# ---- design 1 ----
Figure 1. Met2 routing (design 1).
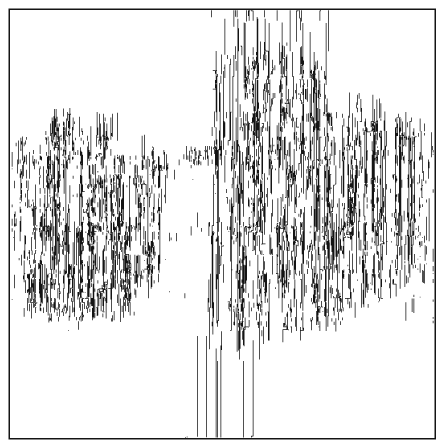

`config.mk`:
```
export PLATFORM = sky130hd
export DESIGN_NAME = ce_sched
export DESIGN_NICKNAME = d
export VERILOG_FILES = /design/src/rtl/ce_sched.sv
export SDC_FILE = /design/constraint.sdc
export NUM_CORES = 1
export LEC_CHECK = 0
export ABC_AREA = 1
export CAP_MARGIN = 0
export CORE_AREA = 2 2 241 243
export CTS_BUF_LIST = sky130_fd_sc_hd__clkbuf_16
export DETAILED_ROUTE_END_ITERATION = 10
export DIE_AREA = 0 0 243 245
export GPL_TIMING_DRIVEN = 0
export SLEW_MARGIN = 5
export SYNTH_ARGS = -nofsm -noshare
export SYNTH_HDL_FRONTEND = slang
export SYNTH_SLANG_ARGS = --single-unit
```
`constraint.sdc`:
```
create_clock -name clk -period 2.85 [get_ports clk]
set_input_delay 0.7125 -clock clk [delete_from_list [all_inputs] [get_ports clk]]
set_output_delay 0.7125 -clock clk [all_outputs]
set_load 0.005 [all_outputs]
```
`src/rtl/ce_sched.sv`:
```
// ce_sched: issues NUM_OC filter operations per input window to the convolution engine,
// holding issue back so every in-flight result is guaranteed a slot in the result FIFO.
module ce_sched #(
    parameter int  NUM_OC = 4,
    parameter int  LAT    = 4,
    parameter int  DW     = 31,
    parameter int  FIFO_D = 8,
    localparam int OCW    = (NUM_OC > 1) ? $clog2(NUM_OC) : 1
) (
    input  logic           clk,
    input  logic           rst,
    input  logic           start,
    input  logic [15:0]    cfg_num_win,
    input  logic           win_valid,
    output logic           win_ready,
    output logic           ce_en_in,
    output logic [OCW-1:0] w_sel,
    input  logic           ce_en_out,
    input  logic [DW-1:0]  ce_d_out,
    output logic           res_valid,
    input  logic           res_ready,
    output logic [DW-1:0]  res_data,
    output logic [OCW-1:0] res_oc,
    output logic           res_last,
    output logic           busy,
    output logic           done,
    output logic           err,
    output logic [1:0]     dbg_state_o
);

    if (NUM_OC < 1 || NUM_OC > 256) begin : g_bad_num_oc
        $error("ce_sched: NUM_OC must be 1..256");
    end
    if (LAT < 1 || LAT > 16) begin : g_bad_lat
        $error("ce_sched: LAT must be 1..16");
    end
    if (FIFO_D < 2 || (FIFO_D & (FIFO_D - 1)) != 0) begin : g_bad_fifo_d
        $error("ce_sched: FIFO_D must be a power of 2, >= 2");
    end

    localparam int CW = $clog2(FIFO_D + 1);
    localparam int PW = $clog2(FIFO_D);
    localparam logic [OCW-1:0] OC_LAST    = OCW'(NUM_OC - 1);
    localparam logic [CW-1:0]  FIFO_FULLC = CW'(FIFO_D);
    localparam logic [CW:0]    CREDIT     = (CW + 1)'(FIFO_D);

    typedef enum logic [1:0] {
        S_IDLE  = 2'd0,
        S_RUN   = 2'd1,
        S_DRAIN = 2'd2,
        S_DONE  = 2'd3
    } state_e;

    state_e         state_q;
    logic [15:0]    num_win_q, win_cnt_q, res_win_q;
    logic [OCW-1:0] oc_cnt_q, res_oc_q;
    logic [CW-1:0]  infl_q, infl_d, fifo_cnt_q, fifo_cnt_d;
    logic [PW-1:0]  wr_ptr_q, rd_ptr_q;
    logic [DW-1:0]  mem_q [FIFO_D];
    logic           err_q;

    logic issue, oc_wrap, win_hs, last_win, run_active;
    logic fifo_empty, fifo_full, pop, push, infl_dec, ret_bad, res_last_c, last_pop;

    // Handshakes: a transfer happens in any cycle where valid && ready are both high at the
    // clock edge. win_ready only rises on the last filter of a window, so the producer keeps
    // the window stable across its NUM_OC issue cycles; res_data is held while res_ready is low.
    assign issue      = (state_q == S_RUN) && win_valid &&
                        (({1'b0, infl_q} + {1'b0, fifo_cnt_q}) < CREDIT);
    assign oc_wrap    = (oc_cnt_q == OC_LAST);
    assign win_hs     = issue && oc_wrap;
    assign last_win   = ((win_cnt_q + 16'd1) == num_win_q);
    assign run_active = (state_q == S_RUN) || (state_q == S_DRAIN);

    assign fifo_empty = (fifo_cnt_q == '0);
    assign fifo_full  = (fifo_cnt_q == FIFO_FULLC);
    assign pop        = !fifo_empty && res_ready;
    assign infl_dec   = ce_en_out && (infl_q != '0);
    // A return with nothing outstanding, or one that finds the FIFO full, is dropped.
    assign ret_bad    = ce_en_out && ((infl_q == '0) || (fifo_full && !pop));
    assign push       = ce_en_out && !ret_bad;

    assign res_last_c = !fifo_empty && run_active &&
                        (res_win_q == num_win_q - 16'd1) && (res_oc_q == OC_LAST);
    assign last_pop   = pop && res_last_c;

    always_comb begin
        infl_d = infl_q;
        if (issue && !infl_dec) begin
            infl_d = infl_q + 1'b1;
        end else if (!issue && infl_dec) begin
            infl_d = infl_q - 1'b1;
        end
    end

    always_comb begin
        fifo_cnt_d = fifo_cnt_q;
        if (push && !pop) begin
            fifo_cnt_d = fifo_cnt_q + 1'b1;
        end else if (!push && pop) begin
            fifo_cnt_d = fifo_cnt_q - 1'b1;
        end
    end

    always_ff @(posedge clk) begin
        if (rst) begin
            state_q   <= S_IDLE;
            num_win_q <= '0;
            win_cnt_q <= '0;
            oc_cnt_q  <= '0;
            res_oc_q  <= '0;
            res_win_q <= '0;
        end else begin
            if (issue) begin
                oc_cnt_q <= oc_wrap ? '0 : oc_cnt_q + 1'b1;
            end
            if (win_hs) begin
                win_cnt_q <= win_cnt_q + 16'd1;
            end
            if (pop) begin
                res_oc_q <= (res_oc_q == OC_LAST) ? '0 : res_oc_q + 1'b1;
                if (res_oc_q == OC_LAST) begin
                    res_win_q <= res_win_q + 16'd1;
                end
            end
            case (state_q)
                S_IDLE: begin
                    if (start) begin
                        num_win_q <= cfg_num_win;
                        win_cnt_q <= '0;
                        oc_cnt_q  <= '0;
                        res_oc_q  <= '0;
                        res_win_q <= '0;
                        state_q   <= (cfg_num_win == 16'd0) ? S_DONE : S_RUN;
                    end
                end
                S_RUN:   if (win_hs && last_win) state_q <= S_DRAIN;
                S_DRAIN: if (last_pop) state_q <= S_DONE;
                S_DONE:  state_q <= S_IDLE;
                default: state_q <= S_IDLE;
            endcase
        end
    end

    always_ff @(posedge clk) begin
        if (rst) begin
            infl_q     <= '0;
            fifo_cnt_q <= '0;
            wr_ptr_q   <= '0;
            rd_ptr_q   <= '0;
            err_q      <= 1'b0;
        end else begin
            infl_q     <= infl_d;
            fifo_cnt_q <= fifo_cnt_d;
            if (push) wr_ptr_q <= wr_ptr_q + 1'b1;
            if (pop)  rd_ptr_q <= rd_ptr_q + 1'b1;
            if (ret_bad) err_q <= 1'b1;
        end
    end

    always_ff @(posedge clk) begin
        if (push) begin
            mem_q[wr_ptr_q] <= ce_d_out;
        end
    end

    assign ce_en_in    = issue;
    assign w_sel       = oc_cnt_q;
    assign win_ready   = win_hs;
    assign res_valid   = !fifo_empty;
    assign res_data    = mem_q[rd_ptr_q];
    assign res_oc      = res_oc_q;
    assign res_last    = res_last_c;
    assign busy        = run_active;
    assign done        = (state_q == S_DONE);
    assign err         = err_q;
    assign dbg_state_o = state_q;

endmodule

```
# ---- design 2 ----
**src/rtl/ifetch_queue_pkg.sv**
```systemverilog
// Shared types and defaults for the instruction fetch queue.
// Used by ifetch_queue (top) and ifq_fifo.
package ifetch_queue_pkg;

    localparam int XLEN_MSB = 31;
    localparam int XLEN_LSB = 0;

    localparam logic [XLEN_MSB:XLEN_LSB] IFQ_RESET_PC = 32'h0000_0000;
    localparam int                       IFQ_DEPTH    = 4;

    typedef enum logic [1:0] {
        FETCH = 2'd0,
        WAIT  = 2'd1,
        DROP  = 2'd2
    } ifq_state_t;

    typedef struct packed {
        logic [XLEN_MSB:XLEN_LSB] pc;
        logic [XLEN_MSB:XLEN_LSB] instr;
    } ifq_entry_t;

endpackage

```
**src/rtl/ifq_fifo.sv**
```systemverilog
// Circular buffer of {pc, instr} entries; pointers carry a wrap bit so
// full and empty are distinguishable. Flush discards all entries.
module ifq_fifo
    import ifetch_queue_pkg::*;
#(
    parameter  int DEPTH = IFQ_DEPTH,
    localparam int AW    = $clog2(DEPTH)
) (
    input  logic       clk,
    input  logic       rst_n,
    input  logic       i_push,
    input  logic       i_pop,
    input  logic       i_flush,
    input  ifq_entry_t i_data,
    output ifq_entry_t o_data,
    output logic       o_empty,
    output logic [AW:0] o_count
);

    ifq_entry_t  r_mem [DEPTH];
    logic [AW:0] r_wr_ptr;
    logic [AW:0] r_rd_ptr;

    // A push and pop on a full buffer write the slot being popped; the head
    // is read combinationally before the edge, so nothing is lost.
    always_ff @(posedge clk or negedge rst_n) begin
        if (!rst_n) begin
            r_wr_ptr <= '0;
            r_rd_ptr <= '0;
            for (int i = 0; i < DEPTH; i++) begin
                r_mem[i] <= '0;
            end
        end else if (i_flush) begin
            r_rd_ptr <= r_wr_ptr;
        end else begin
            if (i_push) begin
                r_mem[r_wr_ptr[AW-1:0]] <= i_data;
                r_wr_ptr                <= r_wr_ptr + (AW+1)'(1);
            end
            if (i_pop) begin
                r_rd_ptr <= r_rd_ptr + (AW+1)'(1);
            end
        end
    end

    assign o_data  = r_mem[r_rd_ptr[AW-1:0]];
    assign o_empty = (r_wr_ptr == r_rd_ptr);
    assign o_count = r_wr_ptr - r_rd_ptr;

endmodule

```
**src/rtl/ifetch_queue.sv**
```systemverilog
// Instruction fetch stage: sequential prefetch into a small queue, redirect flush.
// Define IFQ_BYPASS_EN to forward a response straight to the decoder when the queue is empty.
//
//  state | meaning
//  FETCH | may issue a request at fetch_pc when a queue slot is free
//  WAIT  | one request granted, response will be queued
//  DROP  | one response still owed from before a redirect, to be discarded
module ifetch_queue
    import ifetch_queue_pkg::*;
#(
    parameter int          DEPTH    = IFQ_DEPTH,
    parameter logic [31:0] RESET_PC = IFQ_RESET_PC
) (
    input  logic        clk,
    input  logic        reset,
    output logic        mem_req,
    output logic [31:0] mem_addr,
    input  logic        mem_gnt,
    input  logic        mem_rvalid,
    input  logic [31:0] mem_rdata,
    output logic        instr_valid,
    input  logic        instr_ready,
    output logic [31:0] instr_data,
    output logic [31:0] instr_pc,
    input  logic        redirect_valid,
    input  logic [31:0] redirect_pc
);

    localparam int             CW      = $clog2(DEPTH) + 1;
    localparam logic [CW-1:0]  DEPTH_C = CW'(DEPTH);

    ifq_state_t    r_state;
    ifq_state_t    w_state_nxt;
    logic [31:0]   r_fetch_pc;
    logic [31:0]   w_fetch_pc_nxt;
    logic [31:0]   r_req_pc;
    logic          r_run;
    logic          w_push;
    logic          w_pop;
    logic          w_fifo_empty;
    logic          w_bypass;
    logic [CW-1:0] w_count;
    ifq_entry_t    w_head;
    ifq_entry_t    w_push_entry;

    // r_run holds mem_req low for the first cycle out of reset.
    always_ff @(posedge clk or negedge reset) begin
        if (!reset) begin
            r_state    <= FETCH;
            r_fetch_pc <= RESET_PC;
            r_req_pc   <= RESET_PC;
            r_run      <= 1'b0;
        end else begin
            r_state    <= w_state_nxt;
            r_fetch_pc <= w_fetch_pc_nxt;
            r_run      <= 1'b1;
            if (mem_req && mem_gnt) begin
                r_req_pc <= r_fetch_pc;
            end
        end
    end

    // Nothing is outstanding in FETCH, so queue occupancy alone gates a request.
    assign mem_req  = r_run && (r_state == FETCH) && !redirect_valid && (w_count < DEPTH_C);
    assign mem_addr = r_fetch_pc;

`ifdef IFQ_BYPASS_EN
    assign w_bypass    = w_fifo_empty && mem_rvalid && (r_state == WAIT) && !redirect_valid;
    assign instr_valid = w_bypass || !w_fifo_empty;
    assign instr_data  = w_bypass ? mem_rdata : w_head.instr;
    assign instr_pc    = w_bypass ? r_req_pc  : w_head.pc;
`else
    assign w_bypass    = 1'b0;
    assign instr_valid = !w_fifo_empty;
    assign instr_data  = w_head.instr;
    assign instr_pc    = w_head.pc;
`endif

    assign w_pop = !w_fifo_empty && instr_ready && !redirect_valid;

    always_comb begin
        w_state_nxt        = r_state;
        w_fetch_pc_nxt     = r_fetch_pc;
        w_push             = 1'b0;
        w_push_entry.pc    = r_req_pc;
        w_push_entry.instr = mem_rdata;
        if (redirect_valid) begin
            w_fetch_pc_nxt = redirect_pc & 32'hFFFF_FFFC;
            // A response arriving now settles the debt; otherwise one is still owed.
            if (((r_state != FETCH) && !mem_rvalid) || ((r_state == FETCH) && mem_gnt)) begin
                w_state_nxt = DROP;
            end else begin
                w_state_nxt = FETCH;
            end
        end else begin
            case (r_state)
                FETCH: begin
                    if (mem_req && mem_gnt) begin
                        w_fetch_pc_nxt = r_fetch_pc + 32'd4;
                        w_state_nxt    = WAIT;
                    end
                end
                WAIT: begin
                    if (mem_rvalid) begin
                        w_push      = !(w_bypass && instr_ready);
                        w_state_nxt = FETCH;
                    end
                end
                DROP: begin
                    if (mem_rvalid) begin
                        w_state_nxt = FETCH;
                    end
                end
                default: w_state_nxt = FETCH;
            endcase
        end
    end

    ifq_fifo #(
        .DEPTH (DEPTH)
    ) u_fifo (
        .clk     (clk),
        .rst_n   (reset),
        .i_push  (w_push),
        .i_pop   (w_pop),
        .i_flush (redirect_valid),
        .i_data  (w_push_entry),
        .o_data  (w_head),
        .o_empty (w_fifo_empty),
        .o_count (w_count)
    );

endmodule

```
**config.mk**
```make
export PLATFORM = sky130hd
export DESIGN_NAME = ifetch_queue
export DESIGN_NICKNAME = d
export VERILOG_FILES = /design/src/rtl/ifetch_queue_pkg.sv /design/src/rtl/ifq_fifo.sv /design/src/rtl/ifetch_queue.sv
export SDC_FILE = /design/constraint.sdc
export NUM_CORES = 1
export LEC_CHECK = 0
export CORE_MARGIN = 2
export CORE_UTILIZATION = 43
export DETAILED_ROUTE_END_ITERATION = 10
export PLACE_DENSITY = 0.74
export SYNTH_ARGS = -nofsm -noshare
export SYNTH_HDL_FRONTEND = slang
export SYNTH_HIERARCHICAL = 1
export SYNTH_SLANG_ARGS = --single-unit
```
**constraint.sdc**
```tcl
create_clock -name clk -period 3.3 [get_ports clk]
set_input_delay 0.99 -clock clk [delete_from_list [all_inputs] [get_ports clk]]
set_output_delay 0.99 -clock clk [all_outputs]
set_load 0.005 [all_outputs]
```
# ---- design 3 ----
`src/rtl/kyber_hpm_cmd_shell_if.sv`:
```
// Host and core signal bundle for the Kyber HPM command shell.
// The shell takes the slave modport; the host/core side takes master.
interface kyber_hpm_cmd_shell_if #(
  parameter int PE_NUMBER = 16
);
  logic                      cmd_valid;
  logic [3:0]                cmd_op;
  logic                      cmd_ready;
  logic                      din_valid;
  logic [12*PE_NUMBER-1:0]   din;
  logic                      dout_valid;
  logic [12*PE_NUMBER-1:0]   dout;
  logic                      busy;
  logic                      done;
  logic                      err;
  logic [1:0]                err_code;
  logic                      core_load_a_f;
  logic                      core_load_a_i;
  logic                      core_load_b_f;
  logic                      core_load_b_i;
  logic                      core_read_a;
  logic                      core_read_b;
  logic                      core_start_ab;
  logic                      core_start_fntt;
  logic                      core_start_pwm2;
  logic                      core_start_intt;
  logic                      core_din_valid;
  logic [12*PE_NUMBER-1:0]   core_din;
  logic [12*PE_NUMBER-1:0]   core_dout;
  logic                      core_done;

  modport master (
    output cmd_valid, cmd_op, din_valid, din, core_dout, core_done,
    input  cmd_ready, dout_valid, dout, busy, done, err, err_code,
    input  core_load_a_f, core_load_a_i, core_load_b_f, core_load_b_i,
    input  core_read_a, core_read_b, core_start_ab, core_start_fntt,
    input  core_start_pwm2, core_start_intt, core_din_valid, core_din
  );

  modport slave (
    input  cmd_valid, cmd_op, din_valid, din, core_dout, core_done,
    output cmd_ready, dout_valid, dout, busy, done, err, err_code,
    output core_load_a_f, core_load_a_i, core_load_b_f, core_load_b_i,
    output core_read_a, core_read_b, core_start_ab, core_start_fntt,
    output core_start_pwm2, core_start_intt, core_din_valid, core_din
  );
endinterface

```
`src/rtl/kyber_hpm_cmd_shell.sv`:
```
// Kyber HPM command shell: opcode -> one-cycle core pulse, then load/read/compute sequencing.
// Pulse 1 cycle after acceptance; din/dout delayed IN_STAGES/OUT_STAGES; cmd_ready held low unless IDLE.
module kyber_hpm_cmd_shell #(
  parameter int PE_NUMBER  = 16,
  parameter int IN_STAGES  = 1,
  parameter int OUT_STAGES = 1,
  parameter int BEATS      = 256 / PE_NUMBER,
  parameter int TIMEOUT    = 4095
) (
  input  logic                 clk_i,
  input  logic                 reset_n_i,
  kyber_hpm_cmd_shell_if.slave sh_if
);
  localparam int W     = 12 * PE_NUMBER;
  localparam int CNT_W = $clog2(TIMEOUT + BEATS + 8);
  localparam int IN_N  = (IN_STAGES > 0) ? IN_STAGES : 1;
  localparam int OUT_N = (OUT_STAGES > 0) ? OUT_STAGES : 1;

  typedef enum logic [2:0] {
    S_IDLE, S_ISSUE, S_LOAD, S_READ, S_COMPUTE, S_DONE
  } state_e;

  state_e           state_q;
  logic [3:0]       op_q;
  logic [CNT_W-1:0] cnt_q;
  logic [CNT_W-1:0] cnt_d;
  logic             err_q;
  logic [1:0]       err_code_q;
  logic [9:0]       pulse_q;

  logic op_legal;
  logic load_beat;
  logic rd_vld;

  assign cnt_d     = cnt_q + 1'b1;
  assign op_legal  = (sh_if.cmd_op <= 4'd9);
  // Beats past the last one are dropped so the core never sees more than BEATS.
  assign load_beat = (state_q == S_LOAD) && (cnt_q < CNT_W'(BEATS)) && sh_if.din_valid;
  assign rd_vld    = (state_q == S_READ) && (cnt_q < CNT_W'(BEATS));

  always_ff @(posedge clk_i or negedge reset_n_i) begin
    if (!reset_n_i) begin
      state_q    <= S_IDLE;
      op_q       <= '0;
      cnt_q      <= '0;
      err_q      <= 1'b0;
      err_code_q <= 2'd0;
      pulse_q    <= '0;
    end else begin
      pulse_q <= '0;
      case (state_q)
        S_IDLE: begin
          if (sh_if.cmd_valid) begin
            if (op_legal) begin
              op_q       <= sh_if.cmd_op;
              pulse_q    <= 10'd1 << sh_if.cmd_op;
              err_q      <= 1'b0;
              err_code_q <= 2'd0;
              cnt_q      <= '0;
              state_q    <= S_ISSUE;
            end else begin
              err_q      <= 1'b1;
              err_code_q <= 2'd1;
            end
          end
        end
        S_ISSUE: begin
          cnt_q <= '0;
          if (op_q <= 4'd3)      state_q <= S_LOAD;
          else if (op_q <= 4'd5) state_q <= S_READ;
          else                   state_q <= S_COMPUTE;
        end
        S_LOAD: begin
          // Counter runs past BEATS unconditionally to drain the input pipeline.
          if (load_beat || (cnt_q >= CNT_W'(BEATS))) begin
            cnt_q <= cnt_d;
            if (cnt_d == CNT_W'(BEATS + IN_STAGES)) state_q <= S_DONE;
          end
        end
        S_READ: begin
          cnt_q <= cnt_d;
          if (cnt_d == CNT_W'(BEATS + OUT_STAGES)) state_q <= S_DONE;
        end
        S_COMPUTE: begin
          // core_done wins over a coincident watchdog expiry.
          if (sh_if.core_done) begin
            state_q <= S_DONE;
          end else if (cnt_d == CNT_W'(TIMEOUT)) begin
            err_q      <= 1'b1;
            err_code_q <= 2'd2;
            state_q    <= S_DONE;
          end else begin
            cnt_q <= cnt_d;
          end
        end
        S_DONE:  state_q <= S_IDLE;
        default: state_q <= S_IDLE;
      endcase
    end
  end

  logic [IN_N-1:0]  in_vld_q;
  logic [W-1:0]     in_dat_q [IN_N];
  logic [OUT_N-1:0] out_vld_q;
  logic [W-1:0]     out_dat_q [OUT_N];

  always_ff @(posedge clk_i or negedge reset_n_i) begin
    if (!reset_n_i) begin
      in_vld_q <= '0;
      for (int k = 0; k < IN_N; k++) in_dat_q[k] <= '0;
    end else begin
      in_vld_q[0] <= load_beat;
      in_dat_q[0] <= sh_if.din;
      for (int k = 1; k < IN_N; k++) begin
        in_vld_q[k] <= in_vld_q[k-1];
        in_dat_q[k] <= in_dat_q[k-1];
      end
    end
  end

  always_ff @(posedge clk_i or negedge reset_n_i) begin
    if (!reset_n_i) begin
      out_vld_q <= '0;
      for (int k = 0; k < OUT_N; k++) out_dat_q[k] <= '0;
    end else begin
      out_vld_q[0] <= rd_vld;
      out_dat_q[0] <= sh_if.core_dout;
      for (int k = 1; k < OUT_N; k++) begin
        out_vld_q[k] <= out_vld_q[k-1];
        out_dat_q[k] <= out_dat_q[k-1];
      end
    end
  end

  generate
    if (IN_STAGES == 0) begin : g_in_comb
      assign sh_if.core_din_valid = load_beat;
      assign sh_if.core_din       = sh_if.din;
    end else begin : g_in_reg
      assign sh_if.core_din_valid = in_vld_q[IN_STAGES-1];
      assign sh_if.core_din       = in_dat_q[IN_STAGES-1];
    end
    if (OUT_STAGES == 0) begin : g_out_comb
      assign sh_if.dout_valid = rd_vld;
      assign sh_if.dout       = sh_if.core_dout;
    end else begin : g_out_reg
      assign sh_if.dout_valid = out_vld_q[OUT_STAGES-1];
      assign sh_if.dout       = out_dat_q[OUT_STAGES-1];
    end
  endgenerate

  assign sh_if.cmd_ready       = (state_q == S_IDLE);
  assign sh_if.busy            = (state_q != S_IDLE);
  assign sh_if.done            = (state_q == S_DONE);
  assign sh_if.err             = err_q;
  assign sh_if.err_code        = err_code_q;
  assign sh_if.core_load_a_f   = pulse_q[0];
  assign sh_if.core_load_a_i   = pulse_q[1];
  assign sh_if.core_load_b_f   = pulse_q[2];
  assign sh_if.core_load_b_i   = pulse_q[3];
  assign sh_if.core_read_a     = pulse_q[4];
  assign sh_if.core_read_b     = pulse_q[5];
  assign sh_if.core_start_ab   = pulse_q[6];
  assign sh_if.core_start_fntt = pulse_q[7];
  assign sh_if.core_start_pwm2 = pulse_q[8];
  assign sh_if.core_start_intt = pulse_q[9];
endmodule
```
`src/flat_wrapper.sv`:
```
// flat-port wrapper written by rule: the top's interface ports become plain ports
module kyber_hpm_cmd_shell_flat 
#(
  parameter int PE_NUMBER  = 16,
  parameter int IN_STAGES  = 1,
  parameter int OUT_STAGES = 1,
  parameter int BEATS      = 256 / PE_NUMBER,
  parameter int TIMEOUT    = 4095
)
  (clk_i, reset_n_i, sh_if_cmd_valid, sh_if_cmd_op, sh_if_din_valid, sh_if_din, sh_if_core_dout, sh_if_core_done, sh_if_cmd_ready, sh_if_dout_valid, sh_if_dout, sh_if_busy, sh_if_done, sh_if_err, sh_if_err_code, sh_if_core_load_a_f, sh_if_core_load_a_i, sh_if_core_load_b_f, sh_if_core_load_b_i, sh_if_core_read_a, sh_if_core_read_b, sh_if_core_start_ab, sh_if_core_start_fntt, sh_if_core_start_pwm2, sh_if_core_start_intt, sh_if_core_din_valid, sh_if_core_din);
  kyber_hpm_cmd_shell_if #(.PE_NUMBER(PE_NUMBER)) sh_if_i ();
  input  logic clk_i;
  input  logic reset_n_i;
  input wire logic [$bits(sh_if_i.cmd_valid)-1:0] sh_if_cmd_valid;
  input wire logic [$bits(sh_if_i.cmd_op)-1:0] sh_if_cmd_op;
  input wire logic [$bits(sh_if_i.din_valid)-1:0] sh_if_din_valid;
  input wire logic [$bits(sh_if_i.din)-1:0] sh_if_din;
  input wire logic [$bits(sh_if_i.core_dout)-1:0] sh_if_core_dout;
  input wire logic [$bits(sh_if_i.core_done)-1:0] sh_if_core_done;
  output wire logic [$bits(sh_if_i.cmd_ready)-1:0] sh_if_cmd_ready;
  output wire logic [$bits(sh_if_i.dout_valid)-1:0] sh_if_dout_valid;
  output wire logic [$bits(sh_if_i.dout)-1:0] sh_if_dout;
  output wire logic [$bits(sh_if_i.busy)-1:0] sh_if_busy;
  output wire logic [$bits(sh_if_i.done)-1:0] sh_if_done;
  output wire logic [$bits(sh_if_i.err)-1:0] sh_if_err;
  output wire logic [$bits(sh_if_i.err_code)-1:0] sh_if_err_code;
  output wire logic [$bits(sh_if_i.core_load_a_f)-1:0] sh_if_core_load_a_f;
  output wire logic [$bits(sh_if_i.core_load_a_i)-1:0] sh_if_core_load_a_i;
  output wire logic [$bits(sh_if_i.core_load_b_f)-1:0] sh_if_core_load_b_f;
  output wire logic [$bits(sh_if_i.core_load_b_i)-1:0] sh_if_core_load_b_i;
  output wire logic [$bits(sh_if_i.core_read_a)-1:0] sh_if_core_read_a;
  output wire logic [$bits(sh_if_i.core_read_b)-1:0] sh_if_core_read_b;
  output wire logic [$bits(sh_if_i.core_start_ab)-1:0] sh_if_core_start_ab;
  output wire logic [$bits(sh_if_i.core_start_fntt)-1:0] sh_if_core_start_fntt;
  output wire logic [$bits(sh_if_i.core_start_pwm2)-1:0] sh_if_core_start_pwm2;
  output wire logic [$bits(sh_if_i.core_start_intt)-1:0] sh_if_core_start_intt;
  output wire logic [$bits(sh_if_i.core_din_valid)-1:0] sh_if_core_din_valid;
  output wire logic [$bits(sh_if_i.core_din)-1:0] sh_if_core_din;
  assign sh_if_i.cmd_valid = sh_if_cmd_valid;
  assign sh_if_i.cmd_op = sh_if_cmd_op;
  assign sh_if_i.din_valid = sh_if_din_valid;
  assign sh_if_i.din = sh_if_din;
  assign sh_if_i.core_dout = sh_if_core_dout;
  assign sh_if_i.core_done = sh_if_core_done;
  assign sh_if_cmd_ready = sh_if_i.cmd_ready;
  assign sh_if_dout_valid = sh_if_i.dout_valid;
  assign sh_if_dout = sh_if_i.dout;
  assign sh_if_busy = sh_if_i.busy;
  assign sh_if_done = sh_if_i.done;
  assign sh_if_err = sh_if_i.err;
  assign sh_if_err_code = sh_if_i.err_code;
  assign sh_if_core_load_a_f = sh_if_i.core_load_a_f;
  assign sh_if_core_load_a_i = sh_if_i.core_load_a_i;
  assign sh_if_core_load_b_f = sh_if_i.core_load_b_f;
  assign sh_if_core_load_b_i = sh_if_i.core_load_b_i;
  assign sh_if_core_read_a = sh_if_i.core_read_a;
  assign sh_if_core_read_b = sh_if_i.core_read_b;
  assign sh_if_core_start_ab = sh_if_i.core_start_ab;
  assign sh_if_core_start_fntt = sh_if_i.core_start_fntt;
  assign sh_if_core_start_pwm2 = sh_if_i.core_start_pwm2;
  assign sh_if_core_start_intt = sh_if_i.core_start_intt;
  assign sh_if_core_din_valid = sh_if_i.core_din_valid;
  assign sh_if_core_din = sh_if_i.core_din;
  kyber_hpm_cmd_shell #(.PE_NUMBER(PE_NUMBER), .IN_STAGES(IN_STAGES), .OUT_STAGES(OUT_STAGES), .BEATS(BEATS), .TIMEOUT(TIMEOUT)) u_core (.clk_i(clk_i), .reset_n_i(reset_n_i), .sh_if(sh_if_i));
endmodule
```
`config.mk`:
```
export PLATFORM = sky130hd
export DESIGN_NAME = kyber_hpm_cmd_shell_flat
export DESIGN_NICKNAME = d
export VERILOG_FILES = /design/src/rtl/kyber_hpm_cmd_shell_if.sv /design/src/rtl/kyber_hpm_cmd_shell.sv /design/src/flat_wrapper.sv
export SDC_FILE = /design/constraint.sdc
export NUM_CORES = 1
export LEC_CHECK = 0
export ABC_AREA = 0
export CELL_PAD_IN_SITES_DETAIL_PLACEMENT = 1
export CELL_PAD_IN_SITES_GLOBAL_PLACEMENT = 2
export CORE_AREA = 5 5 311 313
export DETAILED_ROUTE_END_ITERATION = 7
export DIE_AREA = 0 0 316 318
export PLACE_DENSITY = 0.49
export SLEW_MARGIN = 15
export SYNTH_ARGS = -nofsm -noshare
export SYNTH_HDL_FRONTEND = slang
export SYNTH_SLANG_ARGS = --single-unit
```
`constraint.sdc`:
```
create_clock -name clk_i -period 2.1 [get_ports clk_i]
set_input_delay 0.315 -clock clk_i [delete_from_list [all_inputs] [get_ports clk_i]]
set_output_delay 0.315 -clock clk_i [all_outputs]
set_load 0.005 [all_outputs]
```
# ---- design 4 ----
==> config.mk <==
export PLATFORM = sky130hd
export DESIGN_NAME = mp_add_seq
export DESIGN_NICKNAME = d
export VERILOG_FILES = /design/src/rtl/mp_add_pkg.sv /design/src/rtl/mp_add_seq.sv
export SDC_FILE = /design/constraint.sdc
export NUM_CORES = 1
export LEC_CHECK = 0
export ABC_AREA = 1
export CAP_MARGIN = 30
export CORE_ASPECT_RATIO = 0.6
export CORE_MARGIN = 10
export CORE_UTILIZATION = 54
export DETAILED_ROUTE_END_ITERATION = 8
export PLACE_DENSITY = 0.87
export SLEW_MARGIN = 20
export SYNTH_ARGS = -nofsm -noshare
export SYNTH_HDL_FRONTEND = slang
export SYNTH_SLANG_ARGS = --single-unit
==> constraint.sdc <==
create_clock -name clk -period 5.55 [get_ports clk]
set_clock_uncertainty 0.15 [all_clocks]
set_input_delay 1.11 -clock clk [delete_from_list [all_inputs] [get_ports clk]]
set_output_delay 1.11 -clock clk [all_outputs]
set_load 0.01 [all_outputs]
==> src/rtl/mp_add_pkg.sv <==
// Shared types and constants for the multi-precision add sequencer.
// Limb width is fixed by the downstream adder32.
package mp_add_pkg;

    localparam int WORD_W = 32;

    typedef enum logic [1:0] {
        IDLE,
        FEED,
        CAPT
    } state_t;

    // Limb index width; WORDS is always >= 2, the guard only keeps the width legal.
    function automatic int idx_width(input int words);
        return (words > 1) ? $clog2(words) : 1;
    endfunction

endpackage

==> src/rtl/mp_add_seq.sv <==
// Multi-precision add sequencer: feeds a registered 32-bit adder one limb at a
// time (LSW first), chains the carry and assembles the wide sum.
module mp_add_seq
    import mp_add_pkg::*;
#(
    parameter int WORDS = 4
) (
    input  logic                      clk,
    input  logic                      rst_n,
    input  logic                      start,
    input  logic [WORD_W*WORDS-1:0]   a_wide,
    input  logic [WORD_W*WORDS-1:0]   b_wide,
    input  logic                      cin,
    output logic                      busy,
    output logic                      done,
    output logic [WORD_W*WORDS-1:0]   result,
    output logic                      cout,
    output logic                      ovf,
    output logic [WORD_W-1:0]         add_a,
    output logic [WORD_W-1:0]         add_b,
    output logic                      add_c,
    input  logic [WORD_W-1:0]         add_sum,
    input  logic                      add_cout
);

    localparam int W     = WORD_W * WORDS;
    localparam int IDX_W = idx_width(WORDS);
    localparam logic [IDX_W-1:0] LAST_IDX = IDX_W'(WORDS - 1);

    state_t            state_q, state_d;
    logic [IDX_W-1:0]  idx_q, idx_d;
    logic [W-1:0]      a_q, a_d;
    logic [W-1:0]      b_q, b_d;
    logic [W-1:0]      result_q, result_d;
    logic [WORD_W-1:0] add_a_q, add_a_d;
    logic [WORD_W-1:0] add_b_q, add_b_d;
    logic              add_c_q, add_c_d;
    logic              cout_q, cout_d;
    logic              ovf_q, ovf_d;
    logic              done_q, done_d;
    logic              last_limb;

    assign last_limb = (idx_q == LAST_IDX);

    always_ff @(posedge clk) begin
        if (!rst_n) begin
            state_q <= IDLE;
        end else begin
            state_q <= state_d;
        end
    end

    always_comb begin
        state_d = state_q;
        unique case (state_q)
            IDLE:    if (start) state_d = FEED;
            FEED:    state_d = CAPT;
            CAPT:    state_d = last_limb ? IDLE : FEED;
            default: state_d = IDLE;
        endcase
    end

    // NOTE: every signal assigned here gets a hold/default value first, so no
    // path through the case leaves it unassigned and no latch is inferred.
    always_comb begin
        idx_d    = idx_q;
        a_d      = a_q;
        b_d      = b_q;
        result_d = result_q;
        add_a_d  = add_a_q;
        add_b_d  = add_b_q;
        add_c_d  = add_c_q;
        cout_d   = cout_q;
        ovf_d    = ovf_q;
        done_d   = 1'b0;
        unique case (state_q)
            IDLE: begin
                if (start) begin
                    a_d     = a_wide;
                    b_d     = b_wide;
                    idx_d   = '0;
                    add_a_d = a_wide[WORD_W-1:0];
                    add_b_d = b_wide[WORD_W-1:0];
                    add_c_d = cin;
                end
            end
            CAPT: begin
                result_d[idx_q*WORD_W +: WORD_W] = add_sum;
                if (!last_limb) begin
                    // Carry for the next limb comes straight from the adder's register.
                    idx_d   = idx_q + IDX_W'(1);
                    add_a_d = a_q[idx_d*WORD_W +: WORD_W];
                    add_b_d = b_q[idx_d*WORD_W +: WORD_W];
                    add_c_d = add_cout;
                end else begin
                    cout_d = add_cout;
                    ovf_d  = (a_q[W-1] == b_q[W-1]) && (add_sum[WORD_W-1] != a_q[W-1]);
                    done_d = 1'b1;
                end
            end
            default: ;
        endcase
    end

    // NOTE: the operand latches are reset along with the control state so a
    // reset leaves no trace of an aborted request anywhere in the block.
    always_ff @(posedge clk) begin
        if (!rst_n) begin
            idx_q    <= '0;
            a_q      <= '0;
            b_q      <= '0;
            result_q <= '0;
            add_a_q  <= '0;
            add_b_q  <= '0;
            add_c_q  <= 1'b0;
            cout_q   <= 1'b0;
            ovf_q    <= 1'b0;
            done_q   <= 1'b0;
        end else begin
            idx_q    <= idx_d;
            a_q      <= a_d;
            b_q      <= b_d;
            result_q <= result_d;
            add_a_q  <= add_a_d;
            add_b_q  <= add_b_d;
            add_c_q  <= add_c_d;
            cout_q   <= cout_d;
            ovf_q    <= ovf_d;
            done_q   <= done_d;
        end
    end

    assign busy   = (state_q != IDLE);
    assign done   = done_q;
    assign result = result_q;
    assign cout   = cout_q;
    assign ovf    = ovf_q;
    assign add_a  = add_a_q;
    assign add_b  = add_b_q;
    assign add_c  = add_c_q;

endmodule

Figure 2. Cells by drive strength (design 3).
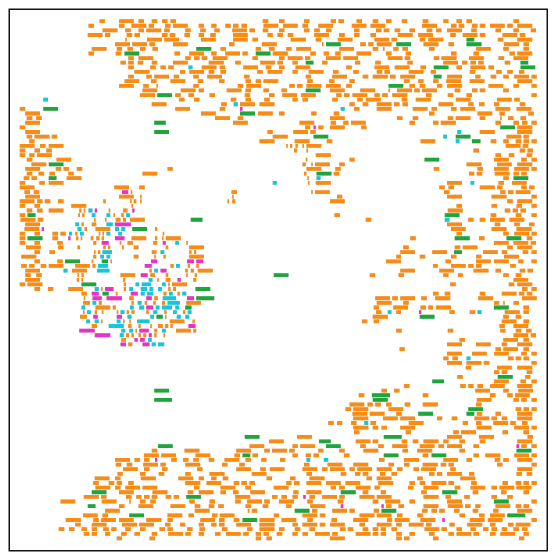
[orange] drive 1 or less | cells: 1358 | share: 87% | most used: clkdlybuf4s50_1
[cyan] drive 3 to 4 | cells: 84 | share: 5.4% | most used: buf_4
[green] drive 6 and up | cells: 76 | share: 4.9% | most used: clkbuf_16
[magenta] drive 2 | cells: 44 | share: 2.8% | most used: clkinv_2

Figure 3. Clock nets (design 3).
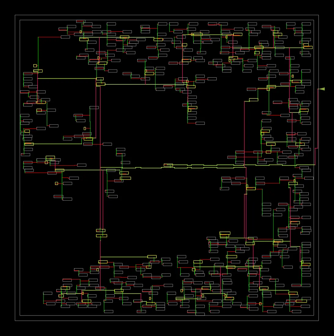
number of sinks driven by the clock tree: 418
total clock buffers created by CTS: 52

==> notes.org, design 3 <==
#+TITLE: Implementation results

** Run status
- The run finished with clean final reports.

** Final layout
- The fraction of cell area in multi-input combinational cells is reported as 5.346%.
- Area occupied by registers :: between 10000 and 15000 um2
- In the final layout, non-clock buffers account for between 30% and 40% of the cell area.
- The final layout report lists a non-clock buffer count of 864.
- 174 cells are multi-input combinational gates.
- Fillers :: a little over 10000
- Number of antenna cells inserted :: 7

** Synth
- Sequential cells were found to cover ~90% of the synthesized design area.
- Dominant kind of combinational cell :: simple AND/OR/NAND/NOR gates
- Xor/xnor cell area share of the yosys netlist :: 0.2260%
- The cell type that accounts for the most area after synthesis is sky130_fd_sc_hd__dfrtp_1.
- Most frequent cell after synthesis :: sky130_fd_sc_hd__dfrtp_1
- Seq cells post-synth :: between 400 and 500
- The synthesis run shows the most used standard cells to be 418 x sky130_fd_sc_hd__dfrtp_1, 23 x sky130_fd_sc_hd__nor2_1, 19 x sky130_fd_sc_hd__nand2_1.
- AND-OR/OR-AND Cells, Area Fraction :: ~3.7%
- Post-synth EDFFs :: 0

** Final timing
- The worst path meets setup with roughly 0.049 ns of slack.
- Setup TNS :: 0 ns
- Looking at the max-slew report, the worst-margin pin has a slew of 0.7466 ns.
- Final setup skew :: ~0.022 ns
- Setup repair after global routing could not meet its margin everywhere.
- Normalized max-slew margin :: 50.05%

** Placement
- Detail Placement HPWL :: 50.69 mm
- Cell area reported after detailed placement :: around 22000 um2
- At the placement stage, the worst setup path has a slack of -0.1215 ns.

** Worst setup path
- The kind of cell with the highest combined delay along the critical path is AND-OR/OR-AND gates.
- Crit path capture type :: register
- Crit. path cell count :: 8
- The worst register-to-register path has a depth of 8.
- Crit-path cells :: ha_4 -> buf_6 -> nand3_4 -> mux2i_4 -> a211oi_2 -> and4_4 -> a211o_4 -> o31ai_2
- Reg-to-reg slack, setup :: between 0.04 and 0.05 ns
- Critical-path cell with the highest stage delay :: sky130_fd_sc_hd__dfrtp_2
- The critical path endpoint has a required time of roughly 2.6 ns.

** Routing
- The detailed router placed approximately 9100 vias in this run.
- The routed design has approximately 63 mm of wire.
- First-pass detailed-route iteration total :: 4
- For this block, the initial DRC count from the detailed router was between 300 and 400.
- Summed over all nets, wire length on met2 after detailed routing comes to between 30 and 40 mm.
- Avg Vias per Cell :: 3.203

** Global routing
- Vias in the first global route :: slightly above 10000

** Floorplan
- Share of the core filled by cells before placement :: 12.37%
- Row Count :: between 100 and 150

** Clock tree
- CTS tree :: yes
- The report puts the hold buffer count at CTS at 1.

** Pwr
- Worst VDD drop :: between 500 and 600 uV
- Combinational cell power :: roughly 3.3 mW
- The largest share of the power goes to the clock network.

** Worst hold path
- In the hold timing report, the worst path depth is 1.
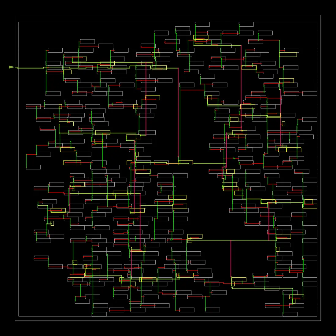
Figure 4: design 2, clock nets.
total clock buffers created by CTS: 37
Latency at later pin: 0.53 ns

==> notes.org, design 2 <==
#+TITLE: Implementation results

** Final layout
- Share of layout cells above drive strength 1 :: a little under two fifths
- Number of antenna cells inserted :: 1
- around 630 cells are multi-input combinational gates.
- The flow measured a signed area growth from synthesis to layout of 23.79%.
- Final instance area :: 18850 um2
- Combinational Area :: roughly 6500 um2
- Number of inverters outside the clock class in the layout :: 10
- Non-clk buf share :: between 10% and 20%
- Fillers :: between 2000 and 3000
- u_fifo/r_mem holds more flip-flops than any other register.
- Clock tree buffers and inverters occupy 6.743% of the routed design's cell area.
- Layout clock buffers :: 48
- The layout report lists the combined flip-flop and latch area as about 8100 um2.

** Synth
- Post-Syn Area :: ~15000 um2
- Warning count from the yosys run :: 6

** Final timing
- For the pin with the worst max-slew slack, the measured transition is between 0.8 and 0.9 ns.
- Min Clock Period, post-route :: ~3.2 ns
- Setup WS post-layout :: around 0.067 ns
- Hold is met by 0.4731 ns.
- Final setup skew :: approximately 0.013 ns
- Setup repair after global routing missed its margin :: no

** Global routing
- Pin count of the biggest net entering global routing :: 89
- The first global-routing pass estimated between 50 and 60 mm of wire.

** Pwr
- Cell area power density :: 589.7 nW/um2
- The script extracted a net switching power of between 3 and 4 mW.
- In this run the VDD rail shows a maximum IR drop of 466.8 uV.
- Switching share of power :: approximately 28%
- The leakage power in the latest report is between 9 and 10 nW.
- The power report attributes to the clock group a share of between 30% and 40%.
- Power consumed by the clock network :: 4.20 mW
- Cell-internal power :: roughly 8.0 mW
- For the combinational group, total power comes out at 2.08 mW.
- Looking at the group totals, the largest power group turns out to be registers.

** Worst setup path
- Buffers plus inverters on the worst setup path :: 3
- Worst Reg2Reg Path Length in Cells :: 10
- Startpoint of the worst register-to-register path :: u_fifo/r_rd_ptr[0]$_DFFE_PN0P_
- Largest delay contributor family on the critical path :: buffers and inverters
- In this run the critical path is formed by buf_12 -> buf_16 -> mux4_2 -> clkdlybuf4s50_1.
- According to the timing report, the critical path is launched from u_fifo/r_rd_ptr[0]$_DFFE_PN0P_.
- The STA report counts the stages on the worst setup path as 4.
- Worst-path maximum fanout :: 6
- Worst path max stage delay :: 0.50 ns

** Routing
- The iteration count recorded for the first detailed-route pass is 5.
- M1 WL :: around 15 mm
- Length of routed met2 wiring :: approximately 16 mm
- Avg Vias per Cell :: approximately 5.4
- After the first detailed-routing iteration, the DRC count stood at 524.

** Floorplan
- According to the tapcell log, the count of inserted taps is ~460.

** Clock tree
- Post_cts resized :: 37
- Looking at the post-CTS report, the setup buffer insertion count equals 3.
- Clock edge transition at the registers on the reported setup and hold paths :: 0.06 ns
- Clock Tree Root :: sky130_fd_sc_hd__clkbuf_16
- TritonCTS built the clock tree.
- The clock passes through at most 3 buffers.

** Run status
- The flow ran to the end, and the final reports show no timing, DRC or antenna violations.

** Placement
- Cell area reported after detailed placement :: 17420 um2
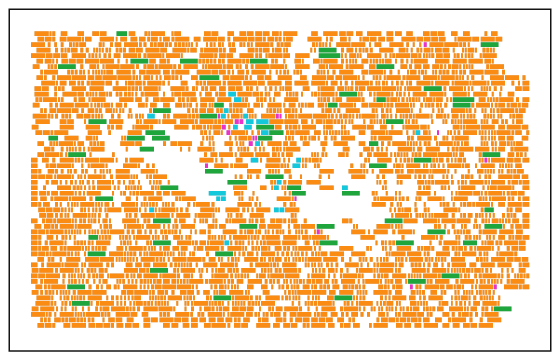
Figure 5: design 4, cells by drive strength.
[orange] drive 1 or less | cells: 3138 | share: 97% | most used: nand2_1
[magenta] drive 2 | cells: 18 | share: 0.55% | most used: clkinv_2
[cyan] drive 3 to 4 | cells: 26 | share: 0.80% | most used: buf_4
[green] drive 6 and up | cells: 64 | share: 2.0% | most used: clkbuf_16

Figure 6. Cell classes on the final placement (design 4).
The bar under the picture is 100 um long. Fill, decap, tap and diode cells in grey.
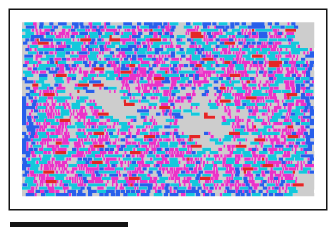
[blue] other buffers and delay cells | cells: 510
[red] clock drivers and dummy loads | cells: 72
[magenta] all other logic | cells: 2208
[cyan] flip-flops | cells: 456

==> notes.org, design 4 <==
#+TITLE: Implementation results

** Placement
- Count of buffers inserted at the top-level ports :: 489
- Cell area reported after detailed placement :: roughly 25000 um2

** Worst setup path
- Worst Setup Path Type :: reg2reg
- The endpoint identified for the worst register-to-register timing path is add_b[18]$_SDFFE_PN0P_.
- Listed in order, past its start point the critical path passes buf_4 -> buf_16 -> ha_1 -> inv_1 -> nand2_2 -> buf_4 -> nand2_4 -> o21ai_0 -> nor2_1.
- Endpoint required time on the critical path :: approximately 6 ns
- Among cell families on the critical path, the largest total delay comes from buffers and inverters.
- Buffers plus inverters on the worst setup path :: 4

** Synth
- Summed over all instances, the cell type with the most area after synthesis is sky130_fd_sc_hd__dfxtp_1.
- Dominant kind of combinational cell :: simple AND/OR/NAND/NOR gates
- Area fraction in and, or, nand and nor cells :: 24.38%
- Cell count after synthesis :: about 2900
- Before any placement, the netlist area is recorded as approximately 20000 um2.
- Counting the warning lines in the Yosys log gives 0.

** Routing
- Length of routed met2 wiring :: approximately 33 mm
- Post-Route WL :: 72.62 mm
- Detailed routing placed a total of ~6.8 mm of wire on met3.
- The highest layer touched by signal routing is met5.

** Worst hold path
- In this run the most critical hold path is launched from b_q[12]$_SDFFE_PN0P_.

** Clock tree
- In this run, post-CTS repair resized a total of 0 instances.
- In this run, CTS created clock tree buffers numbering around 42.

** Global routing
- Global-route congestion overflow total :: 0
- Pin count of the biggest net entering global routing :: 210
- Global routing used around half of the available met2 tracks.

** Pwr
- Final total power :: 7.881 mW
- Proportion of power drawn by combinational gates :: between 10% and 20%
- The internal portion of the total power is about 5.7 mW.

** Final timing
- Counting I/O delays and the setup requirement, the final critical path takes 3.507 ns.
- Based on the critical path, the design can be clocked at up to 285.2 MHz.
- The final report lists the setup-violating endpoint count as 0.
- For reference, the final report shows the max-slew violation count at 0.
- Worst hold slack after final layout :: roughly 0.3 ns

** Floorplan
- Number of tapcells :: 476
- Row Count :: around 54
- I/O pin cnt :: about 490
- Share of the core filled by cells before placement :: between 50% and 60%

** Job
- Stage-log warning count :: roughly 47

** Final layout
- Per the layout area report, the register area comes to just over 9000 um2.
- Final net count :: 3516
- The repair_antennas step left the layout with diodes totalling 18.
- Num sequential :: between 400 and 500
- Most instantiated logic cell after routing :: sky130_fd_sc_hd__nand2_1
- Leaving out buffers and inverters, the combinational logic in the layout accounts for approximately 8400 um2.
- Number of multi-input logic gates :: 1878
- For the completed layout, the total cell area is recorded as 26000 um2.

** Run status
- Outcome :: finished, final reports clean
Figure 7. Clock nets (design 1).
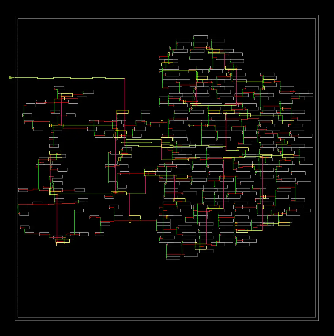
number of sinks driven by the clock tree: 320
final setup skew: 0.02535 ns
total clock buffers created by CTS: 36
power consumed by the clock network: 4.37 mW
Layout clock buffers: 36

About Figure 1:
nets with wire on the layer: 1311
share of all routed wire: 45%
main direction: vertical
longest straight run: 76.2 um
wire length on this layer: 17800 um

==> notes.org, design 1 <==
#+TITLE: Implementation results

** Final timing
- Endpoints with negative setup slack in the final report add up to 1.
- Slew at the pin closest to its max-slew limit :: 0.7113 ns
- Setup WS post-layout :: -0.1898 ns
- Max-slew violation count :: 0
- Based on the critical path, the design can be clocked at up to around 330 MHz.

** Final layout
- Fill cells in the final layout number 5820.
- The final antenna diode tally reported by the flow is 0.
- Seq/total area :: about half
- Flip-flop count of the largest register after layout :: roughly 250
- The library cell used most frequently in the layout, excluding fill and tap cells, is sky130_fd_sc_hd__nor2_1.
- Non-filler cells, final :: ~2400
- The final design was reported to hold multi-input combinational gates totalling around 940.

** Floorplan
- Chip area :: 59540 um2
- Core Area :: 57030 um2

** Clock tree
- Clock edge transition at the registers on the reported setup and hold paths :: approximately 0.060 ns

** Global routing
- Total Routing Usage GR :: around an eighth
- The initial antenna violation count came to 3.
- For this run the aggregate overflow at the end of global routing stands at 0.

** Worst setup path
- Critical-path cell with the highest stage delay :: sky130_fd_sc_hd__dfxtp_2
- The worst register-to-register path has a setup slack of 0.20 ns.
- STA lists the endpoint of the worst register-to-register path as dbg_state_o[1]$_SDFFE_PP0P_.

** Routing
- Post-detailed-route wirelength per cell :: 16.48 um
- First-pass detailed-route iteration total :: 5
- Using the TritonRoute via totals, the vias-per-cell ratio works out to around 4.5.
- After detailed routing, the total wire length is approximately 39 mm.

** Synth
- Synthesis instantiated just over 40 different standard cells from the library.
- Seq cells post-synth :: 320
- The commonest cells after synthesis are 320 x sky130_fd_sc_hd__nor2_1, 248 x sky130_fd_sc_hd__edfxtp_1, 181 x sky130_fd_sc_hd__o21ai_0.
- Xor/xnor cell area share of the yosys netlist :: 2.156%
- In this run the mean area of a mapped cell was roughly 10 um2.
- Summing the sequential cell areas from Yosys gives a little over three fifths of the chip area.
- Adders+Majority by Area :: under 10%

** Pwr
- Heaviest power group :: registers
- Per the summary, power density relative to cell area is roughly 850 nW/um2.
- Looking at the power breakdown, the clock network takes about 28% of the total.
- Combinational logic burns roughly a third of the power.
- Looking at the VDD voltage map, the peak drop is ~440 uV.

** Worst hold path
- Beginning of the worst hold path :: win_cnt_q[1]$_SDFF_PP0_

** Placement
- Timing analysis after detailed placement gives a worst setup slack of -0.8369 ns.

** Run status
- The run finished, with violations left.
- Violations in the final reports :: setup timing

## Gallery

Met2 routing.
picture 1
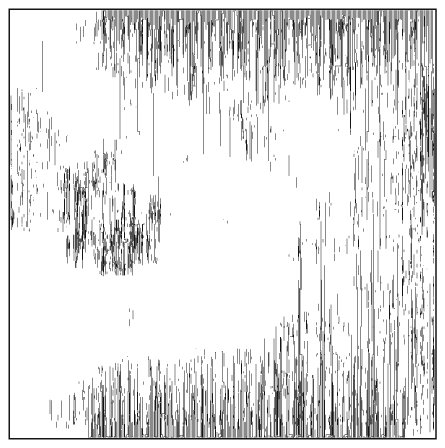
picture 2
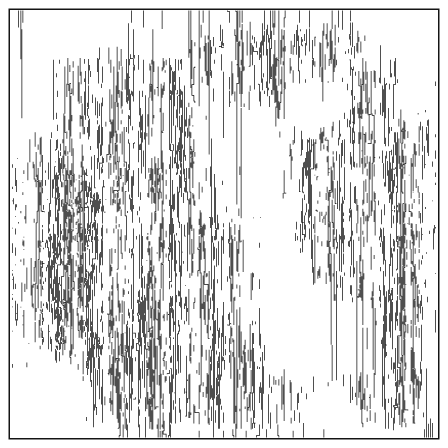
picture 3
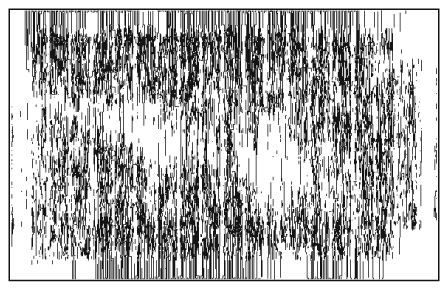
- picture 2 = design 2
- picture 1 = design 3
- picture 3 = design 4

Key to picture 1:
longest straight run: 112 um
main direction: vertical
nets with wire on the layer: 1814
wire length on this layer: 32.4 mm
share of all routed wire: 51%


# ---- design 5 ----
$ cat config.mk
export PLATFORM = sky130hd
export DESIGN_NAME = cmd_responder
export DESIGN_NICKNAME = d
export VERILOG_FILES = /design/src/rtl/cmd_resp_pkg.sv /design/src/rtl/cmd_responder_uart.sv /design/src/rtl/cmd_responder.sv
export SDC_FILE = /design/constraint.sdc
export NUM_CORES = 1
export LEC_CHECK = 0
export CORE_ASPECT_RATIO = 1.1
export CORE_MARGIN = 2
export CORE_UTILIZATION = 30
export DETAILED_ROUTE_END_ITERATION = 12
export PLACE_DENSITY = 0.44
export SLEW_MARGIN = 20
export SYNTH_ARGS = -nofsm -noshare
export SYNTH_HDL_FRONTEND = slang
export SYNTH_SLANG_ARGS = --single-unit
$ cat constraint.sdc
create_clock -name clk -period 3.5 [get_ports clk]
set_input_delay 0.7 -clock clk [delete_from_list [all_inputs] [get_ports clk]]
set_output_delay 0.7 -clock clk [all_outputs]
set_load 0.1 [all_outputs]
$ cat src/rtl/cmd_resp_pkg.sv
// Shared types and constants for the command responder: FSM states, reply strings, terminator.
package cmd_resp_pkg;

  typedef enum logic [1:0] {RCV, LOAD, SEND, DONE} resp_state_t;

  localparam int              REPLY_LEN = 5;
  localparam logic [7:0]      TERM_DEF  = 8'h0D;
  // Element 0 is the first byte on the wire.
  localparam logic [0:4][7:0] AOK_STR   = {8'h41, 8'h4F, 8'h4B, 8'h0D, 8'h0A};
  localparam logic [0:4][7:0] ERR_STR   = {8'h45, 8'h52, 8'h52, 8'h0D, 8'h0A};

  function automatic logic [7:0] reply_byte(input logic good, input logic [2:0] idx);
    return good ? AOK_STR[idx] : ERR_STR[idx];
  endfunction

endpackage

$ cat src/rtl/cmd_responder_uart.sv
// 8N1 UART: oversampling-free receiver (mid-bit sample) and shift-register transmitter.
module cmd_responder_uart #(
  parameter int BAUD_DIV = 434
) (
  input  logic       clk,
  input  logic       rst_n,
  input  logic       RX,
  output logic       TX,
  input  logic       trmt,
  input  logic [7:0] tx_data,
  output logic       tx_done,
  output logic       rx_rdy,
  output logic [7:0] rx_data,
  input  logic       clr_rx_rdy
);

  localparam int CW = $clog2(BAUD_DIV);

  // ---------------- receiver ----------------
  logic          rx_ff1, rx_s, rx_on;
  logic [CW-1:0] rx_baud;
  logic [3:0]    rx_bits;
  logic [8:0]    rx_shft;

  always_ff @(posedge clk or negedge rst_n) begin
    if (!rst_n) begin
      rx_ff1  <= 1'b1;
      rx_s    <= 1'b1;
      rx_on   <= 1'b0;
      rx_baud <= '0;
      rx_bits <= '0;
      rx_shft <= '0;
      rx_rdy  <= 1'b0;
    end else begin
      rx_ff1 <= RX;
      rx_s   <= rx_ff1;
      if (clr_rx_rdy) rx_rdy <= 1'b0;
      if (!rx_on) begin
        if (!rx_s) begin
          // first sample lands mid start bit, then one per bit period
          rx_on   <= 1'b1;
          rx_baud <= CW'(BAUD_DIV/2 - 1);
          rx_bits <= '0;
        end
      end else if (rx_baud == '0) begin
        rx_shft <= {rx_s, rx_shft[8:1]};
        rx_baud <= CW'(BAUD_DIV - 1);
        rx_bits <= rx_bits + 4'd1;
        if (rx_bits == 4'd9) begin
          rx_on  <= 1'b0;
          rx_rdy <= 1'b1;
        end
      end else begin
        rx_baud <= rx_baud - 1'b1;
      end
    end
  end

  // after the stop sample the 8 data bits sit below it
  assign rx_data = rx_shft[7:0];

  // ---------------- transmitter ----------------
  logic          tx_on;
  logic [CW-1:0] tx_baud;
  logic [3:0]    tx_bits;
  logic [9:0]    tx_shft;

  always_ff @(posedge clk or negedge rst_n) begin
    if (!rst_n) begin
      tx_on   <= 1'b0;
      tx_baud <= '0;
      tx_bits <= '0;
      tx_shft <= '1;
      tx_done <= 1'b0;
      TX      <= 1'b1;
    end else begin
      tx_done <= 1'b0;
      TX      <= tx_shft[0];
      if (trmt) begin
        tx_shft <= {1'b1, tx_data, 1'b0};
        tx_baud <= CW'(BAUD_DIV - 1);
        tx_bits <= '0;
        tx_on   <= 1'b1;
        TX      <= 1'b0;
      end else if (tx_on) begin
        if (tx_baud == '0) begin
          tx_shft <= {1'b1, tx_shft[9:1]};
          tx_baud <= CW'(BAUD_DIV - 1);
          TX      <= tx_shft[1];
          if (tx_bits == 4'd9) begin
            tx_on   <= 1'b0;
            tx_done <= 1'b1;
            TX      <= 1'b1;
          end else begin
            tx_bits <= tx_bits + 4'd1;
          end
        end else begin
          tx_baud <= tx_baud - 1'b1;
        end
      end
    end
  end

endmodule

$ cat src/rtl/cmd_responder.sv
// Line-buffering command responder: collects bytes up to TERM, replies AOK/ERR on TX,
// and exposes good lines to the host through cmd_rdy/cmd_len/rd_addr/rd_data.
module cmd_responder
  import cmd_resp_pkg::*;
#(
  parameter int         DEPTH    = 16,
  parameter logic [7:0] TERM     = TERM_DEF,
  parameter int         BAUD_DIV = 434
) (
  input  logic       clk,
  input  logic       rst_n,
  input  logic       RX,
  output logic       TX,
  output logic       cmd_rdy,
  output logic [3:0] cmd_len,
  input  logic [3:0] rd_addr,
  output logic [7:0] rd_data,
  output logic       busy
);

  localparam int         AW      = $clog2(DEPTH);
  localparam logic [4:0] DEPTH_P = 5'(DEPTH);

  resp_state_t state, state_nxt;
  logic [4:0]  wr_ptr, wr_ptr_nxt;
  logic [2:0]  idx, idx_nxt;
  logic        good, good_nxt, ovf, ovf_nxt;
  logic        cmd_rdy_nxt;
  logic [3:0]  cmd_len_nxt;
  logic        buf_we, trmt, tx_done, rx_rdy;
  logic [7:0]  rx_data, tx_data;
  logic [7:0]  buf_mem [DEPTH];

  cmd_responder_uart #(.BAUD_DIV(BAUD_DIV)) u_uart (
    .clk       (clk),
    .rst_n     (rst_n),
    .RX        (RX),
    .TX        (TX),
    .trmt      (trmt),
    .tx_data   (tx_data),
    .tx_done   (tx_done),
    .rx_rdy    (rx_rdy),
    .rx_data   (rx_data),
    .clr_rx_rdy(rx_rdy)
  );

  always_ff @(posedge clk or negedge rst_n) begin
    if (!rst_n) begin
      state   <= RCV;
      wr_ptr  <= '0;
      idx     <= '0;
      good    <= 1'b0;
      ovf     <= 1'b0;
      cmd_rdy <= 1'b0;
      cmd_len <= '0;
    end else begin
      state   <= state_nxt;
      wr_ptr  <= wr_ptr_nxt;
      idx     <= idx_nxt;
      good    <= good_nxt;
      ovf     <= ovf_nxt;
      cmd_rdy <= cmd_rdy_nxt;
      cmd_len <= cmd_len_nxt;
    end
  end

  // Buffer contents are intentionally not reset.
  always_ff @(posedge clk) begin
    if (buf_we) buf_mem[wr_ptr[AW-1:0]] <= rx_data;
  end

  assign rd_data = buf_mem[rd_addr[AW-1:0]];
  assign busy    = (state != RCV);
  // idx_nxt selects the byte being launched, so data is valid alongside trmt
  assign tx_data = reply_byte(good, idx_nxt);

  always_comb begin
    state_nxt   = state;
    wr_ptr_nxt  = wr_ptr;
    idx_nxt     = idx;
    good_nxt    = good;
    ovf_nxt     = ovf;
    cmd_rdy_nxt = 1'b0;
    cmd_len_nxt = cmd_len;
    buf_we      = 1'b0;
    trmt        = 1'b0;
    case (state)
      RCV: begin
        if (rx_rdy) begin
          if (rx_data == TERM) begin
            good_nxt  = (wr_ptr != '0) & ~ovf;
            state_nxt = LOAD;
          end else if (wr_ptr < DEPTH_P) begin
            buf_we     = 1'b1;
            wr_ptr_nxt = wr_ptr + 5'd1;
          end else begin
            ovf_nxt = 1'b1;
          end
        end
      end
      LOAD: begin
        trmt      = 1'b1;
        idx_nxt   = '0;
        state_nxt = SEND;
      end
      SEND: begin
        if (tx_done) begin
          if (idx != 3'(REPLY_LEN - 1)) begin
            idx_nxt = idx + 3'd1;
            trmt    = 1'b1;
          end else begin
            state_nxt = DONE;
          end
        end
      end
      DONE: begin
        if (good) begin
          cmd_rdy_nxt = 1'b1;
          cmd_len_nxt = wr_ptr[3:0];
        end
        wr_ptr_nxt = '0;
        ovf_nxt    = 1'b0;
        state_nxt  = RCV;
      end
      default: state_nxt = RCV;
    endcase
  end

endmodule
# ---- design 6 ----
==> config.mk <==
export PLATFORM = sky130hd
export DESIGN_NAME = ibex_obi_arbiter
export DESIGN_NICKNAME = d
export VERILOG_FILES = /design/src/rtl/ibex_obi_arbiter.sv
export SDC_FILE = /design/constraint.sdc
export NUM_CORES = 1
export LEC_CHECK = 0
export CAP_MARGIN = 20
export CORE_AREA = 2 2 109 111
export DETAILED_ROUTE_END_ITERATION = 7
export DIE_AREA = 0 0 111 113
export GPL_ROUTABILITY_DRIVEN = 0
export SYNTH_ARGS = -nofsm -noshare
export SYNTH_HDL_FRONTEND = slang
export SYNTH_SLANG_ARGS = --single-unit
==> constraint.sdc <==
create_clock -name clk_i -period 2.5 [get_ports clk_i]
set_input_delay 0.5 -clock clk_i [delete_from_list [all_inputs] [get_ports clk_i]]
set_output_delay 0.5 -clock clk_i [all_outputs]
set_load 0.01 [all_outputs]
==> src/rtl/ibex_obi_arbiter.sv <==
// ibex_obi_arbiter: shares one OBI memory port between Ibex instr-fetch and data ports.
// Latency: 0 cycles on every path (req->mem_req, mem_gnt->port gnt, mem_rvalid->port rvalid).
// Backpressure: selection locks until mem_gnt; requests stall while the response-ID FIFO is full.
// Build option: define OBI_ARB_DATA_PRIO_EN for fixed data-first priority instead of round-robin.

// Small in-order FIFO holding the port ID of each accepted request.
// Push and pop may happen together even when full: the popped slot is reused in the same cycle.
module ibex_obi_arbiter_fifo #(
  parameter int unsigned Depth = 2,
  parameter int unsigned Width = 1,
  localparam int unsigned PtrW = (Depth > 1) ? $clog2(Depth) : 1,
  localparam int unsigned CntW = $clog2(Depth + 1)
) (
  input  logic             clk_i,
  input  logic             rst_i,
  input  logic             push_i,
  input  logic [Width-1:0] wdata_i,
  input  logic             pop_i,
  output logic [Width-1:0] rdata_o,
  output logic             empty_o,
  output logic             full_o,
  output logic [CntW-1:0]  count_o
);

  logic [Width-1:0] mem_q [Depth];
  logic [Width-1:0] mem_d [Depth];
  logic [PtrW-1:0]  wptr_q, wptr_d;
  logic [PtrW-1:0]  rptr_q, rptr_d;
  logic [CntW-1:0]  cnt_q, cnt_d;

  // Pointers wrap at Depth-1 so non-trivial depths index only valid slots.
  function automatic logic [PtrW-1:0] ptr_inc(input logic [PtrW-1:0] p);
    if (p == PtrW'(Depth - 1)) begin
      return '0;
    end
    return p + PtrW'(1);
  endfunction

  // Next-state for storage, pointers and occupancy.
  always_comb begin
    mem_d  = mem_q;
    wptr_d = wptr_q;
    rptr_d = rptr_q;
    cnt_d  = cnt_q;
    if (push_i) begin
      mem_d[wptr_q] = wdata_i;
      wptr_d        = ptr_inc(wptr_q);
    end
    if (pop_i) begin
      rptr_d = ptr_inc(rptr_q);
    end
    if (push_i && !pop_i) begin
      cnt_d = cnt_q + CntW'(1);
    end else if (pop_i && !push_i) begin
      cnt_d = cnt_q - CntW'(1);
    end
  end

  // Control state is reset; payload storage needs no reset.
  always_ff @(posedge clk_i) begin
    if (rst_i) begin
      wptr_q <= '0;
      rptr_q <= '0;
      cnt_q  <= '0;
    end else begin
      wptr_q <= wptr_d;
      rptr_q <= rptr_d;
      cnt_q  <= cnt_d;
    end
  end

  // Storage update.
  always_ff @(posedge clk_i) begin
    mem_q <= mem_d;
  end

  assign rdata_o = mem_q[rptr_q];
  assign empty_o = (cnt_q == '0);
  assign full_o  = (cnt_q == CntW'(Depth));
  assign count_o = cnt_q;

endmodule

module ibex_obi_arbiter #(
  parameter int unsigned MaxOutstanding = 2,
  parameter int unsigned AddrWidth      = 32,
  parameter int unsigned DataWidth      = 32,
  localparam int unsigned CntW          = $clog2(MaxOutstanding + 1)
) (
  input  logic                   clk_i,
  input  logic                   rst_i,
  // Instruction fetch port (read-only)
  input  logic                   instr_req_i,
  output logic                   instr_gnt_o,
  input  logic [AddrWidth-1:0]   instr_addr_i,
  output logic                   instr_rvalid_o,
  output logic [DataWidth-1:0]   instr_rdata_o,
  output logic                   instr_err_o,
  // Data port
  input  logic                   data_req_i,
  output logic                   data_gnt_o,
  input  logic [AddrWidth-1:0]   data_addr_i,
  input  logic                   data_we_i,
  input  logic [DataWidth/8-1:0] data_be_i,
  input  logic [DataWidth-1:0]   data_wdata_i,
  output logic                   data_rvalid_o,
  output logic [DataWidth-1:0]   data_rdata_o,
  output logic                   data_err_o,
  // Shared memory port
  output logic                   mem_req_o,
  output logic                   mem_reqpar_o,
  input  logic                   mem_gnt_i,
  output logic [AddrWidth-1:0]   mem_addr_o,
  output logic                   mem_we_o,
  output logic [DataWidth/8-1:0] mem_be_o,
  output logic [DataWidth-1:0]   mem_wdata_o,
  input  logic                   mem_rvalid_i,
  input  logic [DataWidth-1:0]   mem_rdata_i,
  input  logic                   mem_err_i,
  // Status
  output logic [CntW-1:0]        outstanding_o,
  output logic                   unexpected_rsp_o
);

  localparam logic IdInstr = 1'b0;
  localparam logic IdData  = 1'b1;

  // Lock holds the selected port from first mem_req_o until its handshake.
  logic lock_q, lock_d;
  logic sel_q, sel_d;
  logic unexp_q, unexp_d;

  logic sel;
  logic conflict_winner;
  logic sel_req;
  logic can_issue;
  logic hs;
  logic pop;
  logic fifo_empty;
  logic fifo_full;
  logic fifo_head;
  logic [CntW-1:0] fifo_cnt;

`ifdef OBI_ARB_DATA_PRIO_EN
  // Data always wins an unlocked conflict; no round-robin state exists.
  assign conflict_winner = IdData;
`else
  // Port granted last; resetting to instr makes data win the first conflict.
  logic last_q, last_d;

  assign conflict_winner = ~last_q;

  // Round-robin pointer follows the port of each completed handshake.
  always_comb begin
    last_d = last_q;
    if (hs) begin
      last_d = sel;
    end
  end

  // Round-robin pointer register.
  always_ff @(posedge clk_i) begin
    if (rst_i) begin
      last_q <= IdInstr;
    end else begin
      last_q <= last_d;
    end
  end
`endif

  // Port selection: a locked port keeps the bus; otherwise arbitrate live requests.
  always_comb begin
    sel = IdData;
    if (lock_q) begin
      sel = sel_q;
    end else if (instr_req_i && data_req_i) begin
      sel = conflict_winner;
    end else if (instr_req_i) begin
      sel = IdInstr;
    end else begin
      sel = IdData;
    end
  end

  assign sel_req = (sel == IdData) ? data_req_i : instr_req_i;

  // A response retiring this cycle frees a FIFO slot for a same-cycle push.
  assign pop       = mem_rvalid_i & ~fifo_empty & ~rst_i;
  assign can_issue = ~fifo_full | pop;

  assign mem_req_o    = ~rst_i & sel_req & can_issue;
  assign mem_reqpar_o = ~mem_req_o;
  assign hs           = mem_req_o & mem_gnt_i;

  assign instr_gnt_o = hs & (sel == IdInstr);
  assign data_gnt_o  = hs & (sel == IdData);

  // Request payload mux; fetches are forced to full-word reads.
  always_comb begin
    mem_addr_o  = instr_addr_i;
    mem_we_o    = 1'b0;
    mem_be_o    = '1;
    mem_wdata_o = '0;
    if (sel == IdData) begin
      mem_addr_o  = data_addr_i;
      mem_we_o    = data_we_i;
      mem_be_o    = data_be_i;
      mem_wdata_o = data_wdata_i;
    end
  end

  ibex_obi_arbiter_fifo #(
    .Depth (MaxOutstanding),
    .Width (1)
  ) u_id_fifo (
    .clk_i   (clk_i),
    .rst_i   (rst_i),
    .push_i  (hs),
    .wdata_i (sel),
    .pop_i   (pop),
    .rdata_o (fifo_head),
    .empty_o (fifo_empty),
    .full_o  (fifo_full),
    .count_o (fifo_cnt)
  );

  // Response routing to the port at the FIFO head; the idle port sees zeros.
  always_comb begin
    instr_rvalid_o = 1'b0;
    instr_rdata_o  = '0;
    instr_err_o    = 1'b0;
    data_rvalid_o  = 1'b0;
    data_rdata_o   = '0;
    data_err_o     = 1'b0;
    if (pop) begin
      if (fifo_head == IdData) begin
        data_rvalid_o = 1'b1;
        data_rdata_o  = mem_rdata_i;
        data_err_o    = mem_err_i;
      end else begin
        instr_rvalid_o = 1'b1;
        instr_rdata_o  = mem_rdata_i;
        instr_err_o    = mem_err_i;
      end
    end
  end

  // Lock/selection and sticky unexpected-response flag next state.
  always_comb begin
    lock_d  = lock_q;
    sel_d   = sel_q;
    unexp_d = unexp_q;
    if (hs) begin
      lock_d = 1'b0;
    end else if (mem_req_o) begin
      lock_d = 1'b1;
      sel_d  = sel;
    end
    if (mem_rvalid_i && fifo_empty) begin
      unexp_d = 1'b1;
    end
  end

  // Arbiter state registers.
  always_ff @(posedge clk_i) begin
    if (rst_i) begin
      lock_q  <= 1'b0;
      sel_q   <= IdData;
      unexp_q <= 1'b0;
    end else begin
      lock_q  <= lock_d;
      sel_q   <= sel_d;
      unexp_q <= unexp_d;
    end
  end

  assign outstanding_o    = fifo_cnt;
  assign unexpected_rsp_o = unexp_q;

endmodule

Figure 8. Clock nets (design 6).
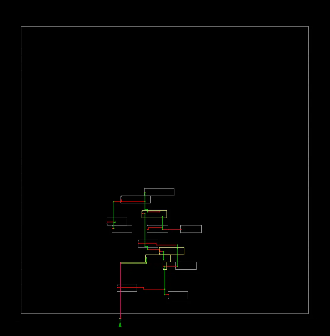
num sequential: 10
total clock buffers created by CTS: 3
power consumed by the clock network: 0.284 mW
Layout clock buffers: 3
Latency at later pin: 0.23 ns

==> notes.org, design 6 <==
#+TITLE: Implementation results

** Run status
- The flow ran to the end, and the final reports show no timing, DRC or antenna violations.

** Synth
- Xor/xnor cell area share of the yosys netlist :: approximately 1.5%
- Summing the areas of all compound-gate instances in the mapped netlist gives 5.352% of the synthesized area.
- Summed standard-cell area reported by yosys :: roughly 1700 um2
- The cell count after synthesis came out at 204.

** Job
- The run reported a max-capacitance violation count of 0.
- Stage-log warning count :: 27

** Worst setup path
- Worst Reg2Reg Path Length in Cells :: 8
- Counting both buffers and inverters, the worst setup path holds a total of 4.
- The critical path runs through a total of 7 cells.

** Floorplan
- Core Area :: 11270 um2
- In this run the full chip footprint comes out at 12540 um2.

** Global routing
- Total Routing Usage GR :: 15.40%
- The global router reports that the layer with the highest usage is met2.

** Routing
- After detailed routing, the average wire length per cell comes to about 16 um.
- Post-Route WL :: 10.81 mm

** Worst hold path
- Endpoint of the worst hold path :: unexpected_rsp_o$_SDFFE_PP0P_

** Clock tree
- Per the CTS log, the maximum H-tree level is 1.
- CTS tree :: yes

** Final layout
- Area occupied by registers :: 224.0 um2

** Final timing
- Max-slew violation count :: 0

** Pwr
- Cell-internal power :: roughly 1.0 mW
Figure 9. Gate families picked out (design 5).
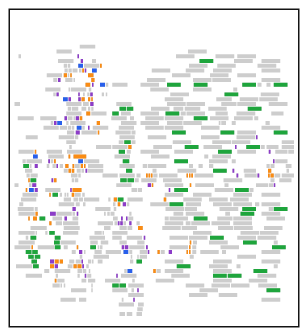
[green] multiplexers | cells: 61
[purple] NAND gates | cells: 59
[orange] NOR gates | cells: 64
[blue] XOR/XNOR gates | cells: 11

Figure 10. Clock nets (design 5).
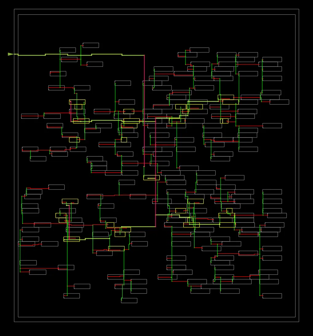
num sequential: 196
final setup skew: 0.01051 ns

==> notes.org, design 5 <==
#+TITLE: Implementation results

** Run status
- Outcome :: finished, final reports clean

** Floorplan
- The design received a total of 363 well taps at floorplan.
- 22 I/O pins were placed.
- The core region is between 20000 and 30000 um2.

** Placement
- Cell area reported after detailed placement :: between 9000 and 10000 um2
- Detail Placement HPWL :: 12.00 mm
- Gp weighted congestion :: roughly 0.75

** Final layout
- Share of layout cells above drive strength 1 :: about 22%
- Final net count :: ~630
- The post-route utilization of the core is recorded as a little over a third.
- Combinational Area :: 2681 um2
- Seq/total area :: a little under three fifths
- Flip-flop count of the largest register after layout :: 128
- The filler cells instantiated in the layout total approximately 2600.
- The library cells used most frequently in the layout, excluding fill and tap cells, are 128 x sky130_fd_sc_hd__edfxtp_1, 56 x sky130_fd_sc_hd__dfrtp_1, 32 x sky130_fd_sc_hd__nand2_1, 32 x sky130_fd_sc_hd__mux4_2, 30 x sky130_fd_sc_hd__nor2_1.

** Synth
- Cell count after synthesis :: 564
- In this run, synthesis inferred 128 flip-flops with an integrated enable.
- After synthesis the cells add up to 8446 um2.
- Dominant kind of combinational cell :: multiplexers
- Area fraction in mux cells :: roughly an eighth
- The largest total area in the synthesized netlist belongs to sky130_fd_sc_hd__edfxtp_1.
- Fraction of post-synthesis cell area in the top cell type by area :: approximately 46%
- Largest cells by area after synthesis :: sky130_fd_sc_hd__edfxtp_1 46%, sky130_fd_sc_hd__dfrtp_1 17%, sky130_fd_sc_hd__mux4_2 8.5%, sky130_fd_sc_hd__dfstp_2 3.7%, sky130_fd_sc_hd__ha_1 2.7%

** Global routing
- On met1, the global router reports a usage of around 17%.

** Routing
- Highest signal layer in the routed design :: met4
- Avg Vias per Cell :: slightly below 5
- Post-detailed-route wirelength per cell :: ~19 um
- In the detailed route, the total length drawn on met2 is between 9 and 10 mm.
- M1 WL :: approximately 8.4 mm

** Final timing
- Per the final report, max-transition violations number 0.
- For the finished layout, the period the worst path requires is 3.172 ns.

** Worst setup path
- Worst path max stage delay :: 0.51 ns
- Startpoint of the worst register-to-register path :: u_uart.rx_shft[1]$_DFFE_PN0P_
- The worst setup path is of the in2out kind.
- Crit. path cell count :: 6
- Destination of the critical timing path :: rd_data[1]

** Clock tree
- CTS tree :: yes
- As reported, the later end of the worst-skew pair has a clock insertion delay of around 0.44 ns.
- Number of buffers inserted by hold repair at cts :: 0
- Clock-pin slew was measured on the worst setup and hold paths at approximately 0.080 ns.
- Post-CTS Setup Inserts :: 0

** Pwr
- Registers are responsible for between 50% and 60% of the overall power.
- Worst VDD drop :: roughly 350 uV
- Cell area power density :: about 460 nW/um2
- The leakage component of the power was reported as approximately 3.4 nW.
- Of the total power, combinational logic draws between 4 and 5%.
- Clock network fraction of total power :: 42.4%

==> layout pictures side by side <==
Cell classes on the final placement.
Plate I
The bar under the picture is 50 um long. Fill, decap, tap and diode cells in grey.
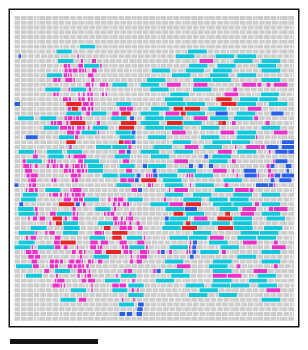
Plate II
The bar under the picture is 20 um long. Fill, decap, tap and diode cells in grey.
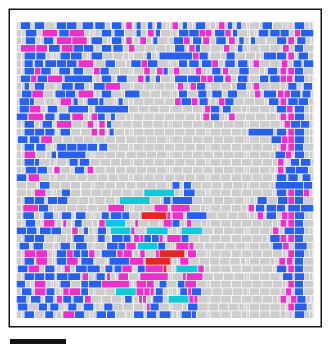
- Plate II = design 6
- Plate I = design 5
Of these, most cells: Plate I
Of these, largest die: Plate I

Key to Plate II:
[blue] other buffers and delay cells | cells: 329
[magenta] all other logic | cells: 180
[cyan] flip-flops | cells: 10
[red] clock drivers and dummy loads | cells: 4


# ---- design 7 ----
Figure 11. Met2 routing (design 7).
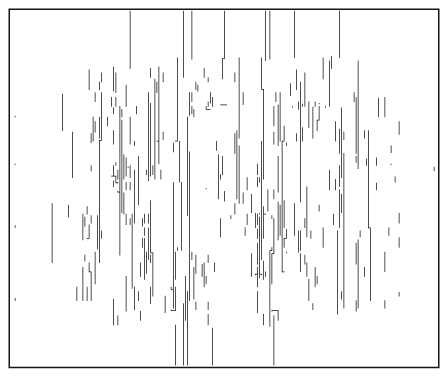

`config.mk`:
```
export PLATFORM = sky130hd
export DESIGN_NAME = xor_stream_parity
export DESIGN_NICKNAME = d
export VERILOG_FILES = /design/src/rtl/xor_stream_parity_pkg.sv /design/src/rtl/xor_word_acc.sv /design/src/rtl/xor_stream_parity.sv
export SDC_FILE = /design/constraint.sdc
export NUM_CORES = 1
export LEC_CHECK = 0
export ABC_AREA = 1
export CELL_PAD_IN_SITES_DETAIL_PLACEMENT = 0
export CELL_PAD_IN_SITES_GLOBAL_PLACEMENT = 2
export CORE_ASPECT_RATIO = 0.8
export CORE_MARGIN = 8
export CORE_UTILIZATION = 30
export DETAILED_ROUTE_END_ITERATION = 6
export GPL_TIMING_DRIVEN = 0
export PLACE_DENSITY_LB_ADDON = 0.1
export SLEW_MARGIN = 20
export SYNTH_ARGS = -nofsm -noshare
export SYNTH_HDL_FRONTEND = slang
export SYNTH_SLANG_ARGS = --single-unit
```
`constraint.sdc`:
```
create_clock -name clk -period 2.9 [get_ports clk]
set_input_delay 0.725 -clock clk [delete_from_list [all_inputs] [get_ports clk]]
set_output_delay 0.725 -clock clk [all_outputs]
set_load 0.03 [all_outputs]
```
`src/rtl/xor_stream_parity_pkg.sv`:
```
// -----------------------------------------------------------------------------
// xor_pkg
//   Shared types and helpers for the xor_stream_parity block.
//
//   state_t    : frame FSM states (ACCUM = collecting words, HOLD = result held)
//   PAR_EVEN   : parity mode selector value for even parity (out_par = ^col)
//   PAR_ODD    : parity mode selector value for odd parity  (out_par = ~^col)
//   cnt_width  : bits needed to hold a word count in the range 0..max
// -----------------------------------------------------------------------------
package xor_pkg;

   typedef enum logic {
      ACCUM = 1'b0,
      HOLD  = 1'b1
   } state_t;

   localparam logic PAR_EVEN = 1'b0;
   localparam logic PAR_ODD  = 1'b1;

   function automatic int cnt_width(input int max);
      return $clog2(max + 1);
   endfunction

endpackage

```
`src/rtl/xor_word_acc.sv`:
```
// -----------------------------------------------------------------------------
// xor_word_acc
//   WIDTH-bit running XOR accumulator.
//
//   clk      : rising-edge clock
//   rst      : synchronous active-high reset, clears the accumulator
//   i_clr    : clear the accumulator at the next edge (frame boundary)
//   i_en     : fold i_data into the accumulator at the next edge
//   i_data   : word to fold in
//   o_acc    : current accumulator contents
//   o_next   : combinational o_acc ^ i_data, used by the parent to capture
//              the final column parity in the same edge that clears o_acc
// -----------------------------------------------------------------------------
module xor_word_acc #(
   parameter int WIDTH = 8
) (
   input  logic             clk,
   input  logic             rst,
   input  logic             i_clr,
   input  logic             i_en,
   input  logic [WIDTH-1:0] i_data,
   output logic [WIDTH-1:0] o_acc,
   output logic [WIDTH-1:0] o_next
);

   logic [WIDTH-1:0] r_acc;
   logic [WIDTH-1:0] w_next;

   assign w_next = r_acc ^ i_data;

   // Clear has priority over enable so a final word never leaks into the
   // following frame.
   always_ff @(posedge clk) begin
      if (rst) begin
         r_acc <= '0;
      end else if (i_clr) begin
         r_acc <= '0;
      end else if (i_en) begin
         r_acc <= w_next;
      end
   end

   assign o_acc  = r_acc;
   assign o_next = w_next;

endmodule

```
`src/rtl/xor_stream_parity.sv`:
```
// -----------------------------------------------------------------------------
// xor_stream_parity
//   Accumulates the bitwise XOR of a frame of WIDTH-bit words received over a
//   valid/ready stream and, at end of frame, presents the column parity, a
//   reduced parity bit, a saturating word count and an overflow flag through a
//   one-deep output holding register with its own valid/ready handshake.
//
//   Parameters
//     WIDTH       : data word width (>= 1)
//     MAX_WORDS   : largest legal frame length; longer frames set out_err
//     ODD_PARITY  : 0 = even (out_par = ^out_col), 1 = odd (out_par = ~^out_col)
//
//   Ports
//     clk        : rising-edge clock
//     rst        : synchronous active-high reset; discards any partial frame
//                  and any held result
//     in_valid   : input word present
//     in_ready   : block can accept a word (decoded from state only)
//     in_data    : input word
//     in_last    : in_data is the final word of the frame
//     out_valid  : frame result held in the output register
//     out_ready  : consumer takes the held result
//     out_col    : XOR of all words in the frame
//     out_par    : reduced parity of out_col per ODD_PARITY
//     out_count  : words in frame, saturating at MAX_WORDS
//     out_err    : frame contained more than MAX_WORDS words
// -----------------------------------------------------------------------------
module xor_stream_parity
   import xor_pkg::*;
#(
   parameter int WIDTH      = 8,
   parameter int MAX_WORDS  = 16,
   parameter int ODD_PARITY = 0
) (
   input  logic                              clk,
   input  logic                              rst,
   input  logic                              in_valid,
   output logic                              in_ready,
   input  logic [WIDTH-1:0]                  in_data,
   input  logic                              in_last,
   output logic                              out_valid,
   input  logic                              out_ready,
   output logic [WIDTH-1:0]                  out_col,
   output logic                              out_par,
   output logic [cnt_width(MAX_WORDS)-1:0]   out_count,
   output logic                              out_err
);

   localparam int   CW       = cnt_width(MAX_WORDS);
   localparam logic PAR_MODE = (ODD_PARITY != 0) ? PAR_ODD : PAR_EVEN;
   localparam logic [CW-1:0] CNT_MAX = CW'(MAX_WORDS);

   // ---------------------------------------------------------------- FSM
   state_t r_state;
   state_t w_state_nxt;

   always_ff @(posedge clk) begin
      if (rst) begin
         r_state <= ACCUM;
      end else begin
         r_state <= w_state_nxt;
      end
   end

   // in_ready and out_valid are pure state decodes; the input handshake never
   // looks at in_valid to decide readiness.
   always_comb begin
      w_state_nxt = r_state;
      in_ready    = 1'b0;
      out_valid   = 1'b0;
      case (r_state)
         ACCUM: begin
            in_ready = 1'b1;
            if (in_valid && in_last) begin
               w_state_nxt = HOLD;
            end
         end
         HOLD: begin
            out_valid = 1'b1;
            if (out_ready) begin
               w_state_nxt = ACCUM;
            end
         end
         default: begin
            w_state_nxt = ACCUM;
         end
      endcase
   end

   // --------------------------------------------------------- handshakes
   logic w_accept;
   logic w_accept_mid;
   logic w_accept_last;

   assign w_accept      = in_valid & in_ready;
   assign w_accept_mid  = w_accept & ~in_last;
   assign w_accept_last = w_accept &  in_last;

   // ------------------------------------------------------- accumulator
   logic [WIDTH-1:0] w_acc;
   logic [WIDTH-1:0] w_acc_nxt;

   xor_word_acc #(
      .WIDTH (WIDTH)
   ) u_acc (
      .clk    (clk),
      .rst    (rst),
      .i_clr  (w_accept_last),
      .i_en   (w_accept_mid),
      .i_data (in_data),
      .o_acc  (w_acc),
      .o_next (w_acc_nxt)
   );

   // ----------------------------------------------- word counter / error
   logic [CW-1:0] r_cnt;
   logic [CW-1:0] w_cnt_inc;
   logic          w_cnt_full;
   logic          r_err_acc;

   // Counter already at MAX_WORDS means the word being accepted now is one
   // beyond the legal length: it flags overflow and leaves the count pinned.
   assign w_cnt_full = (r_cnt == CNT_MAX);
   assign w_cnt_inc  = w_cnt_full ? r_cnt : (r_cnt + 1'b1);

   always_ff @(posedge clk) begin
      if (rst) begin
         r_cnt     <= '0;
         r_err_acc <= 1'b0;
      end else if (w_accept_last) begin
         r_cnt     <= '0;
         r_err_acc <= 1'b0;
      end else if (w_accept_mid) begin
         r_cnt     <= w_cnt_inc;
         r_err_acc <= r_err_acc | w_cnt_full;
      end
   end

   // --------------------------------------------------- output register
   logic [WIDTH-1:0] r_out_col;
   logic             r_out_par;
   logic [CW-1:0]    r_out_count;
   logic             r_out_err;

   // Loaded only on the final word of a frame; the FSM cannot be in HOLD at
   // that point, so a held result is never overwritten. Values persist after
   // handoff and are qualified by out_valid alone.
   always_ff @(posedge clk) begin
      if (rst) begin
         r_out_col   <= '0;
         r_out_par   <= PAR_MODE;
         r_out_count <= '0;
         r_out_err   <= 1'b0;
      end else if (w_accept_last) begin
         r_out_col   <= w_acc_nxt;
         r_out_par   <= (^w_acc_nxt) ^ PAR_MODE;
         r_out_count <= w_cnt_inc;
         r_out_err   <= r_err_acc | w_cnt_full;
      end
   end

   assign out_col   = r_out_col;
   assign out_par   = r_out_par;
   assign out_count = r_out_count;
   assign out_err   = r_out_err;

endmodule

```
# ---- design 8 ----
===== config.mk =====
export PLATFORM = sky130hd
export DESIGN_NAME = alu_serial
export DESIGN_NICKNAME = d
export VERILOG_FILES = /design/src/rtl/alu_serial.sv
export SDC_FILE = /design/constraint.sdc
export NUM_CORES = 1
export LEC_CHECK = 0
export CORE_MARGIN = 1.5
export CORE_UTILIZATION = 40
export CTS_CLUSTER_DIAMETER = 100
export DETAILED_ROUTE_END_ITERATION = 8
export PLACE_DENSITY_LB_ADDON = 0.12
export RECOVER_POWER = 25
export SYNTH_ARGS = -nofsm -noshare
export SYNTH_HDL_FRONTEND = slang
export SYNTH_SLANG_ARGS = --single-unit

===== constraint.sdc =====
create_clock -name clk -period 7.3 [get_ports clk]
set_input_delay 2.19 -clock clk [delete_from_list [all_inputs] [get_ports clk]]
set_output_delay 2.19 -clock clk [all_outputs]
set_load 0.05 [all_outputs]

===== src/rtl/alu_serial.sv =====
// Digit-serial ALU: WIDTH-bit ops processed DIGIT bits per cycle.
// Valid/ready on both sides; result and flags held until taken.
module alu_serial #(
  parameter int WIDTH = 8,
  parameter int DIGIT = 1
) (
  input  logic             clk,
  input  logic             rst,
  input  logic             in_valid,
  output logic             in_ready,
  input  logic [WIDTH-1:0] a,
  input  logic [WIDTH-1:0] b,
  input  logic             carry_in,
  input  logic [2:0]       select,
  output logic             out_valid,
  input  logic             out_ready,
  output logic [WIDTH-1:0] result,
  output logic             carry_out,
  output logic             zero,
  output logic             negative,
  output logic             overflow
);

  localparam int N  = WIDTH / DIGIT;
  localparam int CW = (N > 1) ? $clog2(N) : 1;

  localparam logic [2:0] OP_AND = 3'b000;
  localparam logic [2:0] OP_NOT = 3'b001;
  localparam logic [2:0] OP_OR  = 3'b010;
  localparam logic [2:0] OP_XOR = 3'b011;
  localparam logic [2:0] OP_ADD = 3'b100;
  localparam logic [2:0] OP_SUB = 3'b101;
  localparam logic [2:0] OP_MOV = 3'b110;
  localparam logic [2:0] OP_TST = 3'b111;

  localparam logic [WIDTH-1:0] DMASK = WIDTH'({DIGIT{1'b1}});

  typedef enum logic [1:0] {
    IDLE,
    BUSY,
    DONE
  } state_t;

  state_t           state;
  logic [WIDTH-1:0] a_q;
  logic [WIDTH-1:0] b_q;
  logic [2:0]       op_q;
  logic             carry;
  logic [CW-1:0]    cnt;
  logic [WIDTH-1:0] acc;

  int               idx;
  logic [DIGIT-1:0] ad;
  logic [DIGIT-1:0] bl;
  logic [DIGIT-1:0] bx;
  logic [DIGIT-1:0] sum;
  logic [DIGIT-1:0] dig;
  logic             c_nx;
  logic             c_msb;
  logic             is_sub;
  logic             is_arith;
  logic             last;
  logic [WIDTH-1:0] acc_nx;

  // One digit of the selected op from the latched operands and carry reg
  always_comb begin
    idx      = int'(cnt) * DIGIT;
    ad       = DIGIT'(a_q >> idx);
    bl       = DIGIT'(b_q >> idx);
    is_sub   = (op_q == OP_SUB) || (op_q == OP_TST);
    is_arith = (op_q == OP_ADD) || is_sub;
    bx       = is_sub ? ~bl : bl;
    c_nx     = carry;
    c_msb    = 1'b0;
    sum      = '0;
    for (int i = 0; i < DIGIT; i++) begin
      c_msb  = c_nx;
      sum[i] = ad[i] ^ bx[i] ^ c_nx;
      c_nx   = (ad[i] & bx[i]) | (c_nx & (ad[i] ^ bx[i]));
    end
    unique case (op_q)
      OP_AND:  dig = ad & bl;
      OP_NOT:  dig = ~ad;
      OP_OR:   dig = ad | bl;
      OP_XOR:  dig = ad ^ bl;
      OP_MOV:  dig = ad;
      default: dig = sum;
    endcase
    acc_nx = (acc & ~(DMASK << idx)) | (WIDTH'(dig) << idx);
    last   = (cnt == CW'(N - 1));
  end

  // Control FSM, digit datapath and registered result/flags
  always_ff @(posedge clk) begin
    if (rst) begin
      state     <= IDLE;
      in_ready  <= 1'b1;
      out_valid <= 1'b0;
      a_q       <= '0;
      b_q       <= '0;
      op_q      <= OP_AND;
      carry     <= 1'b0;
      cnt       <= '0;
      acc       <= '0;
      result    <= '0;
      carry_out <= 1'b0;
      zero      <= 1'b0;
      negative  <= 1'b0;
      overflow  <= 1'b0;
    end else begin
      unique case (state)
        IDLE: begin
          if (in_valid) begin
            a_q      <= a;
            b_q      <= b;
            op_q     <= select;
            cnt      <= '0;
            in_ready <= 1'b0;
            state    <= BUSY;
            unique case (select)
              OP_ADD:         carry <= carry_in;
              OP_SUB, OP_TST: carry <= 1'b1;
              default:        carry <= 1'b0;
            endcase
          end
        end
        BUSY: begin
          acc   <= acc_nx;
          carry <= c_nx;
          cnt   <= cnt + 1'b1;
          if (last) begin
            cnt       <= '0;
            state     <= DONE;
            out_valid <= 1'b1;
            result    <= (op_q == OP_TST) ? '0 : acc_nx;
            zero      <= (acc_nx == '0);
            negative  <= acc_nx[WIDTH-1];
            carry_out <= is_arith & c_nx;
            overflow  <= is_arith & (c_msb ^ c_nx);
          end
        end
        DONE: begin
          if (out_ready) begin
            out_valid <= 1'b0;
            in_ready  <= 1'b1;
            state     <= IDLE;
          end
        end
        default: state <= IDLE;
      endcase
    end
  end

endmodule


# ---- design 9 ----
===== src/rtl/apb_requester_if.sv =====
// Bus bundle for apb_requester: request/response stream toward the CPU side
// and the APB3 initiator signals toward the responder cluster.
interface apb_requester_if #(
  parameter int ADDR_WIDTH = 16,
  parameter int SEL_COUNT  = 4
);
  // request channel
  logic                    req_valid;
  logic                    req_ready;
  logic [ADDR_WIDTH-1:0]   req_addr;
  logic                    req_write;
  logic [31:0]             req_wdata;
  // response channel
  logic                    rsp_valid;
  logic                    rsp_ready;
  logic [31:0]             rsp_rdata;
  logic                    rsp_error;
  // APB3 initiator side
  logic [ADDR_WIDTH-1:0]   apb_PADDR;
  logic [SEL_COUNT-1:0]    apb_PSEL;
  logic                    apb_PENABLE;
  logic                    apb_PWRITE;
  logic [31:0]             apb_PWDATA;
  logic [SEL_COUNT-1:0]    apb_PREADY;
  logic [SEL_COUNT*32-1:0] apb_PRDATA;

  // requester (this block)
  modport master (
    input  req_valid, req_addr, req_write, req_wdata, rsp_ready,
           apb_PREADY, apb_PRDATA,
    output req_ready, rsp_valid, rsp_rdata, rsp_error,
           apb_PADDR, apb_PSEL, apb_PENABLE, apb_PWRITE, apb_PWDATA
  );

  // surroundings: CPU port plus responders
  modport slave (
    output req_valid, req_addr, req_write, req_wdata, rsp_ready,
           apb_PREADY, apb_PRDATA,
    input  req_ready, rsp_valid, rsp_rdata, rsp_error,
           apb_PADDR, apb_PSEL, apb_PENABLE, apb_PWRITE, apb_PWDATA
  );
endinterface


===== src/rtl/apb_requester.sv =====
// APB3 requester: converts a valid/ready request stream into SETUP/ACCESS
// transfers, decodes the responder from upper address bits, bounds the wait
// on PREADY and returns read data or an error on the response channel.
module apb_requester #(
  parameter int ADDR_WIDTH = 16,
  parameter int SEL_COUNT  = 4,
  parameter int SEL_SHIFT  = 12,
  parameter int TIMEOUT    = 255
) (
  input  logic            clk_cpu,
  input  logic            nreset,
  apb_requester_if.master bus
);

  localparam int IDX_BITS = $clog2(SEL_COUNT);
  localparam int IDX_W    = (IDX_BITS > 0) ? IDX_BITS : 1;
  localparam int CNT_W    = (TIMEOUT > 0) ? $clog2(TIMEOUT + 1) : 1;

  typedef enum logic [1:0] {IDLE, SETUP, ACCESS, RESP} state_e;

  state_e                state_q, state_d;
  logic [IDX_W-1:0]      idx_q, idx_d;
  logic [CNT_W-1:0]      cnt_q, cnt_d;
  logic                  req_ready_q, req_ready_d;
  logic                  rsp_valid_q, rsp_valid_d;
  logic [31:0]           rsp_rdata_q, rsp_rdata_d;
  logic                  rsp_error_q, rsp_error_d;
  logic [ADDR_WIDTH-1:0] paddr_q, paddr_d;
  logic                  pwrite_q, pwrite_d;
  logic [31:0]           pwdata_q, pwdata_d;
  logic [SEL_COUNT-1:0]  psel_q, psel_d;
  logic                  penable_q, penable_d;

  logic [IDX_W-1:0]      req_idx;
  logic                  req_hit;
  logic [SEL_COUNT-1:0]  sel_onehot;
  logic                  pready_sel;
  logic [31:0]           prdata_sel;
  logic                  timeout_hit;

  // Responder index straight from the incoming address; a single responder
  // has no index field at all.
  generate
    if (IDX_BITS == 0) begin : g_idx_none
      assign req_idx = '0;
    end else begin : g_idx_field
      assign req_idx = bus.req_addr[SEL_SHIFT +: IDX_BITS];
    end
  endgenerate

  // Non-power-of-two counts leave index codes with no responder behind them.
  assign req_hit    = ({1'b0, req_idx} < (IDX_W+1)'(SEL_COUNT));
  assign sel_onehot = SEL_COUNT'(1) << req_idx;

  // A timeout of 0 means wait for PREADY forever.
  generate
    if (TIMEOUT == 0) begin : g_no_tmo
      assign timeout_hit = 1'b0;
    end else begin : g_tmo
      assign timeout_hit = (cnt_q == CNT_W'(TIMEOUT - 1));
    end
  endgenerate

  // Pick the latched responder's PREADY/PRDATA; all other lanes are ignored.
  always_comb begin
    pready_sel = 1'b0;
    prdata_sel = '0;
    for (int i = 0; i < SEL_COUNT; i++) begin
      if (idx_q == IDX_W'(i)) begin
        pready_sel = bus.apb_PREADY[i];
        prdata_sel = bus.apb_PRDATA[32*i +: 32];
      end
    end
  end

  // Next-state and next-output computation for the transfer FSM.
  always_comb begin
    state_d     = state_q;
    idx_d       = idx_q;
    cnt_d       = cnt_q;
    req_ready_d = req_ready_q;
    rsp_valid_d = rsp_valid_q;
    rsp_rdata_d = rsp_rdata_q;
    rsp_error_d = rsp_error_q;
    paddr_d     = paddr_q;
    pwrite_d    = pwrite_q;
    pwdata_d    = pwdata_q;
    psel_d      = psel_q;
    penable_d   = penable_q;
    unique case (state_q)
      IDLE: begin
        // req_ready comes up one edge after reset release, then stays up here
        req_ready_d = 1'b1;
        if (bus.req_valid && req_ready_q) begin
          req_ready_d = 1'b0;
          paddr_d     = bus.req_addr;
          pwrite_d    = bus.req_write;
          pwdata_d    = bus.req_wdata;
          idx_d       = req_idx;
          cnt_d       = '0;
          if (req_hit) begin
            psel_d  = sel_onehot;
            state_d = SETUP;
          end else begin
            // no responder: answer with an error, never touch the bus
            rsp_valid_d = 1'b1;
            rsp_error_d = 1'b1;
            rsp_rdata_d = '0;
            state_d     = RESP;
          end
        end
      end
      SETUP: begin
        penable_d = 1'b1;
        state_d   = ACCESS;
      end
      ACCESS: begin
        // PREADY takes priority over the timeout in the last allowed cycle
        if (pready_sel) begin
          psel_d      = '0;
          penable_d   = 1'b0;
          rsp_valid_d = 1'b1;
          rsp_error_d = 1'b0;
          rsp_rdata_d = pwrite_q ? 32'h0 : prdata_sel;
          state_d     = RESP;
        end else if (timeout_hit) begin
          psel_d      = '0;
          penable_d   = 1'b0;
          rsp_valid_d = 1'b1;
          rsp_error_d = 1'b1;
          rsp_rdata_d = '0;
          state_d     = RESP;
        end else if (TIMEOUT != 0) begin
          cnt_d = cnt_q + CNT_W'(1);
        end
      end
      RESP: begin
        if (bus.rsp_ready) begin
          rsp_valid_d = 1'b0;
          req_ready_d = 1'b1;
          state_d     = IDLE;
        end
      end
      default: state_d = IDLE;
    endcase
  end

  // State and registered outputs; reset clears everything including req_ready.
  always_ff @(posedge clk_cpu) begin
    if (!nreset) begin
      state_q     <= IDLE;
      idx_q       <= '0;
      cnt_q       <= '0;
      req_ready_q <= 1'b0;
      rsp_valid_q <= 1'b0;
      rsp_rdata_q <= '0;
      rsp_error_q <= 1'b0;
      paddr_q     <= '0;
      pwrite_q    <= 1'b0;
      pwdata_q    <= '0;
      psel_q      <= '0;
      penable_q   <= 1'b0;
    end else begin
      state_q     <= state_d;
      idx_q       <= idx_d;
      cnt_q       <= cnt_d;
      req_ready_q <= req_ready_d;
      rsp_valid_q <= rsp_valid_d;
      rsp_rdata_q <= rsp_rdata_d;
      rsp_error_q <= rsp_error_d;
      paddr_q     <= paddr_d;
      pwrite_q    <= pwrite_d;
      pwdata_q    <= pwdata_d;
      psel_q      <= psel_d;
      penable_q   <= penable_d;
    end
  end

  assign bus.req_ready   = req_ready_q;
  assign bus.rsp_valid   = rsp_valid_q;
  assign bus.rsp_rdata   = rsp_rdata_q;
  assign bus.rsp_error   = rsp_error_q;
  assign bus.apb_PADDR   = paddr_q;
  assign bus.apb_PWRITE  = pwrite_q;
  assign bus.apb_PWDATA  = pwdata_q;
  assign bus.apb_PSEL    = psel_q;
  assign bus.apb_PENABLE = penable_q;

endmodule


===== src/flat_wrapper.sv =====
// flat-port wrapper written by rule: the top's interface ports become plain ports
module apb_requester_flat 
#(
  parameter int ADDR_WIDTH = 16,
  parameter int SEL_COUNT  = 4,
  parameter int SEL_SHIFT  = 12,
  parameter int TIMEOUT    = 255
)
  (clk_cpu, nreset, bus_req_valid, bus_req_addr, bus_req_write, bus_req_wdata, bus_rsp_ready, bus_apb_PREADY, bus_apb_PRDATA, bus_req_ready, bus_rsp_valid, bus_rsp_rdata, bus_rsp_error, bus_apb_PADDR, bus_apb_PSEL, bus_apb_PENABLE, bus_apb_PWRITE, bus_apb_PWDATA);
  apb_requester_if #(.ADDR_WIDTH(ADDR_WIDTH), .SEL_COUNT(SEL_COUNT)) bus_i ();
  input  logic clk_cpu;
  input  logic nreset;
  input wire logic [$bits(bus_i.req_valid)-1:0] bus_req_valid;
  input wire logic [$bits(bus_i.req_addr)-1:0] bus_req_addr;
  input wire logic [$bits(bus_i.req_write)-1:0] bus_req_write;
  input wire logic [$bits(bus_i.req_wdata)-1:0] bus_req_wdata;
  input wire logic [$bits(bus_i.rsp_ready)-1:0] bus_rsp_ready;
  input wire logic [$bits(bus_i.apb_PREADY)-1:0] bus_apb_PREADY;
  input wire logic [$bits(bus_i.apb_PRDATA)-1:0] bus_apb_PRDATA;
  output wire logic [$bits(bus_i.req_ready)-1:0] bus_req_ready;
  output wire logic [$bits(bus_i.rsp_valid)-1:0] bus_rsp_valid;
  output wire logic [$bits(bus_i.rsp_rdata)-1:0] bus_rsp_rdata;
  output wire logic [$bits(bus_i.rsp_error)-1:0] bus_rsp_error;
  output wire logic [$bits(bus_i.apb_PADDR)-1:0] bus_apb_PADDR;
  output wire logic [$bits(bus_i.apb_PSEL)-1:0] bus_apb_PSEL;
  output wire logic [$bits(bus_i.apb_PENABLE)-1:0] bus_apb_PENABLE;
  output wire logic [$bits(bus_i.apb_PWRITE)-1:0] bus_apb_PWRITE;
  output wire logic [$bits(bus_i.apb_PWDATA)-1:0] bus_apb_PWDATA;
  assign bus_i.req_valid = bus_req_valid;
  assign bus_i.req_addr = bus_req_addr;
  assign bus_i.req_write = bus_req_write;
  assign bus_i.req_wdata = bus_req_wdata;
  assign bus_i.rsp_ready = bus_rsp_ready;
  assign bus_i.apb_PREADY = bus_apb_PREADY;
  assign bus_i.apb_PRDATA = bus_apb_PRDATA;
  assign bus_req_ready = bus_i.req_ready;
  assign bus_rsp_valid = bus_i.rsp_valid;
  assign bus_rsp_rdata = bus_i.rsp_rdata;
  assign bus_rsp_error = bus_i.rsp_error;
  assign bus_apb_PADDR = bus_i.apb_PADDR;
  assign bus_apb_PSEL = bus_i.apb_PSEL;
  assign bus_apb_PENABLE = bus_i.apb_PENABLE;
  assign bus_apb_PWRITE = bus_i.apb_PWRITE;
  assign bus_apb_PWDATA = bus_i.apb_PWDATA;
  apb_requester #(.ADDR_WIDTH(ADDR_WIDTH), .SEL_COUNT(SEL_COUNT), .SEL_SHIFT(SEL_SHIFT), .TIMEOUT(TIMEOUT)) u_core (.clk_cpu(clk_cpu), .nreset(nreset), .bus(bus_i));
endmodule

===== config.mk =====
export PLATFORM = sky130hd
export DESIGN_NAME = apb_requester_flat
export DESIGN_NICKNAME = d
export VERILOG_FILES = /design/src/rtl/apb_requester_if.sv /design/src/rtl/apb_requester.sv /design/src/flat_wrapper.sv
export SDC_FILE = /design/constraint.sdc
export NUM_CORES = 1
export LEC_CHECK = 0
export ABC_AREA = 1
export CAP_MARGIN = 25
export CORE_MARGIN = 2
export CORE_UTILIZATION = 30
export DETAILED_ROUTE_END_ITERATION = 6
export HOLD_SLACK_MARGIN = 0.08
export PLACE_DENSITY = 0.73
export SETUP_SLACK_MARGIN = 0.02
export SLEW_MARGIN = 25
export SYNTH_ARGS = -nofsm -noshare
export SYNTH_HDL_FRONTEND = slang
export SYNTH_SLANG_ARGS = --single-unit

===== constraint.sdc =====
create_clock -name clk_cpu -period 2.2 [get_ports clk_cpu]
set_clock_uncertainty 0.2 [all_clocks]
set_input_delay 0.33 -clock clk_cpu [delete_from_list [all_inputs] [get_ports clk_cpu]]
set_output_delay 0.33 -clock clk_cpu [all_outputs]
set_load 0.02 [all_outputs]

# ---- design 10 ----
$ cat src/rtl/tiny16_mem_pkg.sv
// Shared constants and DMA state encoding for the tiny16 word memory.
package tiny16_mem_pkg;

    localparam int unsigned ADDR_W = 16;
    localparam int unsigned DATA_W = 16;

    typedef enum logic [1:0] {
        IDLE,
        RUN,
        DRAIN
    } dma_state_t;

endpackage

$ cat src/rtl/mem_dma_copy.sv
// Block-copy bus master for the tiny16 word memory: reads src, writes dst one word per cycle.
// Optional DMA_CHECKSUM_EN adds a running mod-2^DATA_W sum of written words on checksum_o.
module mem_dma_copy #(
    parameter int unsigned ADDR_W = tiny16_mem_pkg::ADDR_W,
    parameter int unsigned DATA_W = tiny16_mem_pkg::DATA_W
) (
    input  logic              clk,
    input  logic              rst,
    input  logic              start_i,
    input  logic [ADDR_W-1:0] src_addr_i,
    input  logic [ADDR_W-1:0] dst_addr_i,
    input  logic [ADDR_W-1:0] len_i,
    output logic              busy_o,
    output logic              done_o,
    output logic              mem_rd_en_o,
    output logic [ADDR_W-1:0] mem_rd_addr_o,
    input  logic [DATA_W-1:0] mem_rd_data_i,
    output logic              mem_wr_en_o,
    output logic [ADDR_W-1:0] mem_wr_addr_o,
    output logic [DATA_W-1:0] mem_wr_data_o
`ifdef DMA_CHECKSUM_EN
    ,
    output logic [DATA_W-1:0] checksum_o
`endif
);
    import tiny16_mem_pkg::*;

    dma_state_t        state_q;
    logic [ADDR_W-1:0] rd_addr_q;
    logic [ADDR_W-1:0] wr_addr_q;
    logic [ADDR_W-1:0] remain_q;
    logic              rd_en_q;
    logic              wr_en_q;
    logic              busy_q;
    logic              done_q;
    logic              start_ok;

    // A start landing in the done cycle is dropped, not queued.
    assign start_ok = (state_q == IDLE) && start_i && !done_q;

    always_ff @(posedge clk) begin
        if (rst) begin
            state_q   <= IDLE;
            rd_addr_q <= '0;
            wr_addr_q <= '0;
            remain_q  <= '0;
            rd_en_q   <= 1'b0;
            wr_en_q   <= 1'b0;
            busy_q    <= 1'b0;
            done_q    <= 1'b0;
        end else begin
            done_q <= 1'b0;
            unique case (state_q)
                IDLE: begin
                    if (start_ok) begin
                        if (len_i == '0) begin
                            done_q <= 1'b1;
                        end else begin
                            state_q   <= RUN;
                            busy_q    <= 1'b1;
                            rd_en_q   <= 1'b1;
                            rd_addr_q <= src_addr_i;
                            wr_addr_q <= dst_addr_i;
                            remain_q  <= len_i - ADDR_W'(1);
                        end
                    end
                end
                RUN: begin
                    // Writes trail reads by one cycle; the first write reuses the latched dst.
                    wr_en_q <= 1'b1;
                    if (wr_en_q) begin
                        wr_addr_q <= wr_addr_q + ADDR_W'(1);
                    end
                    if (remain_q == '0) begin
                        rd_en_q <= 1'b0;
                        state_q <= DRAIN;
                    end else begin
                        rd_addr_q <= rd_addr_q + ADDR_W'(1);
                        remain_q  <= remain_q - ADDR_W'(1);
                    end
                end
                DRAIN: begin
                    wr_en_q <= 1'b0;
                    busy_q  <= 1'b0;
                    done_q  <= 1'b1;
                    state_q <= IDLE;
                end
                default: state_q <= IDLE;
            endcase
        end
    end

    assign busy_o        = busy_q;
    assign done_o        = done_q;
    assign mem_rd_en_o   = rd_en_q;
    assign mem_rd_addr_o = rd_addr_q;
    assign mem_wr_en_o   = wr_en_q;
    assign mem_wr_addr_o = wr_addr_q;
    assign mem_wr_data_o = mem_rd_data_i;

`ifdef DMA_CHECKSUM_EN
    logic [DATA_W-1:0] csum_q;

    always_ff @(posedge clk) begin
        if (rst) begin
            csum_q <= '0;
        end else if (start_ok) begin
            csum_q <= '0;
        end else if (wr_en_q) begin
            csum_q <= csum_q + mem_rd_data_i;
        end
    end

    assign checksum_o = csum_q;
`endif

endmodule

$ cat config.mk
export PLATFORM = sky130hd
export DESIGN_NAME = mem_dma_copy
export DESIGN_NICKNAME = d
export VERILOG_FILES = /design/src/rtl/tiny16_mem_pkg.sv /design/src/rtl/mem_dma_copy.sv
export SDC_FILE = /design/constraint.sdc
export NUM_CORES = 1
export LEC_CHECK = 0
export CAP_MARGIN = 40
export CORE_ASPECT_RATIO = 0.8
export CORE_MARGIN = 4
export CORE_UTILIZATION = 30
export CTS_CLUSTER_SIZE = 12
export DETAILED_ROUTE_END_ITERATION = 12
export PLACE_DENSITY_LB_ADDON = 0.3
export RECOVER_POWER = 25
export SLEW_MARGIN = 20
export SYNTH_ARGS = -nofsm -noshare
export SYNTH_HDL_FRONTEND = slang
export SYNTH_SLANG_ARGS = --single-unit
$ cat constraint.sdc
create_clock -name clk -period 3.2 [get_ports clk]
set_clock_uncertainty 0.2 [all_clocks]
set_input_delay 0.32 -clock clk [delete_from_list [all_inputs] [get_ports clk]]
set_output_delay 0.32 -clock clk [all_outputs]
set_load 0.01 [all_outputs]
Figure 12. Cells by drive strength (design 10).
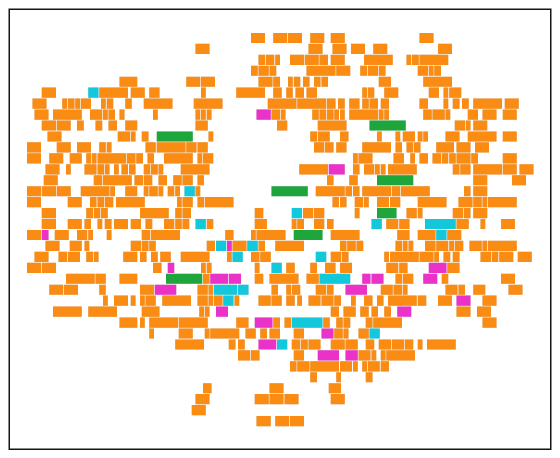
[green] drive 6 and up | cells: 7 | share: 1.3% | most used: clkbuf_16
[orange] drive 1 or less | cells: 505 | share: 91% | most used: clkdlybuf4s50_1
[magenta] drive 2 | cells: 21 | share: 3.8% | most used: a21oi_2
[cyan] drive 3 to 4 | cells: 19 | share: 3.4% | most used: buf_4

Figure 13. Gate families picked out (design 10).
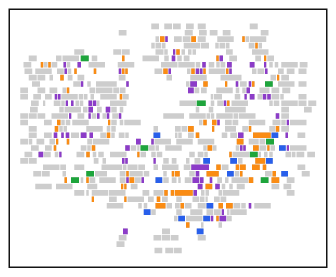
[green] multiplexers | cells: 9
[purple] NAND gates | cells: 78
[orange] NOR gates | cells: 81
[blue] XOR/XNOR gates | cells: 14

==> notes.org, design 10 <==
#+TITLE: Implementation results

** Clock tree
- Buffers inserted during clock tree synthesis total 5.
- The post-CTS hold buffer count recorded in the log is 0.
- CTS tree :: yes

** Worst setup path
- STA classifies the critical path endpoint as a register.
- Looking at the reg2reg group, the worst path ends at mem_rd_addr_o[13]$_SDFFE_PP0P_.
- STA shows the worst reg2reg path with a cell count of 9.

** Pwr
- Cell area power density :: approximately 870 nW/um2
- Heaviest power group :: combinational cells
- Clock network fraction of total power :: a little over an eighth
- Leakage power of the design :: 1.648 nW
- Proportion of power drawn by flip-flops and latches :: around 30%
- Proportion of power drawn by combinational gates :: a little under three fifths

** Synth
- Cell type with the largest total area :: sky130_fd_sc_hd__dfxtp_1
- Average cell area after synthesis :: 7.798 um2
- The synthesized netlist devotes between 20 and 30% of its cell area to simple gates.
- Of the total synthesized cell area, the portion taken by full adders, half adders and majority gates is about 2.3%.
- Dominant kind of combinational cell :: AND-OR/OR-AND gates
- Largest cells by area after synthesis :: sky130_fd_sc_hd__dfxtp_1 28%, sky130_fd_sc_hd__a21oi_1 6.2%, sky130_fd_sc_hd__nand2_1 4.2%, sky130_fd_sc_hd__nor2_1 3.7%, sky130_fd_sc_hd__buf_4 3.5%
- In the synthesized netlist, the cells that appear most often are 54 x sky130_fd_sc_hd__dfxtp_1, 47 x sky130_fd_sc_hd__a21oi_1, 43 x sky130_fd_sc_hd__nand2_1.
- Sequential cells were found to cover around 28% of the synthesized design area.
- AND-OR/OR-AND Cells, Area Fraction :: between 20% and 30%
- In the synthesized netlist the dominant register cell turns out to be sky130_fd_sc_hd__dfxtp_1.
- Per the synth log, the flip-flop and latch total comes to about 54.

** Worst hold path
- Path class of the lowest-slack min-delay path :: reg2reg
- Beginning of the worst hold path :: remain_q[15]$_SDFFE_PP0P_
- Endpoint of the worst hold path :: remain_q[15]$_SDFFE_PP0P_

** Final timing
- Max Freq :: between 300 and 400 MHz
- Min Clock Period, post-route :: around 2.8 ns
- Setup WS post-layout :: roughly 0.36 ns

** Routing
- Total via count after detailed routing :: ~4000
- Post-detailed-route wirelength per cell :: 16.97 um
- Drt initial violations :: 335

** Global routing
- Global routing finished with a remaining overflow of 0.

** Final layout
- Non-clock buffers in the final layout number 102.
- The post-route netlist has under 10% of its cells at a drive strength greater than 1.
- Combinational Area :: approximately 2400 um2
- The finished layout holds around 720 standard cells, fillers aside.
- Leaving out the clock tree, the finished layout contains an inverter count of 11.
- Fillers :: 1252

** Floorplan
- I/O pin cnt :: ~120
- Core Area :: ~12000 um2

** Job
- The stage logs contain a warning count of 29.

** Run status
- The flow ran to the end, and the final reports show no timing, DRC or antenna violations.
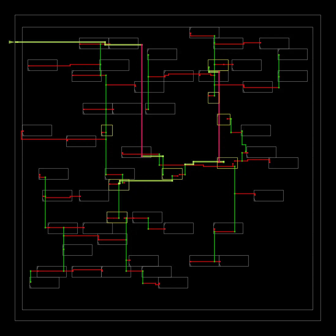
Figure 14: design 8, clock nets.
final setup skew: 0.005440 ns
power consumed by the clock network: 0.161 mW
number of sinks driven by the clock tree: 46
num sequential: 46
Latency at later pin: 0.30 ns

==> notes.org, design 8 <==
#+TITLE: Implementation results

** Floorplan
- The die is approximately 76 um wide.
- Core Area :: 5140 um2
- During tapcell insertion the tool placed ~70 well taps.
- I/O pin cnt :: 38

** Worst setup path
- Along the critical path, the tally of buffer and inverter instances is 2.
- Destination of the critical timing path :: negative$_SDFFE_PP0P_
- Per STA, the worst path accumulates the most delay in the family buffers and inverters.
- Arrival time reported for the critical path endpoint :: 4.46 ns
- Per the timing report, the most critical flop-to-flop path originates at cnt[0]$_SDFFE_PP0P_.
- Critical Path Source :: rst

** Final layout
- Per the cell usage report, the commonest logic cells after layout are 51 x sky130_fd_sc_hd__nand2_1, 46 x sky130_fd_sc_hd__dfxtp_1, 38 x sky130_fd_sc_hd__nor2_1.
- The clock buffers instantiated in the layout total 5.
- Area occupied by registers :: ~900 um2
- Final net count :: ~330
- 194 cells are multi-input combinational gates.

** Synth
- The synthesized netlist has a Yosys-reported chip area of 2160 um2.
- Of the total synthesized cell area, the portion taken by XOR and XNOR cells is 0.8111%.
- Largest cells by area after synthesis :: sky130_fd_sc_hd__dfxtp_1 43%, sky130_fd_sc_hd__nand2_1 8.9%, sky130_fd_sc_hd__a21oi_1 7.4%, sky130_fd_sc_hd__nor2_1 6.6%, sky130_fd_sc_hd__ha_1 4.6%
- By count the netlist is led by 51 x sky130_fd_sc_hd__nand2_1, 46 x sky130_fd_sc_hd__dfxtp_1, 38 x sky130_fd_sc_hd__nor2_1.
- Summing every instance area after synthesis gives approximately 2200 um2.
- The portion of synthesized area spent on multiplexers is ~5.2%.

** Pwr
- Combinational power for this build is between 0.07 and 0.08 mW.
- Worst VDD drop :: 97.84 uV
- In this run the power density over the cells is a little under 200 nW/um2.

** Final timing
- Setup repair after global routing missed its margin :: no
- Max-slew check failures listed in the final report amount to roughly 47.

** Placement
- Detail Placement HPWL :: between 3 and 4 mm

** Run status
- Outcome :: finished with violations
- Violations in the final reports :: capacitance limit, slew limit

** Clock tree
- Looking at the clock tree report, the maximum root-to-sink buffer count equals 2.
- CTS built an H-tree with a depth of 2.
- Clock-pin slew was measured on the worst setup and hold paths at roughly 0.090 ns.

** Global routing
- Met1 track utilization from global routing :: approximately 23%
- For this run, the total global-route usage over all layers was measured as between 15 and 20%.
- Entering global routing, the biggest net connects around 47 pins.

** Routing
- First-pass detailed-route iteration total :: 4
- In the post-route report, total wirelength is listed as about 4.6 mm.

** Job
- The tool flagged a number of max-cap violations equal to 1.
Figure 15. Cell classes on the final placement (design 9).
The bar under the picture is 50 um long. Fill, decap, tap and diode cells in grey.
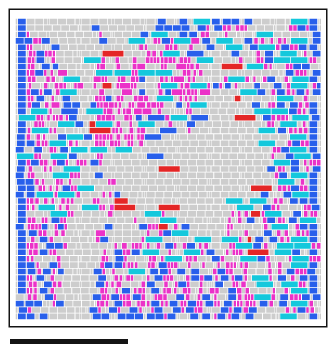
[red] clock drivers and dummy loads | cells: 16
[cyan] flip-flops | cells: 99
[magenta] all other logic | cells: 626
[blue] other buffers and delay cells | cells: 295

==> notes.org, design 9 <==
#+TITLE: Implementation results

** Run status
- The run finished with clean final reports.

** Global routing
- The number of global-route vias before repair is between 5000 and 6000.
- In the global route stage, met2 resource usage came out at roughly a third.
- Global-route congestion overflow total :: 0
- Pin count of the biggest net entering global routing :: ~99
- Grt peak-use layer :: met2
- The first global-routing pass estimated ~27 mm of wire.

** Final layout
- Clock tree buffers and inverters occupy around 3.5% of the routed design's cell area.
- The layout summary lists the proportion of cells stronger than drive strength 1 as 5.792%.
- After layout, the clock buffer instance count stands at 9.
- Number of inverters outside the clock class in the layout :: just under 100

** Routing
- Detailed-route DRC error count :: 0
- Avg Vias per Cell :: 4.705
- In this run the remaining antenna-violating nets after routing total 0.
- Post-Route WL :: roughly 18 mm

** Synth
- Warnings reported by Yosys during synthesis add up to 0.
- The main area contributors are sky130_fd_sc_hd__dfxtp_1 39%, sky130_fd_sc_hd__nand2_1 11%, sky130_fd_sc_hd__o21ai_0 9.4%, sky130_fd_sc_hd__a21oi_1 8.2%, sky130_fd_sc_hd__inv_1 7.0%.
- Primary FF master, synth :: sky130_fd_sc_hd__dfxtp_1

** Pwr
- Heaviest power group :: combinational cells
- Flip-flop and latch power :: 2.35 mW
- Proportion of power drawn by flip-flops and latches :: around a third
- Combinational cell power :: about 3.4 mW
- For this design the total switching power over the nets is about 2.9 mW.

** Worst setup path
- Worst-path maximum fanout :: 28
- STA classifies the critical path startpoint as a register.
- Critical Path Source :: u_core.bus.apb_PADDR[12]$_SDFFE_PN0P_
- Counting buffers and inverters, the worst setup path is 2 cells deep.
- Per STA, the worst path is made up of buf_12 -> clkdlybuf4s50_1.
- The OpenROAD report gives the critical path a data arrival time of ~1.6 ns.

** Clock tree
- Post-CTS Setup Inserts :: 0

** Final timing
- Count of final hold-check violations :: 0
- The final timing report gives a worst setup slack of a little under 0.09 ns.
- Measured against its own limit, the worst slew margin works out to between 60% and 70%.
- Setup repair after global routing left no endpoint under its margin.

** Floorplan
- Die height :: approximately 130 um
Figure 16. Cells by drive strength (design 7).
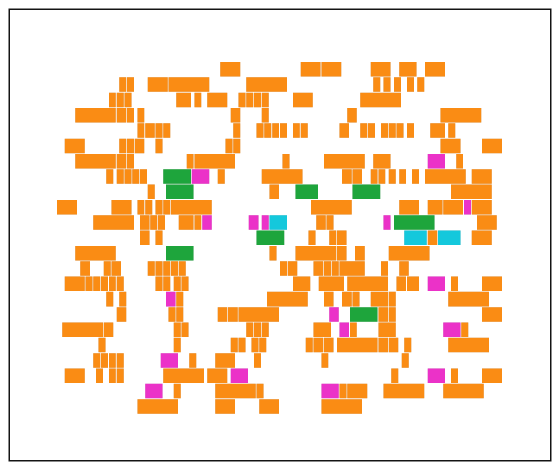
[orange] drive 1 or less | cells: 233 | share: 89% | most used: nand2_1
[cyan] drive 3 to 4 | cells: 3 | share: 1.1%
[green] drive 6 and up | cells: 8 | share: 3.1% | most used: clkbuf_8
[magenta] drive 2 | cells: 17 | share: 6.5% | most used: o21ai_2

Figure 17. Cell classes on the final placement (design 7).
The bar under the picture is 20 um long. Fill, decap, tap and diode cells in grey.
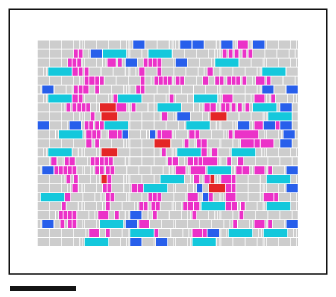
[blue] other buffers and delay cells | cells: 34
[magenta] all other logic | cells: 189
[cyan] flip-flops | cells: 30
[red] clock drivers and dummy loads | cells: 8

## Picture notes: Figure 11
main direction: vertical
wire length on this layer: 1620 um
nets with wire on the layer: 203

==> notes.org, design 7 <==
#+TITLE: Implementation results

** Run status
- Outcome :: finished, final reports clean

** Worst setup path
- Per STA, the startpoint of the critical path is r_state$_SDFF_PP0_.
- Counting buffers and inverters, the worst setup path is 2 cells deep.
- Startpoint of the worst register-to-register path :: r_state$_SDFF_PP0_
- Reg-to-reg slack, setup :: roughly 1.5 ns
- Along the critical path, the tally of buffer and inverter instances is 2.
- Traced cell by cell, the critical path runs through inv_2 -> clkdlybuf4s50_1.
- Worst-path maximum fanout :: 4
- Reg2reg end :: r_cnt[2]$_SDFFE_PP0P_
- Destination of the critical timing path :: in_ready

** Pwr
- Proportion of power drawn by flip-flops and latches :: 44.0%
- Final total power :: between 1 and 1.5 mW
- Net Switching :: roughly 0.31 mW
- Proportion of power drawn by combinational gates :: between 20% and 30%
- In the power breakdown, the internal column shows ~0.71 mW.

** Synth
- Fraction of post-synthesis cell area in the top cell type by area :: approximately 39%
- The synthesized design contains 0 enable-type register cells.
- Average cell area after synthesis :: 6.831 um2
- Xor/xnor cell area share of the yosys netlist :: around 3.4%
- Yosys shows that the main logic family after synthesis is simple AND/OR/NAND/NOR gates.
- Per the post-synthesis report, the nets total about 240.
- Counting the warning lines in the Yosys log gives 0.
- Number of distinct library cells after synthesis :: 24
- In this run, the synthesized area fraction spent on and/or/nand/nor cells is recorded as approximately 28%.

** Placement
- Cell count after placement :: 315
- The placed instances occupy a cell area of 1898 um2.

** Final timing
- Final critical-path share of the clock period :: 72.34%
- Setup TNS :: 0 ns
- Worst hold slack after final layout :: approximately 0.46 ns

** Routing
- Length of routed met2 wiring :: 1.615 mm
- First-pass detailed-route iteration total :: 4
- Post-DRT Antenna Nets :: 0

** Global routing
- Global routing used between 3 and 4% of the available met3 tracks.
- Wire length of the first global-routing pass :: 6.085 mm
- Global routing consumed, on the met1 layer, between 10 and 15% of the routing resources.

** Clock tree
- The clock tree synthesis step divided the H-tree into 2 levels.
- Number of buffers inserted by hold repair at cts :: 0
- Counting along the longest clock path gives a buffer depth of 2.
- TritonCTS built the clock tree.
- Post-CTS Setup Inserts :: 0

** Final layout
- Non-filler cells, final :: 323
- After layout, the clock buffer instance count stands at 7.
- There are 30 flip-flops and latches.
- By instance count after routing, the leading logic cell types are 87 x sky130_fd_sc_hd__nand2_1, 32 x sky130_fd_sc_hd__inv_1, 30 x sky130_fd_sc_hd__dfxtp_1.
- Seq/total area :: between 30% and 40%
- Number of antenna cells inserted :: 0
- The layout has 34 buffers outside the clock class.
- Number of multi-input logic gates :: approximately 150

** Floorplan
- Number of tapcells :: slightly above 60

==> screenshots <==
Met2 routing.
shot_01.png
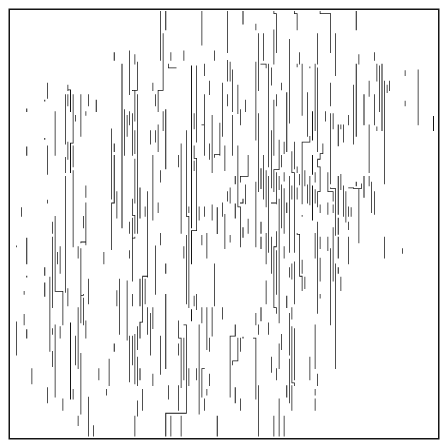
shot_02.png
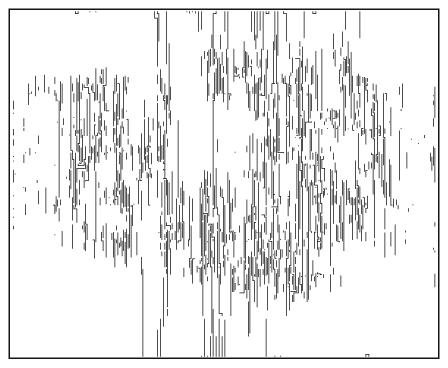
shot_03.png
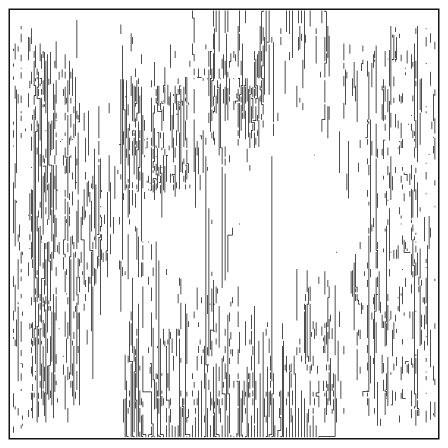
| from | picture |
|---|---|
| design 10 | shot_02.png |
| design 8 | shot_01.png |
| design 9 | shot_03.png |



==> gallery <==
Cells by drive strength.
image #1
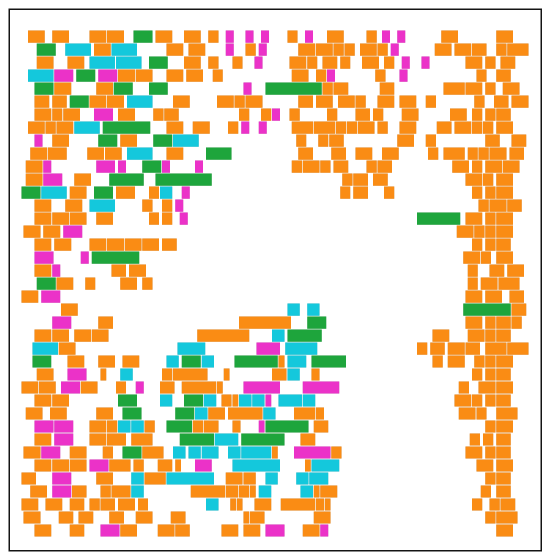
image #2
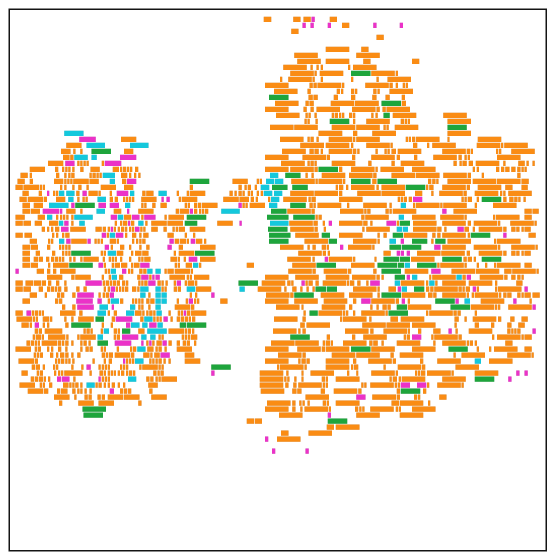
image #3
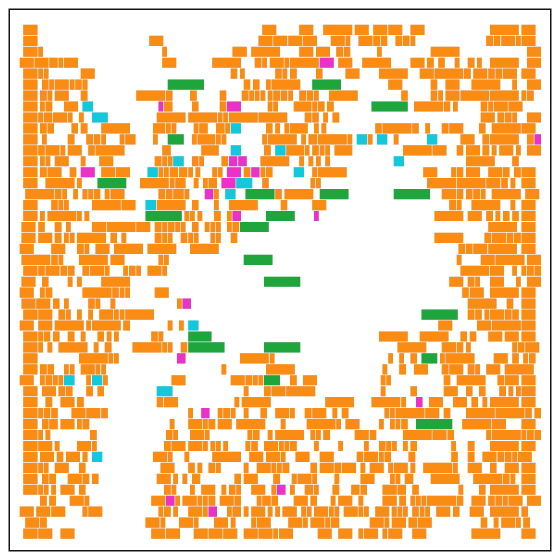
image #4
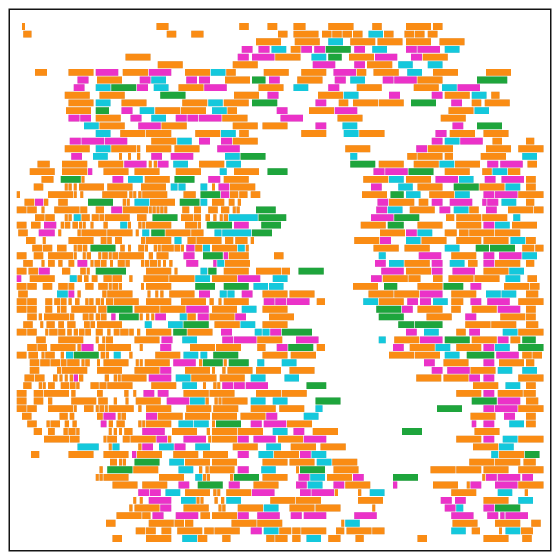
image #5
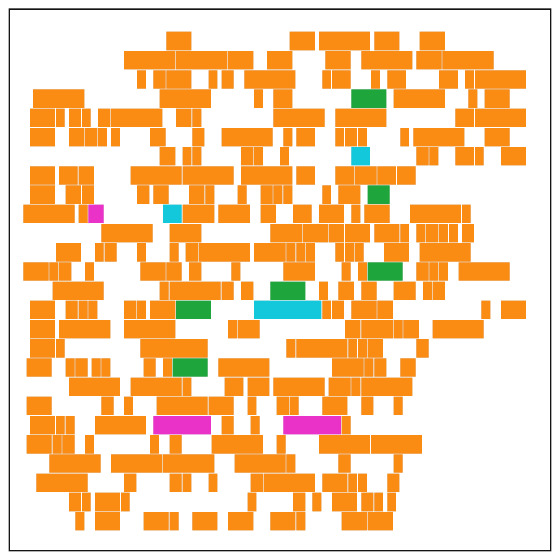
image #6
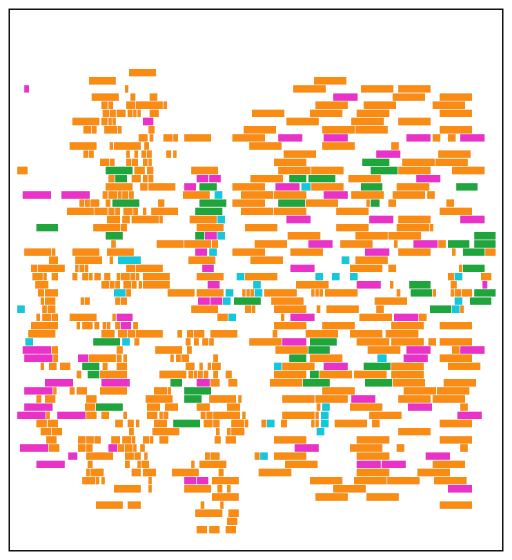
Of these, fewest cells: image #5
Image #6 is design 5.
Image #5 is design 8.
Image #1 is design 6.
Image #3 is design 9.
Image #4 is design 2.
Image #2 is design 1.


==> gallery <==
Gate families picked out.
panel A
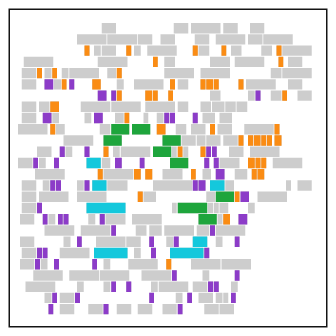
panel B
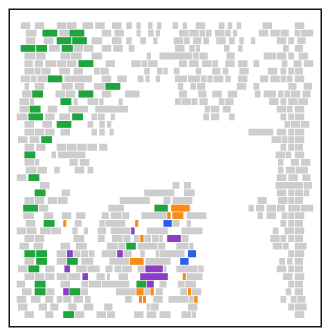
panel C
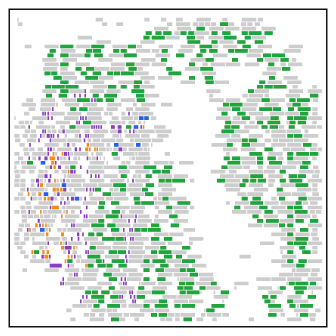
panel D
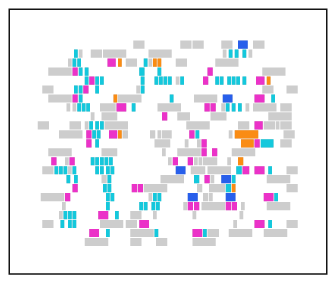
panel E
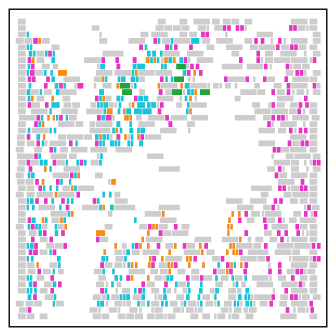
design 7 -> panel D
design 8 -> panel A
design 2 -> panel C
design 9 -> panel E
design 6 -> panel B
- most cells: panel C

Key to panel D:
[magenta] inverting AOI/OAI gates | cells: 43
[orange] NOR gates | cells: 10
[blue] XOR/XNOR gates | cells: 6
[cyan] NAND gates | cells: 92

No activity file was given, so power comes from the tool's default toggle rates.
